=== seller ===
Fig. 1: seller, clock wires, drivers and flops
The bar under the picture is 20 um long.
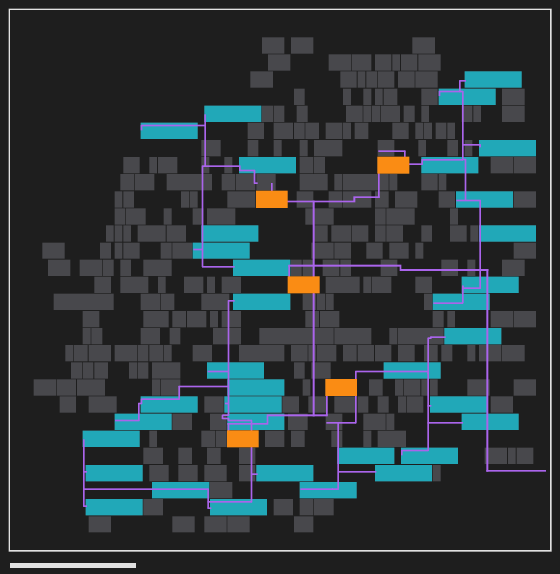
Fig. 2: seller, drive-strength map
The bar under the picture is 20 um long.
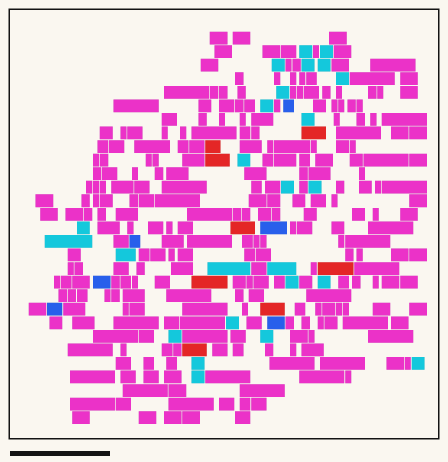
File: src/rtl/seller.sv
// seller: four-drink vending controller with coin edge detection, level-sensitive
// selection, cancel/refund and one-shot terminal VEND/REFUND states. Rev 1.0
`default_nettype none

module seller #(
  parameter logic [9:0] PRICE_A = 10'd15,
  parameter logic [9:0] PRICE_B = 10'd20,
  parameter logic [9:0] PRICE_C = 10'd25,
  parameter logic [9:0] PRICE_D = 10'd30
) (
  input  logic       clk,
  input  logic       reset,
  input  logic [9:0] in_money,
  input  logic [3:0] choose,
  input  logic       notbuy,
  output logic [9:0] out_money,
  output logic       canbuy_A,
  output logic       canbuy_B,
  output logic       canbuy_C,
  output logic       canbuy_D,
  output logic [2:0] giveDrink
);

  typedef enum logic [1:0] {
    COLLECT = 2'd0,
    VEND    = 2'd1,
    REFUND  = 2'd2
  } state_t;

  state_t      r_state;
  logic [9:0]  r_balance;
  logic [9:0]  r_prev_in;
  logic [9:0]  r_out_money;
  logic [2:0]  r_give;

  logic        w_sel_valid;
  logic [9:0]  w_price;
  logic        w_afford;
  logic        w_coin;
  logic [10:0] w_sum;
  logic [9:0]  w_bal_next;
  logic        w_collect;

  always_comb begin
    w_sel_valid = 1'b0;
    w_price     = 10'd0;
    case (choose)
      4'd1: begin w_sel_valid = 1'b1; w_price = PRICE_A; end
      4'd2: begin w_sel_valid = 1'b1; w_price = PRICE_B; end
      4'd3: begin w_sel_valid = 1'b1; w_price = PRICE_C; end
      4'd4: begin w_sel_valid = 1'b1; w_price = PRICE_D; end
      default: begin w_sel_valid = 1'b0; w_price = 10'd0; end
    endcase
  end

  assign w_afford   = w_sel_valid && (r_balance >= w_price);
  // A coin is a nonzero value that differs from last cycle's sample.
  assign w_coin     = (in_money != 10'd0) && (in_money != r_prev_in);
  assign w_sum      = {1'b0, r_balance} + {1'b0, in_money};
  assign w_bal_next = w_sum[10] ? 10'd1023 : w_sum[9:0];
  assign w_collect  = (r_state == COLLECT);

  always_ff @(posedge clk or posedge reset) begin
    if (reset) begin
      r_state     <= COLLECT;
      r_balance   <= 10'd0;
      r_prev_in   <= 10'd0;
      r_out_money <= 10'd0;
      r_give      <= 3'd0;
    end else begin
      r_prev_in <= in_money;
      case (r_state)
        COLLECT: begin
          if (notbuy) begin
            r_state     <= REFUND;
            r_out_money <= r_balance;
            r_give      <= 3'd0;
            r_balance   <= 10'd0;
          end else if (w_afford) begin
            r_state     <= VEND;
            r_out_money <= r_balance - w_price;
            r_give      <= choose[2:0];
            r_balance   <= 10'd0;
          end else if (w_coin) begin
            r_balance   <= w_bal_next;
          end
        end
        VEND, REFUND: begin
          // Terminal until reset: hold outputs, ignore all inputs.
          r_state <= r_state;
        end
        default: begin
          r_state     <= COLLECT;
          r_balance   <= 10'd0;
          r_out_money <= 10'd0;
          r_give      <= 3'd0;
        end
      endcase
    end
  end

  assign out_money = r_out_money;
  assign giveDrink = r_give;
  assign canbuy_A  = w_collect && (r_balance >= PRICE_A);
  assign canbuy_B  = w_collect && (r_balance >= PRICE_B);
  assign canbuy_C  = w_collect && (r_balance >= PRICE_C);
  assign canbuy_D  = w_collect && (r_balance >= PRICE_D);

endmodule

`default_nettype wire

File: config.mk
export PLATFORM = sky130hd
export DESIGN_NAME = seller
export DESIGN_NICKNAME = d
export VERILOG_FILES = /design/src/rtl/seller.sv
export SDC_FILE = /design/constraint.sdc
export NUM_CORES = 1
export LEC_CHECK = 0
export CORE_MARGIN = 2
export CORE_UTILIZATION = 35
export DETAILED_ROUTE_END_ITERATION = 10
export PLACE_DENSITY = 0.59
export SLEW_MARGIN = 30
export SYNTH_ARGS = -nofsm -noshare
export SYNTH_HDL_FRONTEND = slang
export SYNTH_SLANG_ARGS = --single-unit
File: constraint.sdc
create_clock -name clk -period 3.3 [get_ports clk]
set_clock_uncertainty 0.05 [all_clocks]
set_input_delay 0.495 -clock clk [delete_from_list [all_inputs] [get_ports clk]]
set_output_delay 0.495 -clock clk [all_outputs]
set_load 0.01 [all_outputs]
==> GITHUB_STEP_SUMMARY <==
### Yosys + OpenROAD results

| Metric | Value |
|---|---|
| Status | `finished with violations` |
| Failing checks | `design-rule violations` |
| Post-route DRC violation count | `7` |
| Post-synth seq share | `37.3%` |
| Synth area leaders | `dfrtp_1 (37%), ha_1 (8.5%), xor2_1 (6.3%), nand2_1 (5.3%), a22o_1 (3.7%)` |
| Tot GR Track Use | `14.9%` |
| Final Util | `47.0%` |
| Final Power | `2.79 mW` |
| Arrival time worst endpoint | `3230 ps` |
| Sinks on Clock Net | `35` |
| Crit path DRT | `3480 ps` |
| Max-slew violation count | `0` |
| Reg2Reg Depth | `8` |
| Flop share of the area | `29.0%` |
| Worst Hold Depth | `2` |
About Fig. 1:
[cyan] flip-flops | count: 35
[purple] clock wires | length: 475 um
[orange] clock drivers | count: 5
routed clock nets	6
Clock power frac: 11.5%
clock network power: 319 uW
later-pin clock latency in the skew report: 290 ps

About Fig. 2:
color	size	cells	share
blue	_2 cells	6	2.0%
cyan	_3 and _4 cells	25	8.2%
red	_6 and larger	8	2.6%
magenta	_0 and _1 cells	267	87%
Layout area overhead: 28.5%
final instance area: 3020 um2

## registers in the layout (all words and copies together), names as in the netlist
| name | count |
|---|---|
| out_money | 10 |
| r_balance | 10 |
| r_prev_in | 10 |
| giveDrink | 3 |
| r_state | 2 |
## kinds of logic (layout without fill, tap and decap cells)
kind of cell	after synthesis	in the layout	synth area share, %
AOI/OAI and AO/OA	71	71	21.9
DFF	35	35	37.3
xor gates and xnor gates	23	23	8.59
adders and majority gates	18	18	10.2
and+or+nand+nor	81	81	17.5
muxes	2	2	0.853
buffers and inverters	20	76	3.63

=== mem_port_arbiter ===
Fig. 3: mem_port_arbiter, the clock network
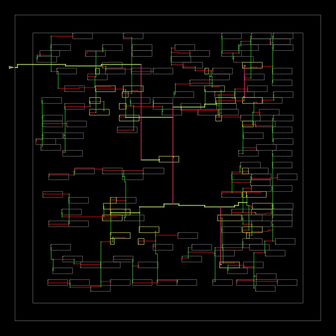
Fig. 4: mem_port_arbiter, sequential cells grouped by signal name
Other sequential cells in the stronger gray, the rest of the logic in the fainter gray.
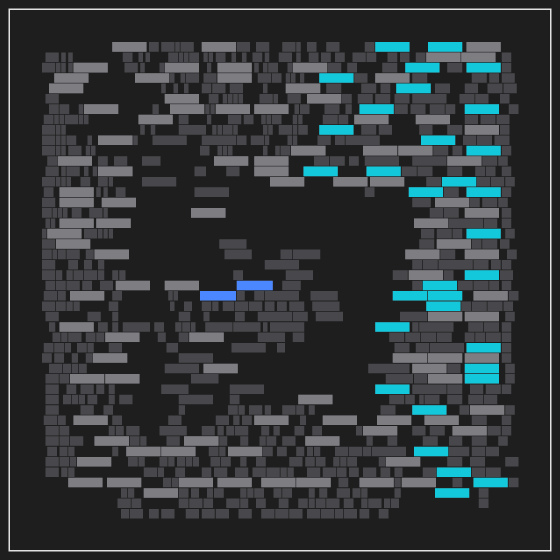
==> src/rtl/mem_port_arbiter.sv <==
// Arbitrates instruction-fetch and data ports onto one single-port memory; data has priority.
// Optional macro ARB_STARVE_GUARD_EN lets a waiting fetch win after STARVE_LIMIT consecutive data grants.
module mem_port_arbiter #(
   parameter int STARVE_LIMIT = 4
) (
   input  logic        clk,
   input  logic        rst,
   input  logic        i_req,
   input  logic [31:0] i_addr,
   output logic        i_ack,
   output logic [31:0] i_rdata,
   input  logic        d_req,
   input  logic        d_we,
   input  logic [31:0] d_addr,
   input  logic [31:0] d_wdata,
   output logic        d_ack,
   output logic [31:0] d_rdata,
   output logic        m_req,
   output logic        m_we,
   output logic [31:0] m_addr,
   output logic [31:0] m_wdata,
   input  logic [31:0] m_rdata,
   input  logic        m_ready
);

   typedef enum logic [1:0] {IDLE, I_XFER, D_XFER, DONE} state_t;

   state_t      r_state;
   state_t      w_next;
   logic        r_sel_d;
   logic        r_we;
   logic [31:0] r_addr;
   logic [31:0] r_wdata;
   logic [31:0] r_i_rdata;
   logic [31:0] r_d_rdata;
   logic        w_grant_i;
   logic        w_grant_d;
   logic        w_i_wins;

`ifdef ARB_STARVE_GUARD_EN
   localparam int CNT_W = $clog2(STARVE_LIMIT + 1);

   logic [CNT_W-1:0] r_starve;

   // Counts back-to-back data grants that left a fetch waiting.
   assign w_i_wins = i_req & (~d_req | (r_starve == CNT_W'(STARVE_LIMIT)));

   always_ff @(posedge clk or negedge rst) begin
      if (!rst) begin
         r_starve <= '0;
      end else if (w_grant_i) begin
         r_starve <= '0;
      end else if (w_grant_d) begin
         r_starve <= i_req ? r_starve + CNT_W'(1) : '0;
      end
   end
`else
   assign w_i_wins = i_req & ~d_req;
`endif

   always_ff @(posedge clk or negedge rst) begin
      if (!rst) begin
         r_state <= IDLE;
      end else begin
         r_state <= w_next;
      end
   end

   always_comb begin
      w_next    = r_state;
      w_grant_i = 1'b0;
      w_grant_d = 1'b0;
      case (r_state)
         IDLE: begin
            if (w_i_wins) begin
               w_grant_i = 1'b1;
               w_next    = I_XFER;
            end else if (d_req) begin
               w_grant_d = 1'b1;
               w_next    = D_XFER;
            end
         end
         I_XFER, D_XFER: begin
            if (m_ready) begin
               w_next = DONE;
            end
         end
         DONE:    w_next = IDLE;
         default: w_next = IDLE;
      endcase
   end

   // Transfer attributes are frozen at the grant edge so requesters may change inputs freely.
   always_ff @(posedge clk or negedge rst) begin
      if (!rst) begin
         r_sel_d   <= 1'b0;
         r_we      <= 1'b0;
         r_addr    <= '0;
         r_wdata   <= '0;
         r_i_rdata <= '0;
         r_d_rdata <= '0;
      end else begin
         if (w_grant_i) begin
            r_sel_d <= 1'b0;
            r_we    <= 1'b0;
            r_addr  <= i_addr;
         end
         if (w_grant_d) begin
            r_sel_d <= 1'b1;
            r_we    <= d_we;
            r_addr  <= d_addr;
            r_wdata <= d_wdata;
         end
         if (r_state == I_XFER && m_ready) begin
            r_i_rdata <= m_rdata;
         end
         if (r_state == D_XFER && m_ready && !r_we) begin
            r_d_rdata <= m_rdata;
         end
      end
   end

   assign m_req   = (r_state == I_XFER) || (r_state == D_XFER);
   assign m_we    = r_we & (r_state == D_XFER);
   assign m_addr  = r_addr;
   assign m_wdata = r_wdata;
   assign i_ack   = (r_state == DONE) & ~r_sel_d;
   assign d_ack   = (r_state == DONE) &  r_sel_d;
   assign i_rdata = r_i_rdata;
   assign d_rdata = r_d_rdata;

endmodule
==> config.mk <==
export PLATFORM = sky130hd
export DESIGN_NAME = mem_port_arbiter
export DESIGN_NICKNAME = d
export VERILOG_FILES = /design/src/rtl/mem_port_arbiter.sv
export SDC_FILE = /design/constraint.sdc
export NUM_CORES = 1
export LEC_CHECK = 0
export ABC_AREA = 0
export ABC_CLOCK_PERIOD_IN_PS = 1720
export CORE_MARGIN = 8
export CORE_UTILIZATION = 35
export DETAILED_ROUTE_END_ITERATION = 7
export PLACE_DENSITY = 0.83
export SLEW_MARGIN = 10
export SYNTH_ARGS = -nofsm -noshare
export SYNTH_HDL_FRONTEND = slang
export SYNTH_SLANG_ARGS = --single-unit
==> constraint.sdc <==
create_clock -name clk -period 1.72 [get_ports clk]
set_clock_uncertainty 0.15 [all_clocks]
set_input_delay 0.258 -clock clk [delete_from_list [all_inputs] [get_ports clk]]
set_output_delay 0.258 -clock clk [all_outputs]
set_load 0.05 [all_outputs]
==> GITHUB_STEP_SUMMARY <==
### Yosys + OpenROAD results

| Metric | Value |
|---|---|
| Max VDD drop | `1070 uV` |
| Routed Antenna Nets | `0` |
| Final worst slack | `-46.5 ps` |
| Grt ovf | `0` |
| Sequential power share | `26.4%` |
| Final instance area | `9000 um2` |
| Highest-count logic cell in the final layout | `buf_4` |
| Switching power | `10.6 mW` |
| Reg2Reg Depth | `5` |
| Clock power frac | `15.6%` |
| Unrepaired setup endpoints after global routing | `true` |
| Status | `finished with violations` |
| Hold WC Path Type | `input port to flop` |
| # H-tree levels | `4` |
| # IOs | `266` |
| Tot GR Track Use | `17.0%` |
| Cell row count | `46` |
| # hold bufs at CTS | `1` |
| WS Path Type | `flop to output pin` |
| # setup viols final | `2` |
| Post-route insts no fill | `984` |
| Met1 global-route usage | `19.5%` |
| Dominant flop cell | `dfrtp_1` |
| Comb power frac | `58.0%` |
| Failing checks | `negative setup slack` |
| Mi-comb count | `312` |
About Fig. 3:
clock network power: 3.38 mW
Num CTS Buffers: 17

About Fig. 4:
color	netlist name	placed flops
blue	r_state	2
cyan	d_rdata	32
not colored	98
Reg area: 3310 um2
flop share of the area: 36.7%
seq pwr: 5.72 mW
Final Util: 57.5%

power by group through the flow:
stage | clock network (mW) | logic [mW] | registers (mW)
floorplan | 0 | 2.93 | 10.8
global placement | 0 | 12.2 | 5.66
detailed placement | 0 | 12.4 | 5.69
CTS | 3.49 | 12.6 | 5.69
global route | 3.64 | 13.2 | 5.91
finish | 3.38 | 12.6 | 5.72
kinds of logic after synthesis:
family / synth area share (%)
adders and majority gates: 0.907
DFF: 59.8
buffers and inverters: 3.58
muxes: 13.2
and+or+nand+nor: 12.1
AOI/OAI and AO/OA: 10.3

=== data_sync_mc ===
Fig. 5: data_sync_mc, sequential cells grouped by signal name
Other sequential cells in the stronger gray, the rest of the logic in the fainter gray.
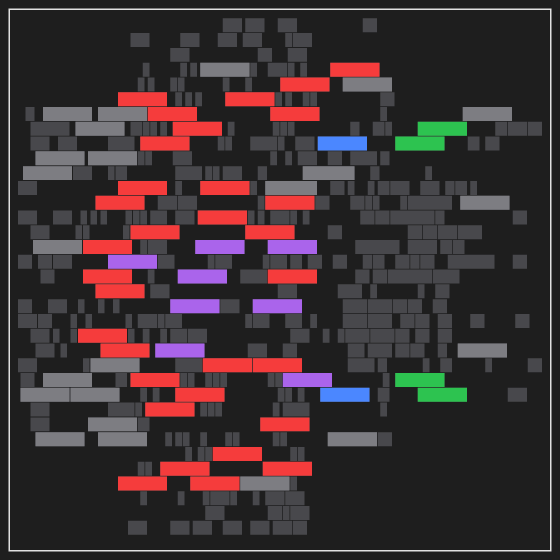
Fig. 6: data_sync_mc, drive-strength map
The bar under the picture is 20 um long.
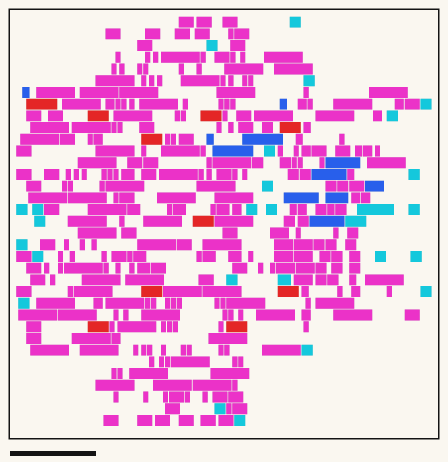
Fig. 7: data_sync_mc, the clock network
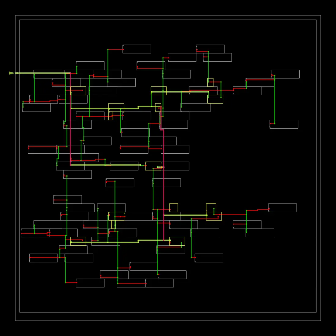
===== src/rtl/data_sync_mc.sv =====
// Multi-channel enable-qualified data synchroniser with round-robin drain onto a valid/ready port.
// Event-to-valid latency NUM_STAGES+2 cycles; output register holds while out_valid && !out_ready.
module data_sync_mc #(
    parameter int WIDTH       = 8,
    parameter int NUM_CH      = 4,
    parameter int NUM_STAGES  = 2,
    parameter int TOGGLE_MODE = 0,
    parameter int CH_W        = (NUM_CH > 1) ? $clog2(NUM_CH) : 1
) (
    input  logic                    clk,
    input  logic                    rst,
    input  logic [NUM_CH-1:0]       ch_en,
    input  logic [NUM_CH*WIDTH-1:0] ch_data,
    output logic [NUM_CH-1:0]       en_pulse,
    output logic [WIDTH-1:0]        out_data,
    output logic [CH_W-1:0]         out_ch,
    output logic                    out_valid,
    input  logic                    out_ready,
    output logic [NUM_CH-1:0]       overrun,
    input  logic                    ovr_clr
);

    logic [NUM_CH-1:0] sync_q [NUM_STAGES];
    logic [NUM_CH-1:0] prev_q;
    logic [WIDTH-1:0]  hold_q [NUM_CH];
    logic [NUM_CH-1:0] pend_q, pend_d;
    logic [NUM_CH-1:0] pulse_q;
    logic [NUM_CH-1:0] ovr_q, ovr_d;
    logic [CH_W-1:0]   ptr_q, ptr_d;
    logic [CH_W-1:0]   och_q, och_d;
    logic [WIDTH-1:0]  odata_q, odata_d;
    logic              ovld_q, ovld_d;

    logic [NUM_CH-1:0] sync_last;
    logic [NUM_CH-1:0] det;
    logic [NUM_CH-1:0] gnt_vec;
    logic [CH_W-1:0]   gnt_idx;
    logic              gnt_found;
    logic              load_slot;

    assign sync_last = sync_q[NUM_STAGES-1];
    assign det       = (TOGGLE_MODE != 0) ? (sync_last ^ prev_q) : (sync_last & ~prev_q);
    assign load_slot = !ovld_q || out_ready;

    // Round-robin search starts one past the last granted channel.
    always_comb begin
        int unsigned idx;
        gnt_found = 1'b0;
        gnt_idx   = '0;
        gnt_vec   = '0;
        idx       = 0;
        if (load_slot) begin
            for (int k = 1; k <= NUM_CH; k++) begin
                idx = (int'(ptr_q) + k) % NUM_CH;
                if (!gnt_found && pend_q[idx]) begin
                    gnt_found    = 1'b1;
                    gnt_idx      = CH_W'(idx);
                    gnt_vec[idx] = 1'b1;
                end
            end
        end
    end

    // A capture on the channel being granted re-arms pend and is not an overrun.
    always_comb begin
        pend_d = (pend_q & ~gnt_vec) | det;
        ovr_d  = (ovr_clr ? '0 : ovr_q) | (det & pend_q & ~gnt_vec);
    end

    always_comb begin
        ptr_d   = ptr_q;
        och_d   = och_q;
        odata_d = odata_q;
        ovld_d  = ovld_q;
        if (load_slot) begin
            if (gnt_found) begin
                odata_d = hold_q[gnt_idx];
                och_d   = gnt_idx;
                ovld_d  = 1'b1;
                ptr_d   = gnt_idx;
            end else begin
                ovld_d  = 1'b0;
            end
        end
    end

    always_ff @(posedge clk or negedge rst) begin
        if (!rst) begin
            for (int k = 0; k < NUM_STAGES; k++) sync_q[k] <= '0;
            prev_q <= '0;
        end else begin
            sync_q[0] <= ch_en;
            for (int k = 1; k < NUM_STAGES; k++) sync_q[k] <= sync_q[k-1];
            prev_q <= sync_last;
        end
    end

    always_ff @(posedge clk or negedge rst) begin
        if (!rst) begin
            for (int c = 0; c < NUM_CH; c++) hold_q[c] <= '0;
        end else begin
            for (int c = 0; c < NUM_CH; c++) begin
                if (det[c]) hold_q[c] <= ch_data[c*WIDTH +: WIDTH];
            end
        end
    end

    always_ff @(posedge clk or negedge rst) begin
        if (!rst) begin
            pend_q  <= '0;
            pulse_q <= '0;
            ovr_q   <= '0;
            ptr_q   <= CH_W'(NUM_CH - 1);
            och_q   <= '0;
            odata_q <= '0;
            ovld_q  <= 1'b0;
        end else begin
            pend_q  <= pend_d;
            pulse_q <= det;
            ovr_q   <= ovr_d;
            ptr_q   <= ptr_d;
            och_q   <= och_d;
            odata_q <= odata_d;
            ovld_q  <= ovld_d;
        end
    end

    assign en_pulse  = pulse_q;
    assign out_data  = odata_q;
    assign out_ch    = och_q;
    assign out_valid = ovld_q;
    assign overrun   = ovr_q;

endmodule


===== config.mk =====
export PLATFORM = sky130hd
export DESIGN_NAME = data_sync_mc
export DESIGN_NICKNAME = d
export VERILOG_FILES = /design/src/rtl/data_sync_mc.sv
export SDC_FILE = /design/constraint.sdc
export NUM_CORES = 1
export LEC_CHECK = 0
export CORE_UTILIZATION = 33
export CTS_CLUSTER_SIZE = 28
export DETAILED_ROUTE_END_ITERATION = 8
export SETUP_SLACK_MARGIN = 0.05
export SYNTH_ARGS = -nofsm -noshare
export SYNTH_HDL_FRONTEND = slang
export SYNTH_SLANG_ARGS = --single-unit

===== constraint.sdc =====
create_clock -name clk -period 3.4 [get_ports clk]
set_input_delay 0.68 -clock clk [delete_from_list [all_inputs] [get_ports clk]]
set_output_delay 0.68 -clock clk [all_outputs]
set_load 0.1 [all_outputs]

==> GITHUB_STEP_SUMMARY <==
### Yosys + OpenROAD results

| Metric | Value |
|---|---|
| Largest net degree at the start of global routing | `41` |
| Yosys Chip Area | `3130 um2` |
| Avg Inst Size Synth | `10.4 um2` |
| Sink of the worst hold path | `sync_last[3]$_DFF_PN0_` |
| Met2 wire length | `3340 um` |
| Post-synth EDFFs | `0` |
| Tcrit/Tclk final | `90.8%` |
| Post_cts resized | `0` |
| TritonCTS clock tree | `done` |
| Crit path DRT | `3600 ps` |
| Later-pin clock latency in the skew report | `340 ps` |
| Final instance area | `3910 um2` |
| Final #Nets | `408` |
| Post-route DRC violation count | `0` |
| Met1 global-route usage | `19.3%` |
| Die H | `99.4 um` |
| Status | `completed` |
| Critical path, cell by cell | `inv_1 -> ha_1 -> mux4_2 -> nor2b_4 -> a211oi_1 -> o21a_1 -> mux2i_1 -> o221ai_1` |
| WP buf/inv | `1` |
| Sinks on Clock Net | `69` |
| PD cells | `931 nW/um2` |
| Unrepaired setup endpoints after global routing | `false` |
| Layout area overhead | `25.0%` |
| Slew margin rel. | `34.9%` |
| Arrival time worst endpoint | `3290 ps` |
| Global placer's final weighted congestion | `0.884` |
| Post-route insts no fill | `475` |
About Fig. 5:
color	netlist name	placed flops
green	pend_q	4
purple	out_data	8
blue	out_ch	2
red	hold_q	32
not colored	23
seq pwr: 1.16 mW
Final Util: 42.5%
Reg area: 1730 um2
flop share of the area: 44.2%

About Fig. 6:
color	size	cells	share
blue	_2 cells	11	3.0%
magenta	_0 and _1 cells	316	87%
red	_6 and larger	10	2.7%
cyan	_3 and _4 cells	27	7.4%

About Fig. 7:
Layout Skew: 8.07 ps
layout clock buffer count: 11

-- state kept, by name (all words and copies together), names as in the netlist --
| name | count |
|---|---|
| hold_q | 32 |
| out_ch | 2 |
| out_valid | 1 |
| sync_q | 4 |
| overrun | 4 |
| out_data | 8 |
| pend_q | 4 |
| en_pulse | 4 |
| prev_q | 4 |
| sync_last | 4 |
| ptr_q | 2 |
-- cells by family after synthesis --
kind of cell               share of synthesized area (%)
buffers and inverters                               4.44
adders and majority gates                           3.20
DFF                                                 55.3
and+or+nand+nor                                     18.5
muxes                                               8.96
AOI/OAI and AO/OA                                   9.68

=== cpc_ram_cpld ===
Fig. 8: cpc_ram_cpld, clock wires, drivers and flops
The bar under the picture is 20 um long.
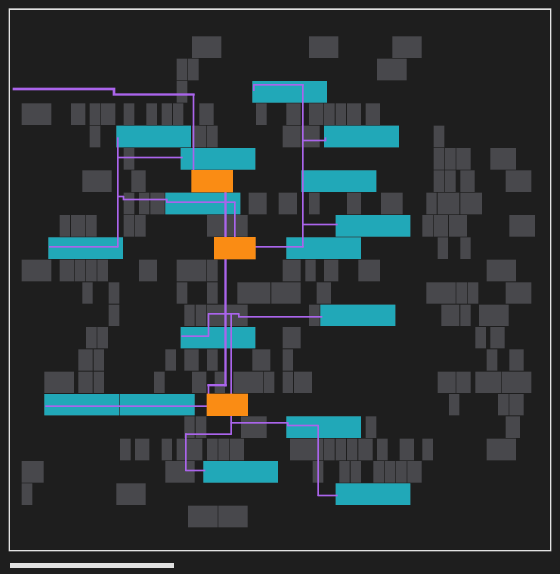
Fig. 9: cpc_ram_cpld, drive-strength map
The bar under the picture is 20 um long.
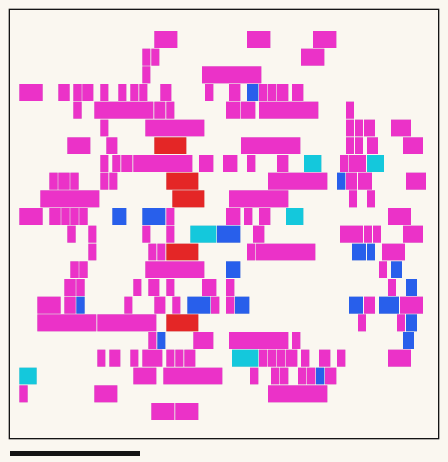
`config.mk`:
```
export PLATFORM = sky130hd
export DESIGN_NAME = cpc_ram_cpld
export DESIGN_NICKNAME = d
export VERILOG_FILES = /design/src/rtl/cpc_ram_pkg.sv /design/src/rtl/cpc_ram_cpld_iowr_capture.sv /design/src/rtl/cpc_ram_cpld.sv
export SDC_FILE = /design/constraint.sdc
export NUM_CORES = 1
export LEC_CHECK = 0
export ABC_AREA = 1
export CAP_MARGIN = 20
export CELL_PAD_IN_SITES_DETAIL_PLACEMENT = 0
export CELL_PAD_IN_SITES_GLOBAL_PLACEMENT = 2
export CORE_UTILIZATION = 25
export DETAILED_ROUTE_END_ITERATION = 6
export GPL_TIMING_DRIVEN = 0
export PLACE_DENSITY_LB_ADDON = 0.1
export SLEW_MARGIN = 30
export SYNTH_ARGS = -nofsm -noshare
export SYNTH_HDL_FRONTEND = slang
export SYNTH_SLANG_ARGS = --single-unit
```
`constraint.sdc`:
```
create_clock -name CLK -period 1.6 [get_ports CLK]
set_input_delay 0.24 -clock CLK [delete_from_list [all_inputs] [get_ports CLK]]
set_output_delay 0.24 -clock CLK [all_outputs]
set_load 0.005 [all_outputs]
```
`src/rtl/cpc_ram_pkg.sv`:
```
// Shared constants, FSM encoding and the mode-to-page mapping
// for the 512K CPC RAM expansion CPLD.
package cpc_ram_pkg;

    localparam logic [2:0] MODE_NONE = 3'd0;
    localparam logic [2:0] MODE_P3   = 3'd1;
    localparam logic [2:0] MODE_ALL  = 3'd2;
    localparam logic [2:0] MODE_M3   = 3'd3;
    localparam logic [2:0] MODE_P4   = 3'd4;
    localparam logic [2:0] MODE_P5   = 3'd5;
    localparam logic [2:0] MODE_P6   = 3'd6;
    localparam logic [2:0] MODE_P7   = 3'd7;

    localparam logic [1:0] GA_SEL = 2'b11;

    typedef logic [1:0] state_t;

    localparam state_t S_IDLE   = 2'd0;
    localparam state_t S_ARM    = 2'd1;
    localparam state_t S_COMMIT = 2'd2;
    localparam state_t S_WAIT   = 2'd3;

    // Returns {hit, page}; page is meaningful only when hit is set.
    function automatic logic [2:0] map(
        input logic [2:0] mode,
        input logic [1:0] region,
        input logic       m3_en
    );
        logic [2:0] r;
        r = 3'b000;
        unique case (1'b1)
            (mode == MODE_P3): if (region == 2'd3) r = 3'b111;
            (mode == MODE_ALL): r = {1'b1, region};
            (mode == MODE_M3): if (m3_en && region == 2'd3) r = 3'b111;
            (mode[2]): if (region == 2'd1) r = {1'b1, mode[1:0]};
            default: r = 3'b000;
        endcase
        return r;
    endfunction

endpackage

```
`src/rtl/cpc_ram_cpld_iowr_capture.sv`:
```
// Debounced capture of Z80 OUT cycles: data must be stable for two
// edges of the strobe before a single commit pulse is issued.
module cpc_ram_iowr_capture
    import cpc_ram_pkg::*;
(
    input  logic       clk_i,
    input  logic       rst_ni,
    input  logic       clr_ni,
    input  logic       iow_i,
    input  logic [7:0] d_i,
    output logic       commit_o,
    output logic [7:0] data_o
);

    state_t     state_q, state_d;
    logic [7:0] sample_q, sample_d;

    // Mealy pulse on the ARM->COMMIT edge so the mapping lands on that edge.
    assign commit_o = (state_q == S_ARM) && iow_i && (d_i == sample_q);
    assign data_o   = sample_q;

    always_comb begin
        state_d  = state_q;
        sample_d = sample_q;
        unique case (state_q)
            S_IDLE: begin
                if (iow_i) begin
                    state_d  = S_ARM;
                    sample_d = d_i;
                end
            end
            S_ARM:    state_d = commit_o ? S_COMMIT : S_IDLE;
            S_COMMIT: state_d = S_WAIT;
            S_WAIT:   if (!iow_i) state_d = S_IDLE;
            default:  state_d = S_IDLE;
        endcase
    end

    always_ff @(posedge clk_i or negedge rst_ni) begin
        if (!rst_ni) begin
            state_q  <= S_IDLE;
            sample_q <= 8'h00;
        end else if (!clr_ni) begin
            state_q  <= S_IDLE;
            sample_q <= 8'h00;
        end else begin
            state_q  <= state_d;
            sample_q <= sample_d;
        end
    end

endmodule

```
`src/rtl/cpc_ram_cpld.sv`:
```
// Top of the RAM expansion CPLD: bank/mode register fed by the OUT
// capture, plus combinational SRAM and RAMDIS decode.
module cpc_ram_cpld
    import cpc_ram_pkg::*;
#(
    parameter int NUM_BANK_BITS = 3,
    parameter int MODE3_EN      = 1
) (
    input  logic                     CLK,
    input  logic                     RESET_B,
    input  logic                     BUSRESET_B,
    input  logic                     MREQ_B,
    input  logic                     IOREQ_B,
    input  logic                     RD_B,
    input  logic                     WR_B,
    input  logic                     RAMRD_B,
    input  logic                     A15,
    input  logic                     A14,
    input  logic [7:0]               D,
    output logic [NUM_BANK_BITS+1:0] HIADR,
    output logic                     RAMCS_B,
    output logic                     RAMOE_B,
    output logic                     RAMWE_B,
    output logic                     RAMDIS,
    output logic                     READY
);

    logic [NUM_BANK_BITS-1:0] bank_q, bank_d;
    logic [2:0]               mode_q, mode_d;
    logic                     iow, commit, hit, acc;
    logic [7:0]               cap;
    logic [2:0]               hp;
    logic [1:0]               page;
    logic                     unused_rd;

    assign unused_rd = RD_B;
    assign iow       = !IOREQ_B && !WR_B && !A15;

    cpc_ram_iowr_capture u_cap (
        .clk_i    (CLK),
        .rst_ni   (RESET_B),
        .clr_ni   (BUSRESET_B),
        .iow_i    (iow),
        .d_i      (D),
        .commit_o (commit),
        .data_o   (cap)
    );

    always_comb begin
        bank_d = bank_q;
        mode_d = mode_q;
        if (commit && cap[7:6] == GA_SEL) begin
            bank_d = cap[3 +: NUM_BANK_BITS];
            mode_d = cap[2:0];
        end
    end

    always_ff @(posedge CLK or negedge RESET_B) begin
        if (!RESET_B) begin
            bank_q <= '0;
            mode_q <= MODE_NONE;
        end else if (!BUSRESET_B) begin
            bank_q <= '0;
            mode_q <= MODE_NONE;
        end else begin
            bank_q <= bank_d;
            mode_q <= mode_d;
        end
    end

    assign hp   = map(mode_q, {A15, A14}, MODE3_EN != 0);
    assign hit  = hp[2];
    assign page = hit ? hp[1:0] : 2'b00;
    assign acc  = !MREQ_B && hit && (!RAMRD_B || !WR_B);

    assign HIADR   = {bank_q, page};
    assign RAMCS_B = !acc;
    assign RAMDIS  = acc;
    assign RAMOE_B = !(acc && !RAMRD_B && WR_B);
    assign RAMWE_B = !(acc && !WR_B);
    assign READY   = 1'b1;

endmodule
```
==> GITHUB_STEP_SUMMARY <==
### Yosys + OpenROAD results

| Metric | Value |
|---|---|
| Asr flop ratio synth | `100%` |
| Placed cell count | `220` |
| Drt wl/cell | `11.2 um` |
| CP Depth | `6` |
| Die H | `65.7 um` |
| Crit path max-delay cell type | `dfrtp_1` |
| Fin Hold WS | `440 ps` |
| Combinational power | `132 uW` |
| Max VDD drop | `359 uV` |
| Fillers | `411` |
| Fp util | `26.9%` |
| Status | `completed` |
| Final wirelength | `2530 um` |
| Top Usage Layer GRT | `met2` |
| Crit start category | `flop` |
| Final #Nets | `198` |
Notes on Fig. 8 above:
[cyan] flip-flops | count: 16
[purple] clock wires | length: 247 um
[orange] clock drivers | count: 3
routed clock nets	4
Layout Skew: 1.86 ps
later-pin clock latency in the skew report: 250 ps

Notes on Fig. 9 above:
color	size	cells	share
blue	_2 cells	19	11%
magenta	_0 and _1 cells	149	83%
cyan	_3 and _4 cells	6	3.4%
red	_6 and larger	5	2.8%
final worst slack: 54.5 ps
Non-clock buffers: 31
Layout area overhead: 36.6%

## worst max-delay path by stage
stage	startpoint	end	slack, ps
6_report	mode_q[2]$_DFFE_PN0P_	HIADR[0]	50
4_1_cts	mode_q[2]$_DFFE_PN0P_	RAMDIS	20
2_1_floorplan	mode_q[2]$_DFFE_PN0P_	RAMDIS	390
5_1_grt	mode_q[2]$_DFFE_PN0P_	HIADR[1]	-50
3_5_place_dp	A15	RAMDIS	-540
3_3_place_gp	A15	RAMDIS	-530

=== operand_issue_fifo ===
Fig. 10: operand_issue_fifo, sequential cells grouped by signal name
Other sequential cells in the stronger gray, the rest of the logic in the fainter gray.
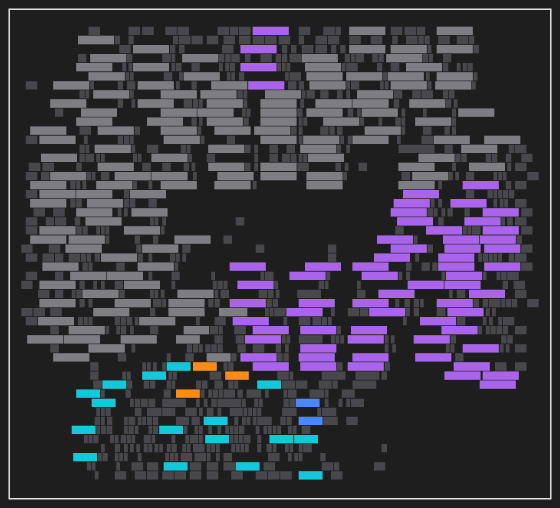
Fig. 11: operand_issue_fifo, met4 routing
Supply wires on this layer in gray.
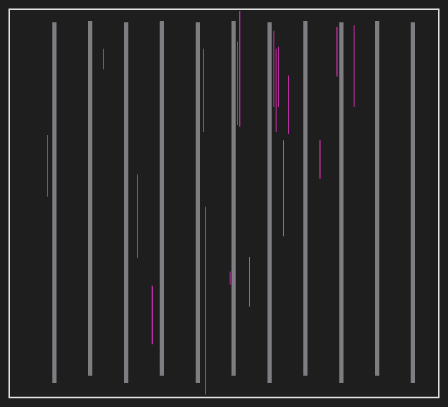
<file path="src/rtl/operand_issue_fifo.sv">
// Issue buffer in front of the stalling arithmetic pipe. Operand triples are
// queued in order and the head triple is presented to the pipe. The pipe
// consumes the head on every cycle where stall is low. Stalled cycles are
// counted, and the counter saturates.
module operand_issue_fifo #(
  parameter int unsigned WIDTH = 16,
  parameter int unsigned DEPTH = 4
) (
  input  logic                     clk,
  input  logic                     rst_n,
  input  logic                     in_valid_i,
  output logic                     in_ready_o,
  input  logic [WIDTH-1:0]         in_a_i,
  input  logic [WIDTH-1:0]         in_b_i,
  input  logic [WIDTH-1:0]         in_c_i,
  input  logic                     hold_i,
  output logic                     stall_o,
  output logic [WIDTH-1:0]         a_o,
  output logic [WIDTH-1:0]         b_o,
  output logic [WIDTH-1:0]         c_o,
  output logic [$clog2(DEPTH):0]   count_o,
  output logic [15:0]              stall_cycles_o
);

  localparam int unsigned PW = $clog2(DEPTH);
  localparam int unsigned CW = PW + 1;
  localparam logic [CW-1:0] CountFull = CW'(DEPTH);

  logic [WIDTH-1:0] mem_a_q [DEPTH];
  logic [WIDTH-1:0] mem_b_q [DEPTH];
  logic [WIDTH-1:0] mem_c_q [DEPTH];

  logic [PW-1:0] wr_ptr_q, wr_ptr_d;
  logic [PW-1:0] rd_ptr_q, rd_ptr_d;
  logic [CW-1:0] count_q, count_d;
  logic [15:0]   stall_cnt_q, stall_cnt_d;

  logic push, pop, empty;

  // Handshake, stall and head-output decode; outputs read zero while empty
  always_comb begin
    empty      = (count_q == '0);
    in_ready_o = (count_q != CountFull);
    stall_o    = hold_i || empty;
    push       = in_valid_i && in_ready_o;
    pop        = !stall_o;
    a_o        = '0;
    b_o        = '0;
    c_o        = '0;
    if (!empty) begin
      a_o = mem_a_q[rd_ptr_q];
      b_o = mem_b_q[rd_ptr_q];
      c_o = mem_c_q[rd_ptr_q];
    end
    count_o        = count_q;
    stall_cycles_o = stall_cnt_q;
  end

  // Next-state for pointers, occupancy and the saturating stall counter
  always_comb begin
    wr_ptr_d    = wr_ptr_q;
    rd_ptr_d    = rd_ptr_q;
    count_d     = count_q;
    stall_cnt_d = stall_cnt_q;
    if (push) wr_ptr_d = wr_ptr_q + 1'b1;
    if (pop)  rd_ptr_d = rd_ptr_q + 1'b1;
    if (push && !pop)      count_d = count_q + 1'b1;
    else if (pop && !push) count_d = count_q - 1'b1;
    if (stall_o && (stall_cnt_q != 16'hFFFF)) stall_cnt_d = stall_cnt_q + 16'd1;
  end

  // Control state with synchronous active-low reset
  always_ff @(posedge clk) begin
    if (!rst_n) begin
      wr_ptr_q    <= '0;
      rd_ptr_q    <= '0;
      count_q     <= '0;
      stall_cnt_q <= '0;
    end else begin
      wr_ptr_q    <= wr_ptr_d;
      rd_ptr_q    <= rd_ptr_d;
      count_q     <= count_d;
      stall_cnt_q <= stall_cnt_d;
    end
  end

  // Storage write; contents are not reset, and the reset cycle writes nothing
  always_ff @(posedge clk) begin
    if (rst_n && push) begin
      mem_a_q[wr_ptr_q] <= in_a_i;
      mem_b_q[wr_ptr_q] <= in_b_i;
      mem_c_q[wr_ptr_q] <= in_c_i;
    end
  end

`ifdef FORMAL
  initial assume (!rst_n);
`endif

  a_count_bound: assert property (@(posedge clk) disable iff (!rst_n)
    count_q <= CountFull);
  a_ready: assert property (@(posedge clk) disable iff (!rst_n)
    in_ready_o == (count_q != CountFull));
  a_stall: assert property (@(posedge clk) disable iff (!rst_n)
    stall_o == (hold_i || count_q == '0));
  a_empty_zero: assert property (@(posedge clk) disable iff (!rst_n)
    (count_q == '0) |-> (a_o == '0 && b_o == '0 && c_o == '0));
  a_ptr_count: assert property (@(posedge clk) disable iff (!rst_n)
    PW'(wr_ptr_q - rd_ptr_q) == count_q[PW-1:0]);

endmodule

</file>
<file path="config.mk">
export PLATFORM = sky130hd
export DESIGN_NAME = operand_issue_fifo
export DESIGN_NICKNAME = d
export VERILOG_FILES = /design/src/rtl/operand_issue_fifo.sv
export SDC_FILE = /design/constraint.sdc
export NUM_CORES = 1
export LEC_CHECK = 0
export ABC_AREA = 1
export CAP_MARGIN = 20
export CORE_ASPECT_RATIO = 0.9
export CORE_MARGIN = 3
export CORE_UTILIZATION = 40
export CTS_BUF_LIST = sky130_fd_sc_hd__clkbuf_4
export DETAILED_ROUTE_END_ITERATION = 16
export PLACE_DENSITY = 0.73
export SLEW_MARGIN = 20
export SYNTH_ARGS = -nofsm -noshare
export SYNTH_HDL_FRONTEND = slang
export SYNTH_SLANG_ARGS = --single-unit
</file>
<file path="constraint.sdc">
create_clock -name clk -period 3.8 [get_ports clk]
set_clock_uncertainty 0.05 [all_clocks]
set_input_delay 0.76 -clock clk [delete_from_list [all_inputs] [get_ports clk]]
set_output_delay 0.76 -clock clk [all_outputs]
set_load 0.01 [all_outputs]
</file>
==> GITHUB_STEP_SUMMARY <==
### Yosys + OpenROAD results

| Metric | Value |
|---|---|
| Tot GR Track Use | `16.6%` |
| Dpl hpwl | `11300 um` |
| Comb power frac | `31.7%` |
| Tapcells | `286` |
| Mi-comb count | `494` |
| Highest-count logic cell in the final layout | `nor2_1` |
| Post-layout min period | `3620 ps` |
| Crit path DRT | `2990 ps` |
| Post-Syn Nets | `834` |
| Pre-CTS setup slack | `870 ps` |
| Cells in synth_stat.txt | `775` |
| Worst hold path startpoint | `rd_ptr_q[1]$_SDFFE_PN0P_` |
| Status | `completed` |
| FF-to-FF setup slack | `1750 ps` |
| ANT cells | `1` |
| Worst Hold Depth | `2` |
| Final hold violations | `0` |
| Avg Inst Size Synth | `11.3 um2` |
| Initial drt markers | `372` |
| Logic cell area | `2250 um2` |
## Picture notes: Fig. 10
color	netlist name	placed flops
cyan	stall_cycles_o	16
orange	count_o	3
purple	mem_b_q	64
blue	wr_ptr_q	2
not colored	132
Final Util: 51.9%
Reg area: 6270 um2
seq pwr: 2.86 mW
flop share of the area: 57.1%

## Picture notes: Fig. 11
nets with wire on the layer	14
share of all routed wire	2.5%
main direction	vertical
Via Count: 6086
final wirelength: 19500 um

==> cells by family after synthesis <==
group,Yosys count,synth area share [%]
AOI/OAI and AO/OA,168,9.60
adders and majority gates,7,1.09
buffers and inverters,64,3.10
DFF,217,71.6
and+or+nand+nor,319,14.6
==> metal layers <==
metal | track usage, % | vias to the layer above | share of wire (%)
met3 | 3.86 | 40 | 6.0
li1 | - | 3005 | -
met5 | 0 | - | 0
met1 | 21.5 | 2865 | 44
met4 | 6.52 | 0 | 2.5
met2 | 27.2 | 176 | 47

=== acao_scheduler ===
Fig. 12: acao_scheduler, drive-strength map
The bar under the picture is 10 um long.
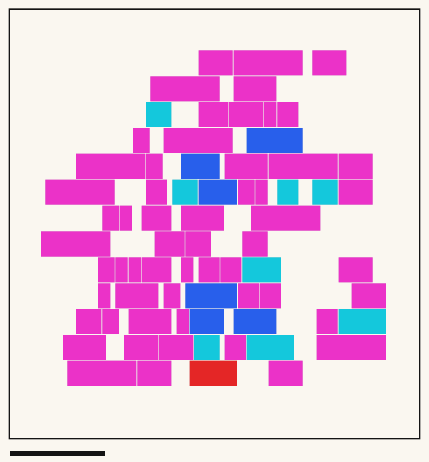
Fig. 13: acao_scheduler, sequential cells grouped by signal name
Other sequential cells in the stronger gray, the rest of the logic in the fainter gray.
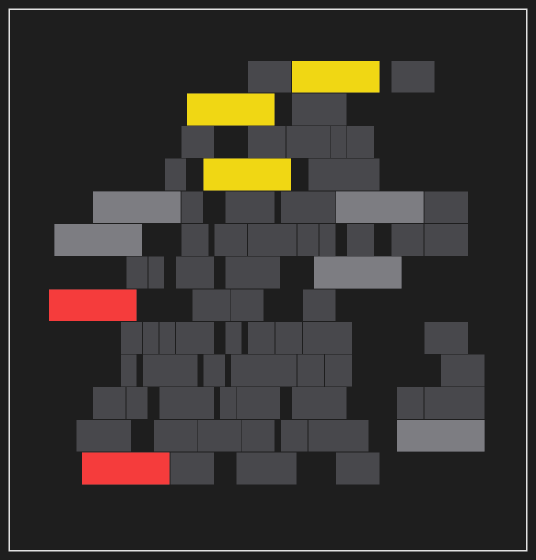
Fig. 14: acao_scheduler, the clock network
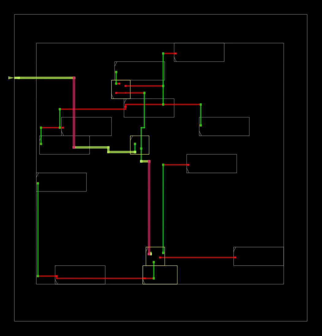
<file path="src/rtl/acao_scheduler.sv">
// Speed-scaled action sequencer: turns a base tick into action-advance strobes at a rate
// chosen by a button-cycled speed mode (STOP/SLOW/MED/FAST), all on a single clock.
module acao_scheduler #(
    parameter int unsigned ACT_MAX  = 7,
    parameter int unsigned DIV_SLOW = 4,
    parameter int unsigned DIV_MED  = 2,
    parameter int unsigned DIV_FAST = 1,
    parameter int unsigned PRE_W    = 3
) (
    input  logic       clk,
    input  logic       rst_but,
    input  logic       tick,
    input  logic       btn_spd,
    input  logic       act_clr,
    input  logic       on_off,
    output logic [1:0] spd,
    output logic [2:0] act,
    output logic       act_strobe
);

    typedef enum logic [1:0] {
        StStop = 2'b00,
        StSlow = 2'b01,
        StMed  = 2'b10,
        StFast = 2'b11
    } spd_e;

    spd_e             spd_q;
    spd_e             spd_nxt;
    logic [2:0]       act_q;
    logic             strobe_q;
    logic             btn_q;
    logic [PRE_W-1:0] pre_q;
    logic [PRE_W-1:0] pre_last;
    logic             press;

    always_comb begin
        press    = btn_spd & ~btn_q;
        pre_last = '0;
        spd_nxt  = StStop;
        unique case (spd_q)
            StStop: begin
                pre_last = '0;
                spd_nxt  = StSlow;
            end
            StSlow: begin
                pre_last = PRE_W'(DIV_SLOW - 1);
                spd_nxt  = StMed;
            end
            StMed: begin
                pre_last = PRE_W'(DIV_MED - 1);
                spd_nxt  = StFast;
            end
            StFast: begin
                pre_last = PRE_W'(DIV_FAST - 1);
                spd_nxt  = StStop;
            end
        endcase
    end

    always_ff @(posedge clk) begin
        if (!rst_but) begin
            spd_q    <= StStop;
            act_q    <= '0;
            strobe_q <= 1'b0;
            pre_q    <= '0;
            btn_q    <= 1'b0;
        end else begin
            // Edge register tracks the button even while frozen, so no phantom press on resume.
            btn_q    <= btn_spd;
            strobe_q <= 1'b0;
            if (on_off) begin
                if (press) begin
                    spd_q <= spd_nxt;
                    pre_q <= '0;
                end
                if (act_clr) begin
                    act_q <= '0;
                    pre_q <= '0;
                end else if (!press && spd_q != StStop && tick) begin
                    if (pre_q == pre_last) begin
                        act_q    <= (act_q == 3'(ACT_MAX)) ? 3'd0 : act_q + 3'd1;
                        pre_q    <= '0;
                        strobe_q <= 1'b1;
                    end else begin
                        pre_q <= pre_q + 1'b1;
                    end
                end
            end
        end
    end

    assign spd        = spd_q;
    assign act        = act_q;
    assign act_strobe = strobe_q;

endmodule

</file>
<file path="config.mk">
export PLATFORM = sky130hd
export DESIGN_NAME = acao_scheduler
export DESIGN_NICKNAME = d
export VERILOG_FILES = /design/src/rtl/acao_scheduler.sv
export SDC_FILE = /design/constraint.sdc
export NUM_CORES = 1
export LEC_CHECK = 0
export CAP_MARGIN = 20
export CORE_AREA = 3 3 40 42
export DETAILED_ROUTE_END_ITERATION = 10
export DIE_AREA = 0 0 43 45
export PLACE_DENSITY = 0.7
export SLEW_MARGIN = 15
export SYNTH_ARGS = -nofsm -noshare
export SYNTH_HDL_FRONTEND = slang
export SYNTH_SLANG_ARGS = --single-unit
export TNS_END_PERCENT = 100
</file>
<file path="constraint.sdc">
create_clock -name clk -period 2.1 [get_ports clk]
set_input_delay 0.42 -clock clk [delete_from_list [all_inputs] [get_ports clk]]
set_output_delay 0.42 -clock clk [all_outputs]
set_load 0.02 [all_outputs]
</file>
==> GITHUB_STEP_SUMMARY <==
### Yosys + OpenROAD results

| Metric | Value |
|---|---|
| Grt ovf | `0` |
| Highest-count logic cell in the final layout | `clkdlybuf4s50_1` |
| WS Path Type | `flop to output pin` |
| Switching share of power | `24.9%` |
| FF-to-FF setup slack | `440 ps` |
| Initial antenna violation count | `0` |
| Cell type with the largest total area | `dfxtp_1` |
| Initial drt markers | `10` |
| Comb power frac | `14.7%` |
| Max-slew violation count | `0` |
| WP buf/inv | `1` |
| Synth mux share | `0%` |
| Switching power | `108 uW` |
| Status | `completed` |
| TritonCTS clock tree | `done` |
| Drt wl/cell | `13.1 um` |
| Num CTS Buffers | `3` |
| Global placer's final weighted congestion | `0.789` |
| Fin Hold WS | `491 ps` |
About Fig. 12:
color	size	cells	share
red	_6 and larger	1	1.4%
magenta	_0 and _1 cells	57	79%
cyan	_3 and _4 cells	8	11%
blue	_2 cells	6	8.3%

About Fig. 13:
color	netlist name	placed flops
red	spd	2
yellow	act	3
not colored	5

About Fig. 14:
Layout Skew: 2.74 ps
later-pin clock latency in the skew report: 270 ps

## per-layer routing
layer	global-route usage [%]	up-vias	share of wire, %	wire (um)
met3	2.39	4	3.7	42
met2	21.6	9	46	528
met1	16.0	218	48	548
met4	9.04	0	2.0	23
li1	-	245	-	-
met5	0	-	0	0
## worst register-to-register path: stages (launching register included)
cell,delay (ps)
dfxtp_1,360
inv_1,90
ha_1,330
xor2_1,170
or3_1,410
nand3_1,120
o41ai_2,60
## area by class of cell
type	count	share of cell area [%]
clock buffer	4	4.89
inverter	4	2.36
tap	15	2.53
sequential	10	27.0
timing repair buffer	12	15.9
multi-input combinational	42	47.4

=== connect4_board_flat ===
$ cat config.mk
export PLATFORM = sky130hd
export DESIGN_NAME = connect4_board_flat
export DESIGN_NICKNAME = d
export VERILOG_FILES = /design/src/rtl/connect4_board_if.sv /design/src/rtl/connect4_board.sv /design/src/flat_wrapper.sv
export SDC_FILE = /design/constraint.sdc
export NUM_CORES = 1
export LEC_CHECK = 0
export CAP_MARGIN = 20
export CORE_UTILIZATION = 52
export CTS_BUF_LIST = sky130_fd_sc_hd__clkbuf_8
export CTS_CLUSTER_SIZE = 20
export DETAILED_ROUTE_END_ITERATION = 10
export GPL_ROUTABILITY_DRIVEN = 0
export PLACE_DENSITY = 0.83
export REMOVE_ABC_BUFFERS = 1
export SYNTH_ARGS = -nofsm -noshare
export SYNTH_HDL_FRONTEND = slang
export SYNTH_SLANG_ARGS = --single-unit
$ cat constraint.sdc
create_clock -name clk -period 5 [get_ports clk]
set_input_delay 1 -clock clk [delete_from_list [all_inputs] [get_ports clk]]
set_output_delay 1 -clock clk [all_outputs]
set_load 0.05 [all_outputs]
$ cat src/rtl/connect4_board_if.sv
// Game-state bundle between the button logic, the connect4_board and the grid renderer.
// master drives drop requests and new_game; slave (the board) returns status and occupancy maps.
interface connect4_board_if #(
    parameter int NUM_ROWS = 6,
    parameter int NUM_COLS = 7
);
    localparam int NUM_CELLS = NUM_ROWS * NUM_COLS;
    localparam int CNT_W     = $clog2(NUM_CELLS + 1);

    logic                 new_game;
    logic                 drop_req;
    logic [2:0]           col_sel;
    logic                 busy;
    logic                 drop_ack;
    logic                 drop_err;
    logic [NUM_CELLS-1:0] red_player;
    logic [NUM_CELLS-1:0] yellow_player;
    logic                 is_red_turn;
    logic [CNT_W-1:0]     piece_count;
    logic                 board_full;
    logic                 turn_timeout;

    modport master (
        output new_game, drop_req, col_sel,
        input  busy, drop_ack, drop_err, red_player, yellow_player,
               is_red_turn, piece_count, board_full, turn_timeout
    );

    modport slave (
        input  new_game, drop_req, col_sel,
        output busy, drop_ack, drop_err, red_player, yellow_player,
               is_red_turn, piece_count, board_full, turn_timeout
    );
endinterface

$ cat src/rtl/connect4_board.sv
// Connect-4 board state: occupancy maps, turn flag and gravity scan (bottom row upward, one row per cycle).
// Latency: ack 2..7 edges after the sampling edge, immediate reject 1 edge; requests while busy are dropped.
// Optional CONNECT4_TURN_TIMEOUT_EN builds the idle turn-pass counter.
module connect4_board #(
    parameter int NUM_ROWS       = 6,
    parameter int NUM_COLS       = 7,
    parameter int TIMEOUT_CYCLES = 250000000
) (
    input  logic             clk,
    input  logic             reset,
    connect4_board_if.slave  bus
);
    localparam int NUM_CELLS = NUM_ROWS * NUM_COLS;
    localparam int IDX_W     = $clog2(NUM_CELLS);
    localparam int ROW_W     = $clog2(NUM_ROWS);
    localparam int CNT_W     = $clog2(NUM_CELLS + 1);
    localparam int COL_W     = 3;

    localparam logic [ROW_W-1:0] ROW_LAST = ROW_W'(NUM_ROWS - 1);
    localparam logic [COL_W-1:0] COL_LAST = COL_W'(NUM_COLS - 1);
    localparam logic [CNT_W-1:0] CNT_FULL = CNT_W'(NUM_CELLS);

    typedef enum logic {IDLE, SCAN} state_t;

    state_t               state_q;
    logic [NUM_CELLS-1:0] red_q;
    logic [NUM_CELLS-1:0] yel_q;
    logic                 turn_q;
    logic [CNT_W-1:0]     count_q;
    logic [ROW_W-1:0]     row_q;
    logic [COL_W-1:0]     col_q;
    logic                 ack_q;
    logic                 err_q;

    logic [IDX_W-1:0]     cell_idx;
    logic [NUM_CELLS-1:0] cell_mask;
    logic                 cell_occ;
    logic                 board_full;
    logic                 bad_col;
    logic [NUM_CELLS-1:0] red_d;
    logic [NUM_CELLS-1:0] yel_d;
    logic [CNT_W-1:0]     count_d;

    always_comb begin
        cell_idx  = IDX_W'(row_q) * IDX_W'(NUM_COLS) + IDX_W'(col_q);
        cell_mask = NUM_CELLS'(1) << cell_idx;
        cell_occ  = |((red_q | yel_q) & cell_mask);
        board_full = (count_q == CNT_FULL);
        bad_col    = (bus.col_sel > COL_LAST);
        // Only the mover's map gains the landing cell.
        red_d   = turn_q ? (red_q | cell_mask) : red_q;
        yel_d   = turn_q ? yel_q : (yel_q | cell_mask);
        count_d = count_q + CNT_W'(1);
    end

`ifdef CONNECT4_TURN_TIMEOUT_EN
    localparam logic [27:0] TMO_LAST = 28'(TIMEOUT_CYCLES - 1);
    logic [27:0] tmo_cnt_q;
    logic        tmo_q;
`else
    logic unused_timeout_cfg;
    assign unused_timeout_cfg = ^TIMEOUT_CYCLES;
`endif

    always_ff @(posedge clk) begin
        if (!reset || bus.new_game) begin
            state_q <= IDLE;
            red_q   <= '0;
            yel_q   <= '0;
            turn_q  <= 1'b1;
            count_q <= '0;
            row_q   <= '0;
            col_q   <= '0;
            ack_q   <= 1'b0;
            err_q   <= 1'b0;
`ifdef CONNECT4_TURN_TIMEOUT_EN
            tmo_cnt_q <= '0;
            tmo_q     <= 1'b0;
`endif
        end else begin
            ack_q <= 1'b0;
            err_q <= 1'b0;
`ifdef CONNECT4_TURN_TIMEOUT_EN
            tmo_q <= 1'b0;
`endif
            case (state_q)
                IDLE: begin
                    if (bus.drop_req) begin
                        if (bad_col || board_full) begin
                            err_q <= 1'b1;
                        end else begin
                            col_q   <= bus.col_sel;
                            row_q   <= ROW_LAST;
                            state_q <= SCAN;
                        end
                    end
`ifdef CONNECT4_TURN_TIMEOUT_EN
                    // A request in the expiry cycle wins; the pass is discarded.
                    if (bus.drop_req) begin
                        tmo_cnt_q <= '0;
                    end else if (tmo_cnt_q == TMO_LAST) begin
                        if (!board_full) begin
                            turn_q    <= ~turn_q;
                            tmo_q     <= 1'b1;
                            tmo_cnt_q <= '0;
                        end
                    end else begin
                        tmo_cnt_q <= tmo_cnt_q + 28'd1;
                    end
`endif
                end
                SCAN: begin
`ifdef CONNECT4_TURN_TIMEOUT_EN
                    tmo_cnt_q <= '0;
`endif
                    if (!cell_occ) begin
                        red_q   <= red_d;
                        yel_q   <= yel_d;
                        turn_q  <= ~turn_q;
                        count_q <= count_d;
                        ack_q   <= 1'b1;
                        state_q <= IDLE;
                    end else if (row_q == '0) begin
                        err_q   <= 1'b1;
                        state_q <= IDLE;
                    end else begin
                        row_q <= row_q - ROW_W'(1);
                    end
                end
                default: state_q <= IDLE;
            endcase
        end
    end

    assign bus.busy          = (state_q != IDLE);
    assign bus.drop_ack      = ack_q;
    assign bus.drop_err      = err_q;
    assign bus.red_player    = red_q;
    assign bus.yellow_player = yel_q;
    assign bus.is_red_turn   = turn_q;
    assign bus.piece_count   = count_q;
    assign bus.board_full    = board_full;
`ifdef CONNECT4_TURN_TIMEOUT_EN
    assign bus.turn_timeout  = tmo_q;
`else
    assign bus.turn_timeout  = 1'b0;
`endif

    a_no_overlap: assert property (@(posedge clk) disable iff (!reset)
        (red_q & yel_q) == '0);
    a_ack_err_excl: assert property (@(posedge clk) disable iff (!reset)
        !(ack_q && err_q));
    a_col_stable: assert property (@(posedge clk) disable iff (!reset)
        (state_q == SCAN) && $past(state_q == SCAN) |-> col_q == $past(col_q));
endmodule

$ cat src/flat_wrapper.sv
// flat-port wrapper written by rule: the top's interface ports become plain ports
module connect4_board_flat 
#(
    parameter int NUM_ROWS       = 6,
    parameter int NUM_COLS       = 7,
    parameter int TIMEOUT_CYCLES = 250000000
)
  (clk, reset, bus_new_game, bus_drop_req, bus_col_sel, bus_busy, bus_drop_ack, bus_drop_err, bus_red_player, bus_yellow_player, bus_is_red_turn, bus_piece_count, bus_board_full, bus_turn_timeout);
  connect4_board_if #(.NUM_ROWS(NUM_ROWS), .NUM_COLS(NUM_COLS)) bus_i ();
  input  logic clk;
  input  logic reset;
  input wire logic [$bits(bus_i.new_game)-1:0] bus_new_game;
  input wire logic [$bits(bus_i.drop_req)-1:0] bus_drop_req;
  input wire logic [$bits(bus_i.col_sel)-1:0] bus_col_sel;
  output wire logic [$bits(bus_i.busy)-1:0] bus_busy;
  output wire logic [$bits(bus_i.drop_ack)-1:0] bus_drop_ack;
  output wire logic [$bits(bus_i.drop_err)-1:0] bus_drop_err;
  output wire logic [$bits(bus_i.red_player)-1:0] bus_red_player;
  output wire logic [$bits(bus_i.yellow_player)-1:0] bus_yellow_player;
  output wire logic [$bits(bus_i.is_red_turn)-1:0] bus_is_red_turn;
  output wire logic [$bits(bus_i.piece_count)-1:0] bus_piece_count;
  output wire logic [$bits(bus_i.board_full)-1:0] bus_board_full;
  output wire logic [$bits(bus_i.turn_timeout)-1:0] bus_turn_timeout;
  assign bus_i.new_game = bus_new_game;
  assign bus_i.drop_req = bus_drop_req;
  assign bus_i.col_sel = bus_col_sel;
  assign bus_busy = bus_i.busy;
  assign bus_drop_ack = bus_i.drop_ack;
  assign bus_drop_err = bus_i.drop_err;
  assign bus_red_player = bus_i.red_player;
  assign bus_yellow_player = bus_i.yellow_player;
  assign bus_is_red_turn = bus_i.is_red_turn;
  assign bus_piece_count = bus_i.piece_count;
  assign bus_board_full = bus_i.board_full;
  assign bus_turn_timeout = bus_i.turn_timeout;
  connect4_board #(.NUM_ROWS(NUM_ROWS), .NUM_COLS(NUM_COLS), .TIMEOUT_CYCLES(TIMEOUT_CYCLES)) u_core (.clk(clk), .reset(reset), .bus(bus_i));
endmodule
Fig. 15: connect4_board_flat, sequential cells grouped by signal name
Other sequential cells in the stronger gray, the rest of the logic in the fainter gray.
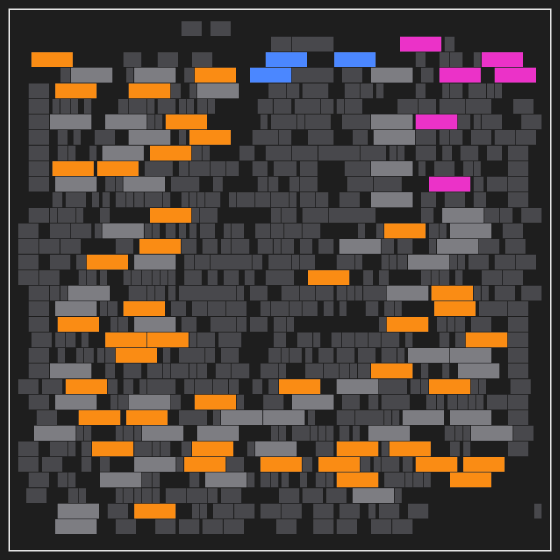
color	netlist name	placed flops
blue	u_core.row_q	3
magenta	u_core.bus.piece_count	6
orange	u_core.bus.yellow_player	42
not colored	49
Final Util: 69.3%
flop share of the area: 35.2%

Fig. 16: connect4_board_flat, the clock network
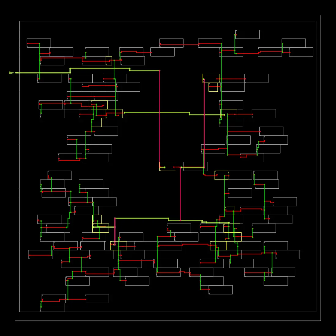
Num CTS Buffers: 9
Sinks on Clock Net: 100

==> GITHUB_STEP_SUMMARY <==
### Yosys + OpenROAD results

| Metric | Value |
|---|---|
| Status | `completed` |
| Chip Width | `94.4 um` |
| Multi-input combinational area share | `39.9%` |
| Number of max-cap violations | `0` |
| Fillers | `682` |
| # setup viols final | `0` |
| Max-area cell share | `45.1%` |
| Highest-count logic cell in the final layout | `nand2_1` |
| Initial antenna violation count | `0` |
| Cells after Synth | `514` |
| Dpl hpwl | `9180 um` |
| Leading cell kind | `logic gates` |
| Buffers on Ports | `101` |
| Yosys warning total | `0` |
| Post-route DRC violation count | `0` |
| Comb power frac | `8.3%` |
| Drt wl/cell | `17.9 um` |
| Worst setup path endpoint | `u_core.bus.yellow_player[4]$_SDFFE_PP0P_` |
| CP startpoint | `u_core.row_q[2]$_SDFFE_PP0P_` |
| # IOs | `103` |
==> kinds of logic (layout without fill, tap and decap cells) <==
group	count (synthesis)	count (layout)	synth area share, %
compound gates	158	158	23.0
fa+ha+maj	18	18	5.75
simple gates	190	190	19.6
flops	100	100	45.1
buf+inv	36	131	4.06
xor+xnor	5	5	0.987
mux	6	6	1.35
other cells	1	1	0.0845
==> what timing repair did <==
item | CTS | global route
setup endpoints to repair | 0 | 65
hold endpoints to repair | 0 | 0
buffers inserted | 0 | 0
gates resized | 0 | 3

=== axis_slave_matrix_loader ===
Fig. 17: axis_slave_matrix_loader, met4 routing
Supply wires on this layer in gray.
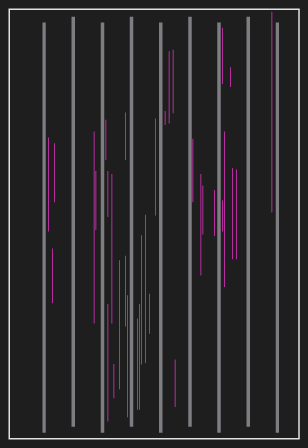
Fig. 18: axis_slave_matrix_loader, sequential cells grouped by signal name
Other sequential cells in the stronger gray, the rest of the logic in the fainter gray.
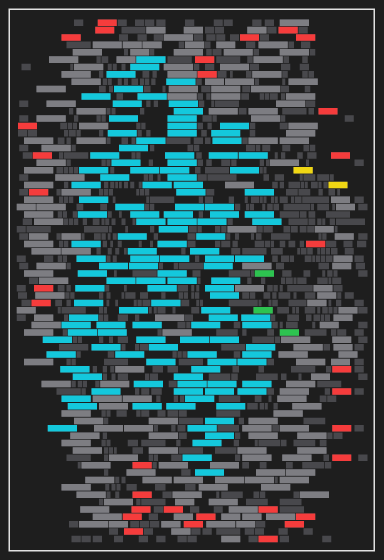
<file path="src/rtl/axis_slave_matrix_loader.sv">
// AXI-Stream ingress loader for the systolic multiplier.
// Buffers one A/B matrix-pair frame (SIZE A rows, then SIZE B rows) and then
// replays it as the diagonally skewed operand stream the array consumes.
module axis_slave_matrix_loader #(
  parameter int SIZE                 = 4,
  parameter int I_BITS               = 8,
  parameter int C_S_AXIS_TDATA_WIDTH = 32
) (
  input  logic                              i_clock,
  input  logic                              i_reset,
  input  logic                              s_axis_tvalid,
  output logic                              s_axis_tready,
  input  logic [C_S_AXIS_TDATA_WIDTH-1:0]   s_axis_tdata,
  input  logic [C_S_AXIS_TDATA_WIDTH/8-1:0] s_axis_tstrb,
  input  logic                              s_axis_tlast,
  output logic                              o_mult_reset,
  output logic                              o_valid,
  output logic [SIZE*I_BITS-1:0]            o_a_full,
  output logic [SIZE*I_BITS-1:0]            o_b_full,
  output logic                              o_busy,
  output logic                              o_done,
  output logic                              o_frame_err
);

  localparam int ROW = SIZE * I_BITS;
  localparam int CW  = (SIZE > 2) ? $clog2(SIZE) : 1;
  localparam int SW  = $clog2(2 * SIZE);

  localparam logic [2:0] LOAD_A = 3'd0;
  localparam logic [2:0] LOAD_B = 3'd1;
  localparam logic [2:0] SKIP   = 3'd2;
  localparam logic [2:0] CLEAR  = 3'd3;
  localparam logic [2:0] STREAM = 3'd4;
  localparam logic [2:0] DRAIN  = 3'd5;
  localparam logic [2:0] DONE   = 3'd6;

  if (C_S_AXIS_TDATA_WIDTH != SIZE * I_BITS) begin : g_bad_width
    $error("C_S_AXIS_TDATA_WIDTH must equal SIZE*I_BITS");
  end
  if (SIZE < 2) begin : g_bad_size
    $error("SIZE must be at least 2");
  end

  logic [2:0]             state, state_d;
  logic [CW-1:0]          cnt, cnt_d;
  logic [SW-1:0]          step, step_d;
  logic                   beat, err_d, wr_a, wr_b;
  logic [SIZE*ROW-1:0]    a_flat, b_flat;
  logic [ROW-1:0]         a_vec_d, b_vec_d;
  logic                   unused_tstrb;

  assign unused_tstrb = ^s_axis_tstrb;
  assign beat         = s_axis_tvalid & s_axis_tready;

  // Next-state, beat counter and stream step decode
  always_comb begin
    state_d = state;
    cnt_d   = cnt;
    step_d  = step;
    err_d   = 1'b0;
    wr_a    = 1'b0;
    wr_b    = 1'b0;
    case (state)
      LOAD_A: if (beat) begin
        if (s_axis_tlast) begin
          err_d = 1'b1;
          cnt_d = '0;
        end else begin
          wr_a = 1'b1;
          if (cnt == CW'(SIZE - 1)) begin
            cnt_d   = '0;
            state_d = LOAD_B;
          end else begin
            cnt_d = cnt + 1'b1;
          end
        end
      end
      LOAD_B: if (beat) begin
        if (cnt == CW'(SIZE - 1)) begin
          wr_b    = 1'b1;
          cnt_d   = '0;
          err_d   = ~s_axis_tlast;
          state_d = s_axis_tlast ? CLEAR : SKIP;
        end else if (s_axis_tlast) begin
          err_d   = 1'b1;
          cnt_d   = '0;
          state_d = LOAD_A;
        end else begin
          wr_b  = 1'b1;
          cnt_d = cnt + 1'b1;
        end
      end
      SKIP: if (beat && s_axis_tlast) state_d = LOAD_A;
      CLEAR: begin
        step_d  = '0;
        state_d = STREAM;
      end
      STREAM: begin
        if (step == SW'(2 * SIZE - 2)) begin
          step_d  = '0;
          state_d = DRAIN;
        end else begin
          step_d = step + 1'b1;
        end
      end
      DRAIN: begin
        if (step == SW'(SIZE - 1)) begin
          step_d  = '0;
          state_d = DONE;
        end else begin
          step_d = step + 1'b1;
        end
      end
      DONE:    state_d = LOAD_A;
      default: state_d = LOAD_A;
    endcase
  end

  // Skewed operand selection for the step about to be presented:
  // lane q carries A[q][t-q] and B[t-q][q] when t-q lies inside the matrix.
  always_comb begin
    a_vec_d = '0;
    b_vec_d = '0;
    if (state_d == STREAM) begin
      for (int unsigned q = 0; q < SIZE; q++) begin
        for (int unsigned k = 0; k < SIZE; k++) begin
          if (32'(step_d) == q + k) begin
            a_vec_d[q*I_BITS +: I_BITS] = a_flat[(q*SIZE + k)*I_BITS +: I_BITS];
            b_vec_d[q*I_BITS +: I_BITS] = b_flat[(k*SIZE + q)*I_BITS +: I_BITS];
          end
        end
      end
    end
  end

  // Row buffers; intentionally not cleared by reset
  always_ff @(posedge i_clock) begin
    for (int unsigned r = 0; r < SIZE; r++) begin
      if (!i_reset && wr_a && cnt == CW'(r)) a_flat[r*ROW +: ROW] <= s_axis_tdata;
      if (!i_reset && wr_b && cnt == CW'(r)) b_flat[r*ROW +: ROW] <= s_axis_tdata;
    end
  end

  // State registers and outputs, registered from the next state so each
  // output lines up with the state it describes
  always_ff @(posedge i_clock) begin
    if (i_reset) begin
      state         <= LOAD_A;
      cnt           <= '0;
      step          <= '0;
      s_axis_tready <= 1'b0;
      o_mult_reset  <= 1'b0;
      o_valid       <= 1'b0;
      o_a_full      <= '0;
      o_b_full      <= '0;
      o_busy        <= 1'b0;
      o_done        <= 1'b0;
      o_frame_err   <= 1'b0;
    end else begin
      state         <= state_d;
      cnt           <= cnt_d;
      step          <= step_d;
      s_axis_tready <= (state_d == LOAD_A) || (state_d == LOAD_B) || (state_d == SKIP);
      o_mult_reset  <= (state_d == CLEAR);
      o_valid       <= (state_d == STREAM) || (state_d == DRAIN);
      o_a_full      <= a_vec_d;
      o_b_full      <= b_vec_d;
      o_busy        <= (state_d != LOAD_A);
      o_done        <= (state_d == DONE);
      o_frame_err   <= err_d;
    end
  end

endmodule

</file>
<file path="config.mk">
export PLATFORM = sky130hd
export DESIGN_NAME = axis_slave_matrix_loader
export DESIGN_NICKNAME = d
export VERILOG_FILES = /design/src/rtl/axis_slave_matrix_loader.sv
export SDC_FILE = /design/constraint.sdc
export NUM_CORES = 1
export LEC_CHECK = 0
export CAP_MARGIN = 20
export CORE_ASPECT_RATIO = 1.5
export CORE_MARGIN = 2
export CORE_UTILIZATION = 50
export CTS_CLUSTER_DIAMETER = 80
export DETAILED_ROUTE_END_ITERATION = 12
export GPL_TIMING_DRIVEN = 0
export PLACE_DENSITY = 0.68
export SLEW_MARGIN = 15
export SYNTH_ARGS = -nofsm -noshare
export SYNTH_HDL_FRONTEND = slang
export SYNTH_SLANG_ARGS = --single-unit
</file>
<file path="constraint.sdc">
create_clock -name i_clock -period 2.85 [get_ports i_clock]
set_input_delay 0.285 -clock i_clock [delete_from_list [all_inputs] [get_ports i_clock]]
set_output_delay 0.285 -clock i_clock [all_outputs]
set_load 0.01 [all_outputs]
</file>
==> GITHUB_STEP_SUMMARY <==
### Yosys + OpenROAD results

| Metric | Value |
|---|---|
| Failing checks | `negative setup slack` |
| Most used standard cell by instance count after synthesis | `edfxtp_1` |
| Largest net degree at the start of global routing | `33` |
| Status | `finished with violations` |
| Placed cell count | `1291` |
| Core area | `25100 um2` |
| Tcrit/Tclk final | `100%` |
| Vias in the first global route | `8104` |
| Hold WC Path Type | `input port to flop` |
| TNS Setup | `-5.45 ps` |
| Clock tree buffer depth | `3` |
| Tot GR Track Use | `25.6%` |
| CTS Root Cell | `clkbuf_16` |
| Layout Skew | `16.7 ps` |
| M3 GR Usage | `3.40%` |
| Critical path, cell by cell | `ha_1 -> ha_1 -> nand2_1 -> nand4_1 -> nand4_1 -> buf_2 -> buf_2 -> a21oi_1 -> o311a_1` |
| Slew margin rel. | `45.3%` |
| Layout cells sized above 1 | `11.9%` |
| # setup viols final | `1` |
| Top Usage Layer GRT | `met2` |
| Cells in synth_stat.txt | `854` |
| Initial antenna violation count | `0` |
| Crit start category | `flop` |
| R2r startpoint | `step[1]$_SDFF_PP0_` |
| Cell type with the largest total area | `edfxtp_1` |
| Logic cell area | `3160 um2` |
| Final worst slack | `-5.45 ps` |
About Fig. 17:
wire length on this layer	1350 um
longest straight run	93.2 um
share of all routed wire	4.0%
nets with wire on the layer	27
main direction	vertical
final wirelength: 34100 um
Via Count: 8211

About Fig. 18:
color	netlist name	placed flops
green	step	3
yellow	cnt	2
cyan	a_flat	128
red	o_b_full	32
not colored	169
Final Util: 61.1%
Reg area: 9250 um2
flop share of the area: 60.4%
seq pwr: 5.25 mW

==> repair_timing <==
action,4_1_cts,5_1_grt
gates resized,1,16
setup endpoints to repair,2,35
buffers inserted,0,2
==> cell families after synthesis <==
kind of cell,after synthesis,share of synthesized area [%]
and+or+nand+nor,175,7.80
adders and majority gates,10,0.985
DFF,334,72.8
buffers and inverters,78,2.65
muxes,16,2.84
AOI/OAI and AO/OA,241,12.9

=== serial_adder ===
Fig. 19: serial_adder, the clock network
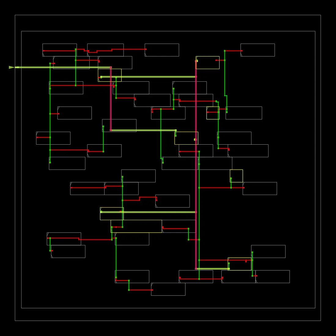
Fig. 20: serial_adder, sequential cells grouped by signal name
Other sequential cells in the stronger gray, the rest of the logic in the fainter gray.
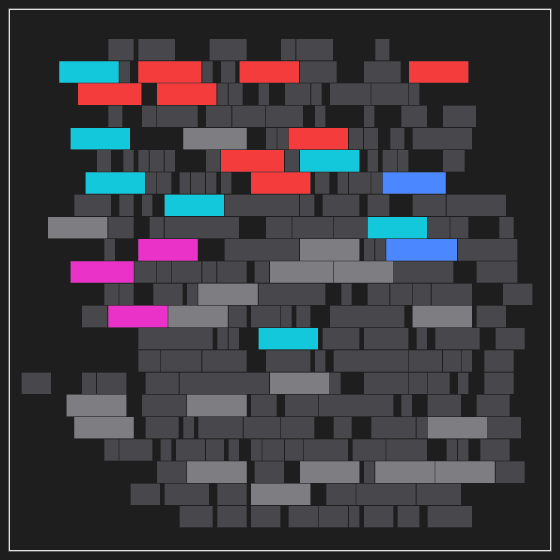
### config.mk
export PLATFORM = sky130hd
export DESIGN_NAME = serial_adder
export DESIGN_NICKNAME = d
export VERILOG_FILES = /design/src/rtl/serial_adder_pkg.sv /design/src/rtl/serial_adder_fa.sv /design/src/rtl/serial_adder.sv
export SDC_FILE = /design/constraint.sdc
export NUM_CORES = 1
export LEC_CHECK = 0
export CORE_UTILIZATION = 39
export DETAILED_ROUTE_END_ITERATION = 8
export PLACE_DENSITY = 0.65
export SKIP_CTS_REPAIR_TIMING = 1
export SLEW_MARGIN = 20
export SYNTH_ARGS = -nofsm -noshare
export SYNTH_HDL_FRONTEND = slang
export SYNTH_SLANG_ARGS = --single-unit
### constraint.sdc
create_clock -name clk -period 1.13 [get_ports clk]
set_input_delay 0.113 -clock clk [delete_from_list [all_inputs] [get_ports clk]]
set_output_delay 0.113 -clock clk [all_outputs]
set_load 0.005 [all_outputs]
### src/rtl/serial_adder_pkg.sv
`default_nettype none
// ============================================================================
// Module      : serial_adder_pkg
// Description : Shared state encoding and counter-width helper for the
//               bit-serial adder.
// Revision    : 1.0 - initial release
// ============================================================================
package serial_adder_pkg;

    // 2'd3 is never entered; the FSM recovers from it to S_IDLE.
    typedef enum logic [1:0] {
        S_IDLE  = 2'd0,
        S_SHIFT = 2'd1,
        S_DONE  = 2'd2
    } state_t;

    function automatic int cnt_w(input int width);
        int w;
        w = $clog2(width);
        return (w < 1) ? 1 : w;
    endfunction

endpackage
`default_nettype wire

### src/rtl/serial_adder_fa.sv
`default_nettype none
// ============================================================================
// Module      : fa
// Description : 1-bit full-adder cell, the serial bit slice of serial_adder.
// Revision    : 1.0 - initial release
// ============================================================================
module fa (
    input  logic a,
    input  logic b,
    input  logic cin,
    output logic sum,
    output logic cout
);

    assign sum  = a ^ b ^ cin;
    assign cout = (a & b) | (a & cin) | (b & cin);

endmodule
`default_nettype wire

### src/rtl/serial_adder.sv
`default_nettype none
// ============================================================================
// Module      : serial_adder
// Description : WIDTH-bit adder processed one bit per clock through a single
//               full-adder cell; start/done handshake, result held until the
//               next operation. Optional macro SERIAL_ADDER_SUB_EN adds a
//               'sub' port for two's-complement subtraction.
// Revision    : 1.0 - initial release
// ============================================================================
module serial_adder
    import serial_adder_pkg::*;
#(
    parameter int WIDTH = 8
) (
    input  logic             clk,
    input  logic             rst,
    input  logic             start,
    input  logic [WIDTH-1:0] a,
    input  logic [WIDTH-1:0] b,
`ifdef SERIAL_ADDER_SUB_EN
    input  logic             sub,
`endif
    output logic             busy,
    output logic             done,
    output logic [WIDTH-1:0] sum,
    output logic             cout
);

    localparam int             CNT_W    = cnt_w(WIDTH);
    localparam logic [CNT_W-1:0] LAST_CNT = CNT_W'(WIDTH - 1);

    state_t           r_state;
    state_t           w_next;
    logic [WIDTH-1:0] r_a;
    logic [WIDTH-1:0] r_b;
    logic [WIDTH-1:0] r_acc;
    logic [WIDTH-1:0] r_sum;
    logic             r_carry;
    logic             r_cout;
    logic [CNT_W-1:0] r_cnt;
    logic             w_accept;
    logic             w_last;
    logic             w_sub;
    logic             w_fa_s;
    logic             w_fa_c;

`ifdef SERIAL_ADDER_SUB_EN
    assign w_sub = sub;
`else
    assign w_sub = 1'b0;
`endif

    fa u_fa (
        .a    (r_a[0]),
        .b    (r_b[0]),
        .cin  (r_carry),
        .sum  (w_fa_s),
        .cout (w_fa_c)
    );

    always_comb begin
        w_next   = r_state;
        w_accept = 1'b0;
        w_last   = 1'b0;
        busy     = 1'b0;
        done     = 1'b0;
        case (r_state)
            S_IDLE: begin
                if (start) begin
                    w_accept = 1'b1;
                    w_next   = S_SHIFT;
                end
            end
            S_SHIFT: begin
                busy = 1'b1;
                if (r_cnt == LAST_CNT) begin
                    w_last = 1'b1;
                    w_next = S_DONE;
                end
            end
            S_DONE: begin
                done = 1'b1;
                if (start) begin
                    w_accept = 1'b1;
                    w_next   = S_SHIFT;
                end else begin
                    w_next = S_IDLE;
                end
            end
            default: w_next = S_IDLE;
        endcase
    end

    // Subtraction is a + ~b + 1: invert B at capture and seed the carry.
    always_ff @(posedge clk) begin
        if (rst) begin
            r_state <= S_IDLE;
            r_a     <= '0;
            r_b     <= '0;
            r_acc   <= '0;
            r_sum   <= '0;
            r_carry <= 1'b0;
            r_cout  <= 1'b0;
            r_cnt   <= '0;
        end else begin
            r_state <= w_next;
            if (w_accept) begin
                r_a     <= a;
                r_b     <= w_sub ? ~b : b;
                r_carry <= w_sub;
                r_cnt   <= '0;
            end else if (r_state == S_SHIFT) begin
                r_a     <= r_a >> 1;
                r_b     <= r_b >> 1;
                r_acc   <= {w_fa_s, r_acc[WIDTH-1:1]};
                r_carry <= w_fa_c;
                r_cnt   <= r_cnt + 1'b1;
                if (w_last) begin
                    r_sum  <= {w_fa_s, r_acc[WIDTH-1:1]};
                    r_cout <= w_fa_c;
                end
            end
        end
    end

    assign sum  = r_sum;
    assign cout = r_cout;

endmodule
`default_nettype wire
==> GITHUB_STEP_SUMMARY <==
### Yosys + OpenROAD results

| Metric | Value |
|---|---|
| Status | `finished with violations` |
| Failing checks | `negative setup slack` |
| CP Depth | `5` |
| DRT Pass-1 Iters | `4` |
| Highest-count logic cell in the final layout | `nand2_1` |
| Pre-CTS setup slack | `-158 ps` |
| Global routing met2 resource utilization | `27.2%` |
| Yosys warning total | `0` |
| Grt ovf | `0` |
| Comb power frac | `17.9%` |
| Critical path, cell by cell | `buf_6 -> nand2b_4 -> clkbuf_16 -> nor2_2 -> a311oi_2` |
| Post-route DRC violation count | `0` |
| Final worst slack | `-73.0 ps` |
| Top Usage Layer GRT | `met2` |
| Yosys adder share | `2.81%` |
| Num CTS Buffers | `5` |
| Number of max-cap violations | `0` |
| # setup viols final | `21` |
| Unrepaired setup endpoints after global routing | `true` |
Notes on Fig. 19 above:
later-pin clock latency in the skew report: 300 ps
Layout Skew: 5.27 ps
Sinks on Clock Net: 38

Notes on Fig. 20 above:
color	netlist name	placed flops
magenta	r_cnt	3
red	sum	8
blue	r_state	2
cyan	r_acc	7
not colored	18
Final Util: 65.8%
Reg area: 773 um2
flop share of the area: 30.9%
seq pwr: 1.46 mW

power groups by stage:
stage	sequential, mW	clock (mW)	combinational [mW]
3_3_place_gp	1.46	0	0.377
3_5_place_dp	1.46	0	0.386
4_1_cts	1.43	1.18	0.390
6_report	1.46	1.18	0.574
5_1_grt	1.46	1.25	0.606
2_1_floorplan	1.46	0	0.247
layout make-up:
cell class	instances	area (um2)
fillers	279	1300
multi-input cells	125	917
flip-flops and latches	38	773
repair buffers	50	626
clock buffers	5	68.8
well taps	48	60.1
clock inverters	3	45.0
inverters	1	11.3

=== fetch_sequencer ===
Fig. 21: fetch_sequencer, clock wires, drivers and flops
The bar under the picture is 20 um long.
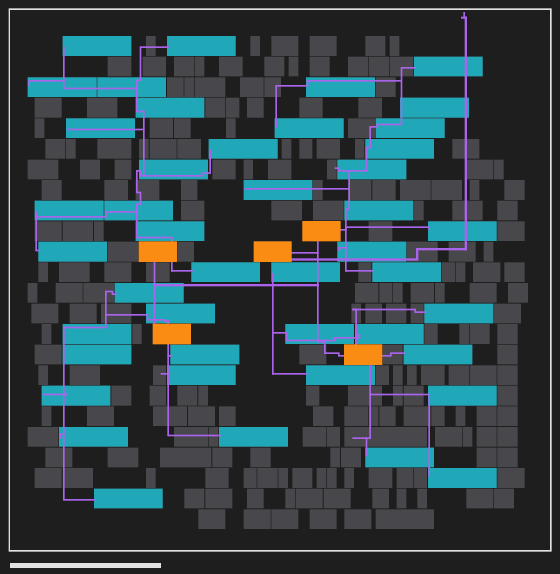
Fig. 22: fetch_sequencer, sequential cells grouped by signal name
Other sequential cells in the stronger gray, the rest of the logic in the fainter gray.
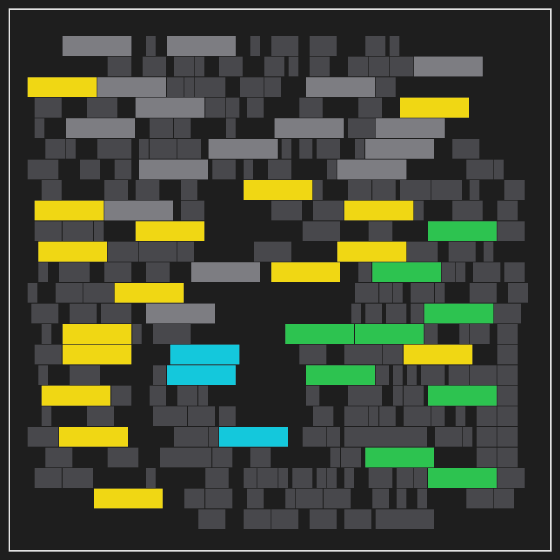
[config.mk]
export PLATFORM = sky130hd
export DESIGN_NAME = fetch_sequencer
export DESIGN_NICKNAME = d
export VERILOG_FILES = /design/src/rtl/fetch_seq_pkg.sv /design/src/rtl/fetch_sequencer_pc_reg.sv /design/src/rtl/fetch_sequencer.sv
export SDC_FILE = /design/constraint.sdc
export NUM_CORES = 1
export LEC_CHECK = 0
export CORE_MARGIN = 2
export CORE_UTILIZATION = 46
export CTS_CLUSTER_DIAMETER = 60
export DETAILED_ROUTE_END_ITERATION = 16
export PLACE_DENSITY = 0.94
export RECOVER_POWER = 50
export SYNTH_ARGS = -nofsm -noshare
export SYNTH_HDL_FRONTEND = slang
export SYNTH_HIERARCHICAL = 1
export SYNTH_SLANG_ARGS = --single-unit
[constraint.sdc]
create_clock -name clk -period 3.3 [get_ports clk]
set_clock_uncertainty 0.1 [all_clocks]
set_input_delay 0.66 -clock clk [delete_from_list [all_inputs] [get_ports clk]]
set_output_delay 0.66 -clock clk [all_outputs]
set_load 0.1 [all_outputs]
[src/rtl/fetch_seq_pkg.sv]
// fetch_seq_pkg
//   Shared definitions for the instruction-fetch sequencer:
//   - state_e   : sequencer state encoding
//   - OPC_HALT  : opcode value that stops the sequencer (used only when
//                 FETCH_HALT_EN is defined)
//   - OPC_MSB / OPC_LSB : position of the opcode field in an instruction word
package fetch_seq_pkg;

  typedef enum logic [2:0] {
    ST_IDLE  = 3'd0,
    ST_FETCH = 3'd1,
    ST_ISSUE = 3'd2,
    ST_GUARD = 3'd3,
    ST_EXEC  = 3'd4,
    ST_HALT  = 3'd5
  } state_e;

  localparam logic [2:0] OPC_HALT = 3'b111;
  localparam int         OPC_MSB  = 15;
  localparam int         OPC_LSB  = 13;

endpackage : fetch_seq_pkg

[src/rtl/fetch_sequencer_pc_reg.sv]
// pc_reg
//   Program-counter register with asynchronous reset to RESET_PC,
//   parallel load and increment with wrap modulo 2^PC_WIDTH.
//   Load wins over increment if both are requested.
//   Written as a standalone block so branch support can reuse it later.
//
// Ports:
//   clk        in   system clock, rising edge
//   reset      in   asynchronous, active-high; pc <= RESET_PC
//   load       in   load pc from load_data
//   load_data  in   PC_WIDTH new value
//   inc        in   pc <= pc + 1 (wraps to 0)
//   pc         out  PC_WIDTH current value
module pc_reg #(
  parameter int                   PC_WIDTH = 9,
  parameter logic [PC_WIDTH-1:0]  RESET_PC = '0
) (
  input  logic                clk,
  input  logic                reset,
  input  logic                load,
  input  logic [PC_WIDTH-1:0] load_data,
  input  logic                inc,
  output logic [PC_WIDTH-1:0] pc
);

  logic [PC_WIDTH-1:0] pc_value_reg;
  logic [PC_WIDTH-1:0] pc_value_next;

  always_comb begin
    pc_value_next = pc_value_reg;
    if (load) begin
      pc_value_next = load_data;
    end else if (inc) begin
      // Natural overflow of the PC_WIDTH-bit add gives the wrap to 0.
      pc_value_next = pc_value_reg + PC_WIDTH'(1);
    end
  end

  always_ff @(posedge clk or posedge reset) begin
    if (reset) begin
      pc_value_reg <= RESET_PC;
    end else begin
      pc_value_reg <= pc_value_next;
    end
  end

  assign pc = pc_value_reg;

endmodule : pc_reg

[src/rtl/fetch_sequencer.sv]
// fetch_sequencer
//   Instruction-fetch and issue sequencer placed in front of the execute
//   controller. Reads one instruction word per loop over a req/ack
//   handshake, latches it into ir, pulses exec_start, then waits for the
//   execute controller to report completion on exec_done.
//
//   Loop: IDLE -> FETCH -> ISSUE -> GUARD -> EXEC -> (FETCH | IDLE)
//
// Build option:
//   FETCH_HALT_EN  when defined, an instruction whose opcode field equals
//                  OPC_HALT sends the sequencer to HALT instead of issuing
//                  it, and the extra output 'halted' is present.
//
// Ports:
//   clk          in   system clock, rising edge
//   reset        in   asynchronous, active-high; back to IDLE
//   run          in   1 = fetch/execute continuously, 0 = stop after current
//   pc_load      in   load PC from pc_wdata (IDLE, or HALT with the option)
//   pc_wdata     in   PC_WIDTH new PC value
//   mem_req      out  instruction read request (state FETCH)
//   mem_addr     out  PC_WIDTH read address, equals pc
//   mem_ack      in   read data valid this cycle
//   mem_rdata    in   INSTR_WIDTH read data
//   ir           out  INSTR_WIDTH instruction register
//   exec_start   out  one-cycle start pulse to the execute controller
//   exec_done    in   execute controller is in its wait state
//   pc           out  PC_WIDTH current PC
//   instr_count  out  16-bit retired-instruction counter (wraps)
//   busy         out  1 in every state except IDLE
//   halted       out  (FETCH_HALT_EN only) 1 in HALT
module fetch_sequencer
  import fetch_seq_pkg::*;
#(
  parameter int                   PC_WIDTH    = 9,
  parameter int                   INSTR_WIDTH = 16,
  parameter logic [PC_WIDTH-1:0]  RESET_PC    = '0
) (
  input  logic                   clk,
  input  logic                   reset,
  input  logic                   run,
  input  logic                   pc_load,
  input  logic [PC_WIDTH-1:0]    pc_wdata,
  output logic                   mem_req,
  output logic [PC_WIDTH-1:0]    mem_addr,
  input  logic                   mem_ack,
  input  logic [INSTR_WIDTH-1:0] mem_rdata,
  output logic [INSTR_WIDTH-1:0] ir,
  output logic                   exec_start,
  input  logic                   exec_done,
  output logic [PC_WIDTH-1:0]    pc,
  output logic [15:0]            instr_count,
`ifdef FETCH_HALT_EN
  output logic                   halted,
`endif
  output logic                   busy
);

  state_e                 state_reg;
  state_e                 state_next;
  logic [INSTR_WIDTH-1:0] ir_reg;
  logic [15:0]            count_reg;

  logic                   pc_load_en;
  logic                   pc_inc_en;
  logic                   ir_load_en;
  logic                   count_inc_en;

  // ---------------------------------------------------------------------
  // Program counter
  // ---------------------------------------------------------------------
  pc_reg #(
    .PC_WIDTH (PC_WIDTH),
    .RESET_PC (RESET_PC)
  ) u_pc_reg (
    .clk       (clk),
    .reset     (reset),
    .load      (pc_load_en),
    .load_data (pc_wdata),
    .inc       (pc_inc_en),
    .pc        (pc)
  );

  // ---------------------------------------------------------------------
  // Next-state and control decode
  // ---------------------------------------------------------------------
  always_comb begin
    state_next   = state_reg;
    pc_load_en   = 1'b0;
    pc_inc_en    = 1'b0;
    ir_load_en   = 1'b0;
    count_inc_en = 1'b0;

    case (state_reg)
      ST_IDLE: begin
        // A PC load in the same cycle as run keeps us in IDLE so the new
        // PC is in place before the first fetch.
        if (pc_load) begin
          pc_load_en = 1'b1;
        end else if (run) begin
          state_next = ST_FETCH;
        end
      end

      ST_FETCH: begin
        // An ack in the very first FETCH cycle is accepted, which lets a
        // zero-wait memory complete the fetch in one cycle.
        if (mem_ack) begin
          ir_load_en = 1'b1;
          pc_inc_en  = 1'b1;
`ifdef FETCH_HALT_EN
          if (mem_rdata[OPC_MSB:OPC_LSB] == OPC_HALT) begin
            state_next = ST_HALT;
          end else begin
            state_next = ST_ISSUE;
          end
`else
          state_next = ST_ISSUE;
`endif
        end
      end

      ST_ISSUE: begin
        state_next = ST_GUARD;
      end

      // The execute controller still shows its wait flag for a cycle after
      // the start pulse; ignoring exec_done here avoids retiring the
      // instruction before it has actually started.
      ST_GUARD: begin
        state_next = ST_EXEC;
      end

      ST_EXEC: begin
        if (exec_done) begin
          count_inc_en = 1'b1;
          state_next   = run ? ST_FETCH : ST_IDLE;
        end
      end

`ifdef FETCH_HALT_EN
      ST_HALT: begin
        if (pc_load) begin
          pc_load_en = 1'b1;
          state_next = ST_IDLE;
        end
      end
`endif

      // Any unused encoding (including HALT when the option is off)
      // recovers to IDLE.
      default: begin
        state_next = ST_IDLE;
      end
    endcase
  end

  // ---------------------------------------------------------------------
  // State, instruction register and retired counter
  // ---------------------------------------------------------------------
  always_ff @(posedge clk or posedge reset) begin
    if (reset) begin
      state_reg <= ST_IDLE;
    end else begin
      state_reg <= state_next;
    end
  end

  always_ff @(posedge clk or posedge reset) begin
    if (reset) begin
      ir_reg <= '0;
    end else if (ir_load_en) begin
      ir_reg <= mem_rdata;
    end
  end

  always_ff @(posedge clk or posedge reset) begin
    if (reset) begin
      count_reg <= '0;
    end else if (count_inc_en) begin
      count_reg <= count_reg + 16'd1;
    end
  end

  // ---------------------------------------------------------------------
  // Outputs: decoded directly from the state register
  // ---------------------------------------------------------------------
  assign mem_req     = (state_reg == ST_FETCH);
  assign exec_start  = (state_reg == ST_ISSUE);
  assign busy        = (state_reg != ST_IDLE);
  assign mem_addr    = pc;
  assign ir          = ir_reg;
  assign instr_count = count_reg;
`ifdef FETCH_HALT_EN
  assign halted      = (state_reg == ST_HALT);
`endif

endmodule : fetch_sequencer

==> GITHUB_STEP_SUMMARY <==
### Yosys + OpenROAD results

| Metric | Value |
|---|---|
| WP buf/inv | `1` |
| Slew @ Worst Pin | `1190 ps` |
| Fin Hold WS | `373 ps` |
| Cells in synth_stat.txt | `174` |
| Aoi share | `4.61%` |
| Pre-CTS setup slack | `678 ps` |
| Later-pin clock latency in the skew report | `280 ps` |
| Status | `completed` |
| Synth area leaders | `dfrtp_1 (53%), mux2_2 (9.2%), xnor2_1 (5.0%), buf_4 (4.0%), nand2_1 (3.1%)` |
| Hold WC Path Type | `flop to flop` |
| Reg2Reg Depth | `5` |
| M1 WL | `1890 um` |
| Worst setup path endpoint | `pc[8]` |
## Picture notes: Fig. 21
[orange] clock drivers | count: 5
[cyan] flip-flops | count: 44
[purple] clock wires | length: 489 um
flops lie	all over the die
routed clock nets	6

## Picture notes: Fig. 22
color	netlist name	placed flops
green	u_pc_reg/pc	9
cyan	state_reg	3
yellow	ir	16

cells in the final DEF, fill, tap and decap left out, types with 5 or more instances in the layout:
master / instances
inv_1: 5
xnor2_1: 12
nand4_1: 5
clkbuf_8: 5
clkdlybuf4s50_1: 27
nand3_1: 6
mux2_2: 17
nand2_1: 17
buf_4: 33
dfrtp_1: 44
clkbuf_1: 24
xor2_1: 7
o21ai_0: 5
cell type report:
class | instances | area (um2)
fill | 375 | 1570
timing repair buffer | 86 | 634
clock buffer | 6 | 72.6
sequential | 44 | 1100
clock inverter | 2 | 35.0
tap | 52 | 65.1
multi-input combinational | 109 | 857
inverter | 5 | 18.8

=== ex_mem_reg ===
`src/rtl/ex_mem_reg.sv`:
```
// ex_mem_reg: EX/MEM pipeline register for the 32-bit MIPS datapath.
//
// Captures the ALU result, the zero flag, the store data, the destination
// register, the branch target and the MEM/WB control bits on every rising
// edge. Each edge does exactly one of the following, in priority order:
// reset, flush (load a bubble), stall (hold), or load.
// It also resolves a conditional branch from the captured zero flag, and
// provides forwarding information for the EX-stage operand muxes.
//
// Ports:
//   clk, rst            clock; synchronous active-high reset
//   stall, flush        hold all contents / load an all-zero bubble
//   in_valid            EX stage holds a real instruction
//   *_in                ALU result, zero flag, store data, destination,
//                       control bits and branch target from EX
//   valid_out, *_out    registered copies of the above
//   branchTaken         registered branch & zero flag & valid
//   fwdValid, fwdData   forwarding of the MEM-stage result (never for $zero)
module ex_mem_reg #(
  parameter int DATA_W     = 32,
  parameter int REG_ADDR_W = 5
) (
  input  logic                  clk,
  input  logic                  rst,
  input  logic                  stall,
  input  logic                  flush,
  input  logic                  in_valid,
  input  logic [DATA_W-1:0]     resultado_in,
  input  logic                  zeroFlag_in,
  input  logic [DATA_W-1:0]     rtData_in,
  input  logic [REG_ADDR_W-1:0] regDest_in,
  input  logic                  regWrite_in,
  input  logic                  memRead_in,
  input  logic                  memWrite_in,
  input  logic                  memToReg_in,
  input  logic                  branch_in,
  input  logic [DATA_W-1:0]     branchTarget_in,
  output logic                  valid_out,
  output logic [DATA_W-1:0]     resultado_out,
  output logic                  zeroFlag_out,
  output logic [DATA_W-1:0]     rtData_out,
  output logic [REG_ADDR_W-1:0] regDest_out,
  output logic                  regWrite_out,
  output logic                  memRead_out,
  output logic                  memWrite_out,
  output logic                  memToReg_out,
  output logic                  branchTaken,
  output logic [DATA_W-1:0]     branchTarget_out,
  output logic                  fwdValid,
  output logic [DATA_W-1:0]     fwdData
);

  logic                  valid_q,    valid_d;
  logic [DATA_W-1:0]     res_q,      res_d;
  logic                  zero_q,     zero_d;
  logic [DATA_W-1:0]     rt_q,       rt_d;
  logic [REG_ADDR_W-1:0] dest_q,     dest_d;
  logic                  regwrite_q, regwrite_d;
  logic                  memread_q,  memread_d;
  logic                  memwrite_q, memwrite_d;
  logic                  memtoreg_q, memtoreg_d;
  logic                  branch_q,   branch_d;
  logic [DATA_W-1:0]     target_q,   target_d;

  always_comb begin
    // By default every register holds its value; this is also the stall case.
    valid_d    = valid_q;
    res_d      = res_q;
    zero_d     = zero_q;
    rt_d       = rt_q;
    dest_d     = dest_q;
    regwrite_d = regwrite_q;
    memread_d  = memread_q;
    memwrite_d = memwrite_q;
    memtoreg_d = memtoreg_q;
    branch_d   = branch_q;
    target_d   = target_q;

    if (flush) begin
      // The bubble is fully zero, data included, so that it is deterministic.
      valid_d    = 1'b0;
      res_d      = '0;
      zero_d     = 1'b0;
      rt_d       = '0;
      dest_d     = '0;
      regwrite_d = 1'b0;
      memread_d  = 1'b0;
      memwrite_d = 1'b0;
      memtoreg_d = 1'b0;
      branch_d   = 1'b0;
      target_d   = '0;
    end else if (!stall) begin
      valid_d    = in_valid;
      res_d      = resultado_in;
      zero_d     = zeroFlag_in;
      rt_d       = rtData_in;
      dest_d     = regDest_in;
      // Control bits are gated by in_valid. A non-valid slot must never
      // write memory or the register file.
      regwrite_d = regWrite_in & in_valid;
      memread_d  = memRead_in  & in_valid;
      memwrite_d = memWrite_in & in_valid;
      memtoreg_d = memToReg_in & in_valid;
      branch_d   = branch_in   & in_valid;
      target_d   = branchTarget_in;
    end
  end

  always_ff @(posedge clk) begin
    if (rst) begin
      valid_q    <= 1'b0;
      res_q      <= '0;
      zero_q     <= 1'b0;
      rt_q       <= '0;
      dest_q     <= '0;
      regwrite_q <= 1'b0;
      memread_q  <= 1'b0;
      memwrite_q <= 1'b0;
      memtoreg_q <= 1'b0;
      branch_q   <= 1'b0;
      target_q   <= '0;
    end else begin
      valid_q    <= valid_d;
      res_q      <= res_d;
      zero_q     <= zero_d;
      rt_q       <= rt_d;
      dest_q     <= dest_d;
      regwrite_q <= regwrite_d;
      memread_q  <= memread_d;
      memwrite_q <= memwrite_d;
      memtoreg_q <= memtoreg_d;
      branch_q   <= branch_d;
      target_q   <= target_d;
    end
  end

  assign valid_out        = valid_q;
  assign resultado_out    = res_q;
  assign zeroFlag_out     = zero_q;
  assign rtData_out       = rt_q;
  assign regDest_out      = dest_q;
  assign regWrite_out     = regwrite_q;
  assign memRead_out      = memread_q;
  assign memWrite_out     = memwrite_q;
  assign memToReg_out     = memtoreg_q;
  assign branchTarget_out = target_q;

  assign branchTaken = branch_q & zero_q & valid_q;
  // $zero is hard-wired, so a write to it is never forwarded.
  assign fwdValid    = valid_q & regwrite_q & (dest_q != '0);
  assign fwdData     = res_q;

endmodule

```
`config.mk`:
```
export PLATFORM = sky130hd
export DESIGN_NAME = ex_mem_reg
export DESIGN_NICKNAME = d
export VERILOG_FILES = /design/src/rtl/ex_mem_reg.sv
export SDC_FILE = /design/constraint.sdc
export NUM_CORES = 1
export LEC_CHECK = 0
export CAP_MARGIN = 20
export CELL_PAD_IN_SITES_DETAIL_PLACEMENT = 1
export CELL_PAD_IN_SITES_GLOBAL_PLACEMENT = 2
export CORE_MARGIN = 2
export CORE_UTILIZATION = 19
export CTS_BUF_LIST = sky130_fd_sc_hd__clkbuf_8
export DETAILED_ROUTE_END_ITERATION = 16
export PLACE_DENSITY_LB_ADDON = 0.1
export SLEW_MARGIN = 20
export SYNTH_ARGS = -nofsm -noshare
export SYNTH_HDL_FRONTEND = slang
export SYNTH_SLANG_ARGS = --single-unit
```
`constraint.sdc`:
```
create_clock -name clk -period 1 [get_ports clk]
set_input_delay 0.15 -clock clk [delete_from_list [all_inputs] [get_ports clk]]
set_output_delay 0.15 -clock clk [all_outputs]
set_load 0.02 [all_outputs]
```
Fig. 23: ex_mem_reg, selected gate families
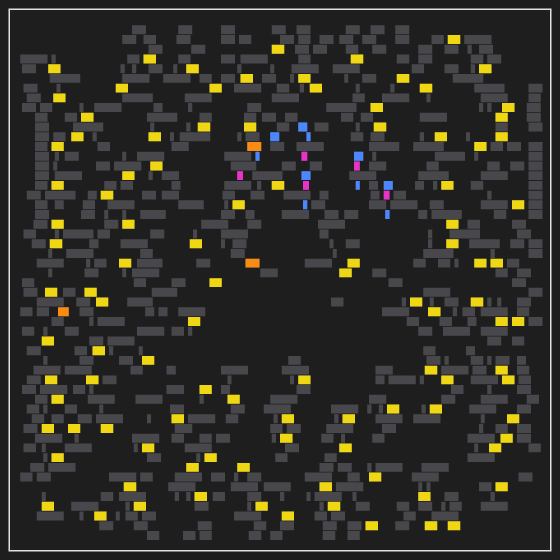
color	family	cells
blue	nand cells	10
magenta	aoi and oai cells	5
yellow	mux cells	103
orange	and/or cells	3
multi-input combinational area share: 20.9%
highest-count logic cell in the final layout: buf_6

==> GITHUB_STEP_SUMMARY <==
### Yosys + OpenROAD results

| Metric | Value |
|---|---|
| Status | `finished with violations` |
| Failing checks | `negative setup slack` |
| M3 GR Usage | `5.39%` |
| Most used standard cell by instance count after synthesis | `dfxtp_1` |
| Placed cell count | `878` |
| Final Power | `8.72 mW` |
| Dominant flop cell | `dfxtp_1` |
| Max-area cell share | `52.6%` |
| Final Util | `35.1%` |
| Largest net degree at the start of global routing | `42` |
| Grt ovf | `0` |
| Crit path max-delay cell type | `or3_4` |
| Slowest stage delay, CP | `380 ps` |
| Logic cell area | `1550 um2` |
| # setup viols final | `72` |
| Cell type with the largest total area | `dfxtp_1` |
| Simple-Gate Area Share | `11.2%` |
| Final worst slack | `-682 ps` |
==> state kept, by name (all words and copies together) (netlist names) <==
register and flops:
valid_out 1, branchTarget_out 32, zeroFlag_out 1, memRead_out 1, memWrite_out 1, regWrite_out 1
memToReg_out 1, regDest_out 5, fwdData 32, branch_q 1, rtData_out 32
==> layout make-up <==
type,instances,share of cell area (%)
repair buffers,282,40.6
multi-input cells,225,20.9
flip-flops and latches,108,31.5
clock buffers,10,1.85
well taps,275,4.63
clock inverters,6,0.455
==> repair_timing <==
action                     CTS  global route
resized                    943            21
setup endpoints to repair  141           141
pin swaps                    0             1
setup buffers                6             9

=== reg_file_wr_arbiter_flat ===
Fig. 24: reg_file_wr_arbiter_flat, the clock network
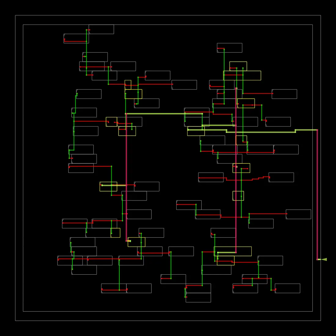
Fig. 25: reg_file_wr_arbiter_flat, sequential cells grouped by signal name
Other sequential cells in the stronger gray, the rest of the logic in the fainter gray.
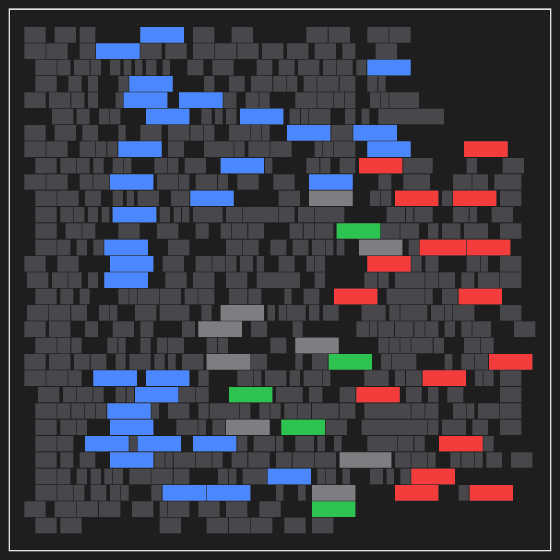
===== src/rtl/reg_file_wr_arbiter_if.sv =====
// reg_file_wr_arbiter_if
// Bundles the two write-requester handshakes and the register-file write
// port driven by the arbiter.
//   req0_* / req1_*  : valid/addr/data from requesters, ready back to them
//   write_data       : value to write into the register file
//   write_register   : destination register index
//   wr               : register-file write enable
//   init_done        : post-reset clear sweep finished
//   conflict_cnt     : saturating count of contended arbitration cycles
// master = requester/register-file side, slave = arbiter side.
interface reg_file_wr_arbiter_if #(
  parameter int WIDTH = 32,
  parameter int DEPTH = 5
);
  logic             req0_valid;
  logic [DEPTH-1:0] req0_addr;
  logic [WIDTH-1:0] req0_data;
  logic             req0_ready;
  logic             req1_valid;
  logic [DEPTH-1:0] req1_addr;
  logic [WIDTH-1:0] req1_data;
  logic             req1_ready;
  logic [WIDTH-1:0] write_data;
  logic [DEPTH-1:0] write_register;
  logic             wr;
  logic             init_done;
  logic [15:0]      conflict_cnt;

  modport master (
    output req0_valid, req0_addr, req0_data,
    output req1_valid, req1_addr, req1_data,
    input  req0_ready, req1_ready,
    input  write_data, write_register, wr, init_done, conflict_cnt
  );

  modport slave (
    input  req0_valid, req0_addr, req0_data,
    input  req1_valid, req1_addr, req1_data,
    output req0_ready, req1_ready,
    output write_data, write_register, wr, init_done, conflict_cnt
  );
endinterface


===== src/rtl/reg_file_wr_arbiter.sv =====
// reg_file_wr_arbiter
// Two-requester round-robin write arbiter in front of a register file.
// After reset it first sweeps zeros into registers 1..2**DEPTH-1 (CLEAR),
// then grants one write per cycle (ARB). Writes to register 0 complete the
// handshake but never assert wr.
// Ports:
//   clk  : clock, rising edge
//   rst  : synchronous active-high reset
//   bus  : reg_file_wr_arbiter_if.slave (requesters + register-file port)
module reg_file_wr_arbiter #(
  parameter int WIDTH = 32,
  parameter int DEPTH = 5
) (
  input  logic                  clk,
  input  logic                  rst,
  reg_file_wr_arbiter_if.slave  bus
);

  typedef enum logic {CLEAR = 1'b0, ARB = 1'b1} state_t;

  state_t           state_q, state_d;
  logic [DEPTH-1:0] clr_ptr_q, clr_ptr_d;
  logic             last_gnt_q, last_gnt_d;
  logic             wr_q, wr_d;
  logic [DEPTH-1:0] wreg_q, wreg_d;
  logic [WIDTH-1:0] wdata_q, wdata_d;
  logic             init_done_q, init_done_d;
  logic [15:0]      cnt_q, cnt_d;
  logic             gnt0, gnt1;

  function automatic logic [15:0] sat_inc16(input logic [15:0] v);
    return (v == 16'hFFFF) ? v : v + 16'd1;
  endfunction

  always_comb begin
    state_d     = state_q;
    clr_ptr_d   = clr_ptr_q;
    last_gnt_d  = last_gnt_q;
    wr_d        = 1'b0;
    wreg_d      = wreg_q;
    wdata_d     = wdata_q;
    init_done_d = init_done_q;
    cnt_d       = cnt_q;
    gnt0        = 1'b0;
    gnt1        = 1'b0;
    case (state_q)
      CLEAR: begin
        wr_d      = 1'b1;
        wreg_d    = clr_ptr_q;
        wdata_d   = '0;
        clr_ptr_d = clr_ptr_q + 1'b1;
        if (clr_ptr_q == '1) begin
          state_d     = ARB;
          init_done_d = 1'b1;
        end
      end
      ARB: begin
        // On contention the requester that did not win last time goes first.
        if (bus.req0_valid && bus.req1_valid) begin
          cnt_d = sat_inc16(cnt_q);
          if (last_gnt_q) gnt0 = 1'b1;
          else            gnt1 = 1'b1;
        end else if (bus.req0_valid) begin
          gnt0 = 1'b1;
        end else if (bus.req1_valid) begin
          gnt1 = 1'b1;
        end
        // Register 0 is read-only: accept the write but keep wr low.
        if (gnt0) begin
          wreg_d     = bus.req0_addr;
          wdata_d    = bus.req0_data;
          wr_d       = (bus.req0_addr != '0);
          last_gnt_d = 1'b0;
        end else if (gnt1) begin
          wreg_d     = bus.req1_addr;
          wdata_d    = bus.req1_data;
          wr_d       = (bus.req1_addr != '0);
          last_gnt_d = 1'b1;
        end
      end
      default: state_d = CLEAR;
    endcase
  end

  always_ff @(posedge clk) begin
    if (rst) begin
      state_q     <= CLEAR;
      clr_ptr_q   <= DEPTH'(1);
      last_gnt_q  <= 1'b1;
      wr_q        <= 1'b0;
      wreg_q      <= '0;
      wdata_q     <= '0;
      init_done_q <= 1'b0;
      cnt_q       <= '0;
    end else begin
      state_q     <= state_d;
      clr_ptr_q   <= clr_ptr_d;
      last_gnt_q  <= last_gnt_d;
      wr_q        <= wr_d;
      wreg_q      <= wreg_d;
      wdata_q     <= wdata_d;
      init_done_q <= init_done_d;
      cnt_q       <= cnt_d;
    end
  end

  // Grants are gated by rst so nothing is accepted on a reset edge.
  assign bus.req0_ready     = gnt0 & ~rst;
  assign bus.req1_ready     = gnt1 & ~rst;
  assign bus.write_data     = wdata_q;
  assign bus.write_register = wreg_q;
  assign bus.wr             = wr_q;
  assign bus.init_done      = init_done_q;
  assign bus.conflict_cnt   = cnt_q;

endmodule


===== src/flat_wrapper.sv =====
// flat-port wrapper written by rule: the top's interface ports become plain ports
module reg_file_wr_arbiter_flat 
#(
  parameter int WIDTH = 32,
  parameter int DEPTH = 5
)
  (clk, rst, bus_req0_valid, bus_req0_addr, bus_req0_data, bus_req1_valid, bus_req1_addr, bus_req1_data, bus_req0_ready, bus_req1_ready, bus_write_data, bus_write_register, bus_wr, bus_init_done, bus_conflict_cnt);
  reg_file_wr_arbiter_if #(.WIDTH(WIDTH), .DEPTH(DEPTH)) bus_i ();
  input  logic clk;
  input  logic rst;
  input wire logic [$bits(bus_i.req0_valid)-1:0] bus_req0_valid;
  input wire logic [$bits(bus_i.req0_addr)-1:0] bus_req0_addr;
  input wire logic [$bits(bus_i.req0_data)-1:0] bus_req0_data;
  input wire logic [$bits(bus_i.req1_valid)-1:0] bus_req1_valid;
  input wire logic [$bits(bus_i.req1_addr)-1:0] bus_req1_addr;
  input wire logic [$bits(bus_i.req1_data)-1:0] bus_req1_data;
  output wire logic [$bits(bus_i.req0_ready)-1:0] bus_req0_ready;
  output wire logic [$bits(bus_i.req1_ready)-1:0] bus_req1_ready;
  output wire logic [$bits(bus_i.write_data)-1:0] bus_write_data;
  output wire logic [$bits(bus_i.write_register)-1:0] bus_write_register;
  output wire logic [$bits(bus_i.wr)-1:0] bus_wr;
  output wire logic [$bits(bus_i.init_done)-1:0] bus_init_done;
  output wire logic [$bits(bus_i.conflict_cnt)-1:0] bus_conflict_cnt;
  assign bus_i.req0_valid = bus_req0_valid;
  assign bus_i.req0_addr = bus_req0_addr;
  assign bus_i.req0_data = bus_req0_data;
  assign bus_i.req1_valid = bus_req1_valid;
  assign bus_i.req1_addr = bus_req1_addr;
  assign bus_i.req1_data = bus_req1_data;
  assign bus_req0_ready = bus_i.req0_ready;
  assign bus_req1_ready = bus_i.req1_ready;
  assign bus_write_data = bus_i.write_data;
  assign bus_write_register = bus_i.write_register;
  assign bus_wr = bus_i.wr;
  assign bus_init_done = bus_i.init_done;
  assign bus_conflict_cnt = bus_i.conflict_cnt;
  reg_file_wr_arbiter #(.WIDTH(WIDTH), .DEPTH(DEPTH)) u_core (.clk(clk), .rst(rst), .bus(bus_i));
endmodule

===== config.mk =====
export PLATFORM = sky130hd
export DESIGN_NAME = reg_file_wr_arbiter_flat
export DESIGN_NICKNAME = d
export VERILOG_FILES = /design/src/rtl/reg_file_wr_arbiter_if.sv /design/src/rtl/reg_file_wr_arbiter.sv /design/src/flat_wrapper.sv
export SDC_FILE = /design/constraint.sdc
export NUM_CORES = 1
export LEC_CHECK = 0
export CORE_MARGIN = 2
export CORE_UTILIZATION = 43
export DETAILED_ROUTE_END_ITERATION = 6
export GPL_ROUTABILITY_DRIVEN = 0
export PLACE_DENSITY = 0.79
export SETUP_SLACK_MARGIN = 0.5
export SYNTH_ARGS = -nofsm -noshare
export SYNTH_HDL_FRONTEND = slang
export SYNTH_SLANG_ARGS = --single-unit

===== constraint.sdc =====
create_clock -name clk -period 2.5 [get_ports clk]
set_input_delay 0.5 -clock clk [delete_from_list [all_inputs] [get_ports clk]]
set_output_delay 0.5 -clock clk [all_outputs]
set_load 0.02 [all_outputs]

==> GITHUB_STEP_SUMMARY <==
### Yosys + OpenROAD results

| Metric | Value |
|---|---|
| RR Endpoint | `u_core.bus.conflict_cnt[2]$_SDFFE_PP0P_` |
| Yosys Chip Area | `3170 um2` |
| Largest net degree at the start of global routing | `74` |
| CP Capture Type | `output pin` |
| Routed vias/inst | `5.40` |
| Flops after synth | `62` |
| Final wirelength | `9240 um` |
| Synth Area in XOR/XNOR | `0.830%` |
| DRT Pass-1 Iters | `4` |
| DP Area | `4610 um2` |
| Initial drt markers | `141` |
| Aoi share | `27.3%` |
| Core area | `7180 um2` |
| Post-route DRC violation count | `0` |
| Mi-comb count | `299` |
| Status | `completed` |
| Tapcells | `99` |
| FF-to-FF setup slack | `610 ps` |
| # setup viols final | `0` |
| Combinational power | `246 uW` |
| Post_cts resized | `7` |
| Avg Inst Size Synth | `7.97 um2` |
| Dominant flop cell | `dfxtp_1` |
Notes on Fig. 24 above:
Layout Skew: 5.89 ps
Num CTS Buffers: 9
later-pin clock latency in the skew report: 340 ps

Notes on Fig. 25 above:
color	netlist name	placed flops
blue	u_core.bus.write_data	32
green	u_core.clr_ptr_q	5
red	u_core.bus.conflict_cnt	16

metal layers:
metal	GRT usage [%]	routed length (um)
met5	0	0
met4	8.59	165
met3	7.80	761
met2	38.4	4540
met1	25.1	3770
state kept, by name, summed over array words and instances, names as in the netlist:
register	cells
u_core.bus.conflict_cnt	16
u_core.bus.write_register	5
u_core.bus.init_done	1
u_core.state_q	1
u_core.bus.write_data	32
u_core.clr_ptr_q	5
u_core.bus.wr	1
u_core.last_gnt_q	1

=== eva_ahb_reg_slave ===
Fig. 26: eva_ahb_reg_slave, drive-strength map
The bar under the picture is 100 um long.
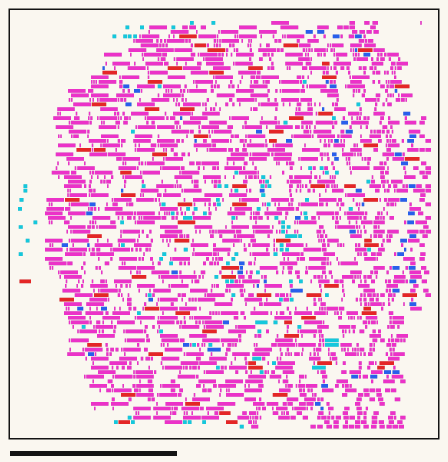
File: src/rtl/eva_ahb_reg_slave.sv
// AHB-Lite register slave: ID, scratch, W1C interrupt block, free-running counter
// and general-purpose registers, with configurable data-phase wait states.
module eva_ahb_reg_slave #(
    parameter logic [31:0] BASE_ADDR   = 32'h4000_0000,
    parameter int          NUM_REGS    = 16,
    parameter int          WAIT_STATES = 0,
    parameter logic [31:0] ID_VALUE    = 32'hE7A0_0001
) (
    input  logic        hclk,
    input  logic        rst_n,
    input  logic        hsel,
    input  logic [1:0]  htrans,
    input  logic        hwrite,
    input  logic [31:0] haddr,
    input  logic [2:0]  hsize,
    input  logic [31:0] hwdata,
    input  logic        hready,
    output logic        hready_out,
    output logic [1:0]  hresp,
    output logic [31:0] hrdata,
    output logic [31:0] irq
);
    localparam int          NUM_GEN   = NUM_REGS - 5;
    localparam logic [12:0] REG_LIMIT = 13'(NUM_REGS * 4);
    localparam logic [2:0]  WS_LOAD   = 3'(WAIT_STATES);

    localparam logic [9:0] OFF_ID         = 10'd0;
    localparam logic [9:0] OFF_SCRATCH    = 10'd1;
    localparam logic [9:0] OFF_IRQ_STATUS = 10'd2;
    localparam logic [9:0] OFF_IRQ_SET    = 10'd3;
    localparam logic [9:0] OFF_COUNTER    = 10'd4;

    typedef enum logic [1:0] {
        IDLE,
        WAIT,
        ERR1,
        ERR2
    } state_t;

    state_t      state, state_nxt;
    logic        pend, pend_nxt;
    logic [2:0]  wcnt, wcnt_nxt;
    logic [9:0]  addr_q, addr_nxt;
    logic        write_q, write_nxt;

    logic        accept;
    logic        addr_err;
    logic        complete;
    logic        take;
    logic        commit;
    logic [31:0] rd_val;

    logic [31:0] scratch;
    logic [31:0] irq_status;
    logic [31:0] counter;
    logic [31:0] gen_regs [NUM_GEN];

    // A stray select outside the 4 KB window is answered with ERROR like any bad offset.
    assign accept   = hsel && hready && ((htrans == 2'b10) || (htrans == 2'b11));
    assign addr_err = (haddr[31:12] != BASE_ADDR[31:12])
                   || ({1'b0, haddr[11:0]} >= REG_LIMIT)
                   || (haddr[1:0] != 2'b00)
                   || (hsize != 3'b010);

    always_ff @(posedge hclk) begin
        if (!rst_n) begin
            state   <= IDLE;
            pend    <= 1'b0;
            wcnt    <= '0;
            addr_q  <= '0;
            write_q <= 1'b0;
        end else begin
            state   <= state_nxt;
            pend    <= pend_nxt;
            wcnt    <= wcnt_nxt;
            addr_q  <= addr_nxt;
            write_q <= write_nxt;
        end
    end

    // 'take' marks every cycle where hready_out is high, so a new address phase
    // can be accepted alongside a completing data phase without a bubble.
    always_comb begin
        state_nxt  = state;
        pend_nxt   = pend;
        wcnt_nxt   = wcnt;
        addr_nxt   = addr_q;
        write_nxt  = write_q;
        hready_out = 1'b1;
        hresp      = 2'b00;
        complete   = 1'b0;
        take       = 1'b0;
        case (state)
            IDLE: begin
                complete = pend;
                take     = 1'b1;
            end
            WAIT: begin
                if (wcnt != 3'd0) begin
                    hready_out = 1'b0;
                    wcnt_nxt   = wcnt - 3'd1;
                end else begin
                    complete = 1'b1;
                    take     = 1'b1;
                end
            end
            ERR1: begin
                hready_out = 1'b0;
                hresp      = 2'b01;
                state_nxt  = ERR2;
            end
            ERR2: begin
                hresp = 2'b01;
                take  = 1'b1;
            end
            default: state_nxt = IDLE;
        endcase

        if (take) begin
            pend_nxt  = 1'b0;
            state_nxt = IDLE;
            if (accept) begin
                addr_nxt  = haddr[11:2];
                write_nxt = hwrite;
                if (addr_err) begin
                    state_nxt = ERR1;
                end else if (WAIT_STATES == 0) begin
                    pend_nxt = 1'b1;
                end else begin
                    state_nxt = WAIT;
                    wcnt_nxt  = WS_LOAD;
                end
            end
        end
    end

    assign commit = complete && write_q;

    // The counter write overrides the free-running increment on the commit cycle.
    always_ff @(posedge hclk) begin
        if (!rst_n) begin
            scratch    <= '0;
            irq_status <= '0;
            counter    <= '0;
            for (int i = 0; i < NUM_GEN; i++) begin
                gen_regs[i] <= '0;
            end
        end else begin
            counter <= counter + 32'd1;
            if (commit) begin
                case (addr_q)
                    OFF_SCRATCH:    scratch    <= hwdata;
                    OFF_IRQ_STATUS: irq_status <= irq_status & ~hwdata;
                    OFF_IRQ_SET:    irq_status <= irq_status | hwdata;
                    OFF_COUNTER:    counter    <= hwdata;
                    default: ;
                endcase
            end
            for (int i = 0; i < NUM_GEN; i++) begin
                if (commit && (addr_q == 10'(i + 5))) begin
                    gen_regs[i] <= hwdata;
                end
            end
        end
    end

    always_comb begin
        rd_val = '0;
        case (addr_q)
            OFF_ID:         rd_val = ID_VALUE;
            OFF_SCRATCH:    rd_val = scratch;
            OFF_IRQ_STATUS: rd_val = irq_status;
            OFF_COUNTER:    rd_val = counter;
            default:        rd_val = '0;
        endcase
        for (int i = 0; i < NUM_GEN; i++) begin
            if (addr_q == 10'(i + 5)) begin
                rd_val = gen_regs[i];
            end
        end
    end

    assign hrdata = (complete && !write_q) ? rd_val : 32'd0;
    assign irq    = irq_status;

endmodule

File: config.mk
export PLATFORM = sky130hd
export DESIGN_NAME = eva_ahb_reg_slave
export DESIGN_NICKNAME = d
export VERILOG_FILES = /design/src/rtl/eva_ahb_reg_slave.sv
export SDC_FILE = /design/constraint.sdc
export NUM_CORES = 1
export LEC_CHECK = 0
export CORE_MARGIN = 4
export CORE_UTILIZATION = 35
export DETAILED_ROUTE_END_ITERATION = 16
export PLACE_DENSITY = 0.48
export SETUP_SLACK_MARGIN = 0.4
export SKIP_CTS_REPAIR_TIMING = 1
export SYNTH_ARGS = -nofsm -noshare
export SYNTH_HDL_FRONTEND = slang
export SYNTH_SLANG_ARGS = --single-unit
export TNS_END_PERCENT = 5
File: constraint.sdc
create_clock -name hclk -period 5.3 [get_ports hclk]
set_input_delay 0.795 -clock hclk [delete_from_list [all_inputs] [get_ports hclk]]
set_output_delay 0.795 -clock hclk [all_outputs]
set_load 0.05 [all_outputs]
==> GITHUB_STEP_SUMMARY <==
### Yosys + OpenROAD results

| Metric | Value |
|---|---|
| RR Endpoint | `gen_regs[4][23]$_SDFFCE_PN0P_` |
| Cell type with the largest total area | `edfxtp_1` |
| Slew margin rel. | `21.0%` |
| Synth mux share | `2.20%` |
| CTS Root Cell | `clkbuf_16` |
| Synthesized area | `21600 um2` |
| Cells after Synth | `2129` |
| Seq_cells | `465` |
| Synth area leaders | `edfxtp_1 (49%), dfxtp_1 (10%), nor2_1 (7.3%), a21oi_1 (4.7%), nand2_1 (3.3%)` |
| CP Capture Type | `output pin` |
| # H-tree levels | `2` |
| Drt wl/cell | `26.4 um` |
| Global routing met2 resource utilization | `37.4%` |
| Biggest register | `gen_regs` |
| Status | `completed` |
| Largest fanout on the critical path | `9` |
| Most used standard cell by instance count after synthesis | `nor2_1` |
| Worst setup path endpoint | `hrdata[7]` |
| Power Internal | `6.31 mW` |
| Dominant flop cell | `edfxtp_1` |
| Cell row count | `90` |
| Logic cell area | `7890 um2` |
## Picture notes: Fig. 26
color	size	cells	share
red	_6 and larger	72	3.2%
blue	_2 cells	72	3.2%
magenta	_0 and _1 cells	2001	89%
cyan	_3 and _4 cells	108	4.8%

[per-stage QoR]
stage	worst slack [ps]	cell area (um2)	std cells	total power, mW
3_3_place_gp	865	23900	2939	4.76
2_1_floorplan	926	21600	2129	4.44
5_1_grt	200	25600	3035	8.58
6_report	400	25600	3036	8.32
4_1_cts	215	25600	3035	8.38
3_5_place_dp	861	23900	2939	4.77
[critical path: stages (launching register included)]
cell             delay (ps)
dfxtp_1                 320
or4_1                   700
or2_2                   480
nor2_1                  440
buf_4                   290
a22oi_1                  90
a21oi_1                 290
clkdlybuf4s50_1         880


==> gallery <==
Met4 routing.
Supply wires on this layer in gray.
Plate I
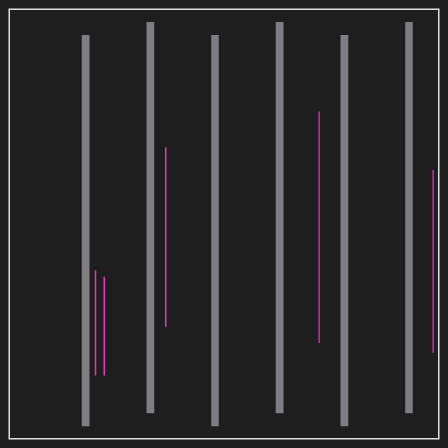
Plate II
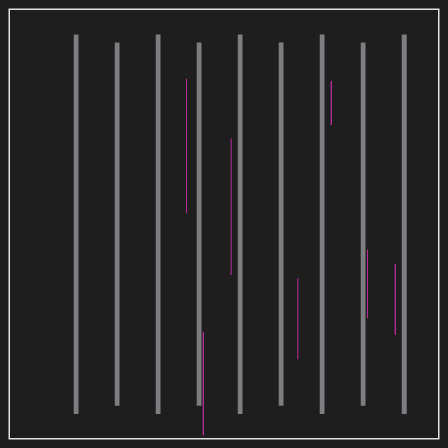
Plate III
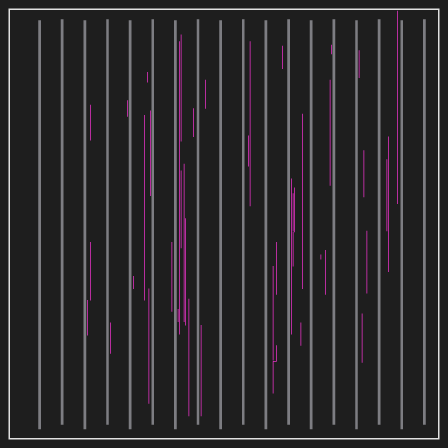
Plate IV
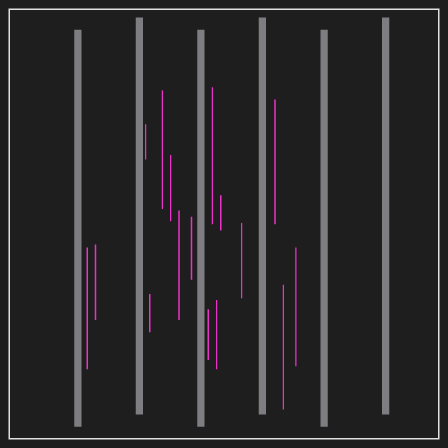
connect4_board_flat: Plate IV
reg_file_wr_arbiter_flat: Plate I
eva_ahb_reg_slave: Plate III
mem_port_arbiter: Plate II

Key to Plate I:
nets with wire on the layer	4
longest straight run	48.3 um


==> layout pictures side by side <==
The clock network.
panel A
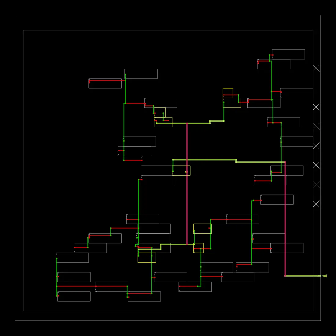
panel B
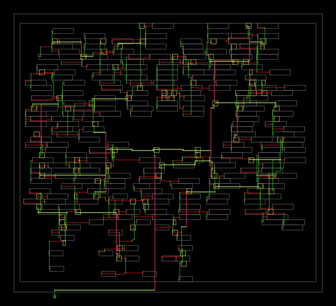
panel C
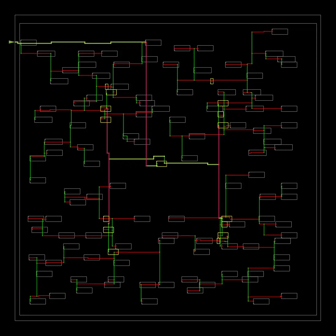
panel D
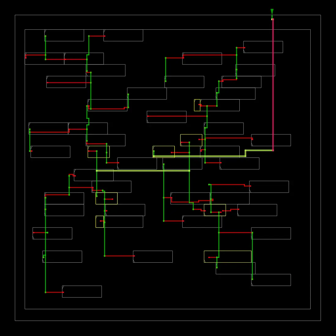
panel E
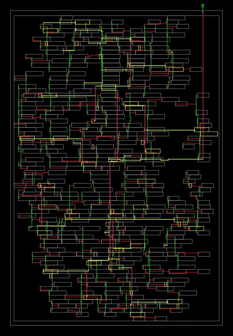
panel F
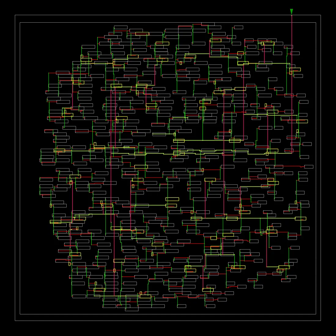
- fewest sequential cells: panel A
Panel B is operand_issue_fifo.
Panel E is axis_slave_matrix_loader.
Panel F is eva_ahb_reg_slave.
Panel D is fetch_sequencer.
Panel C is ex_mem_reg.
Panel A is seller.

Power is estimated from default activity; no workload was simulated.
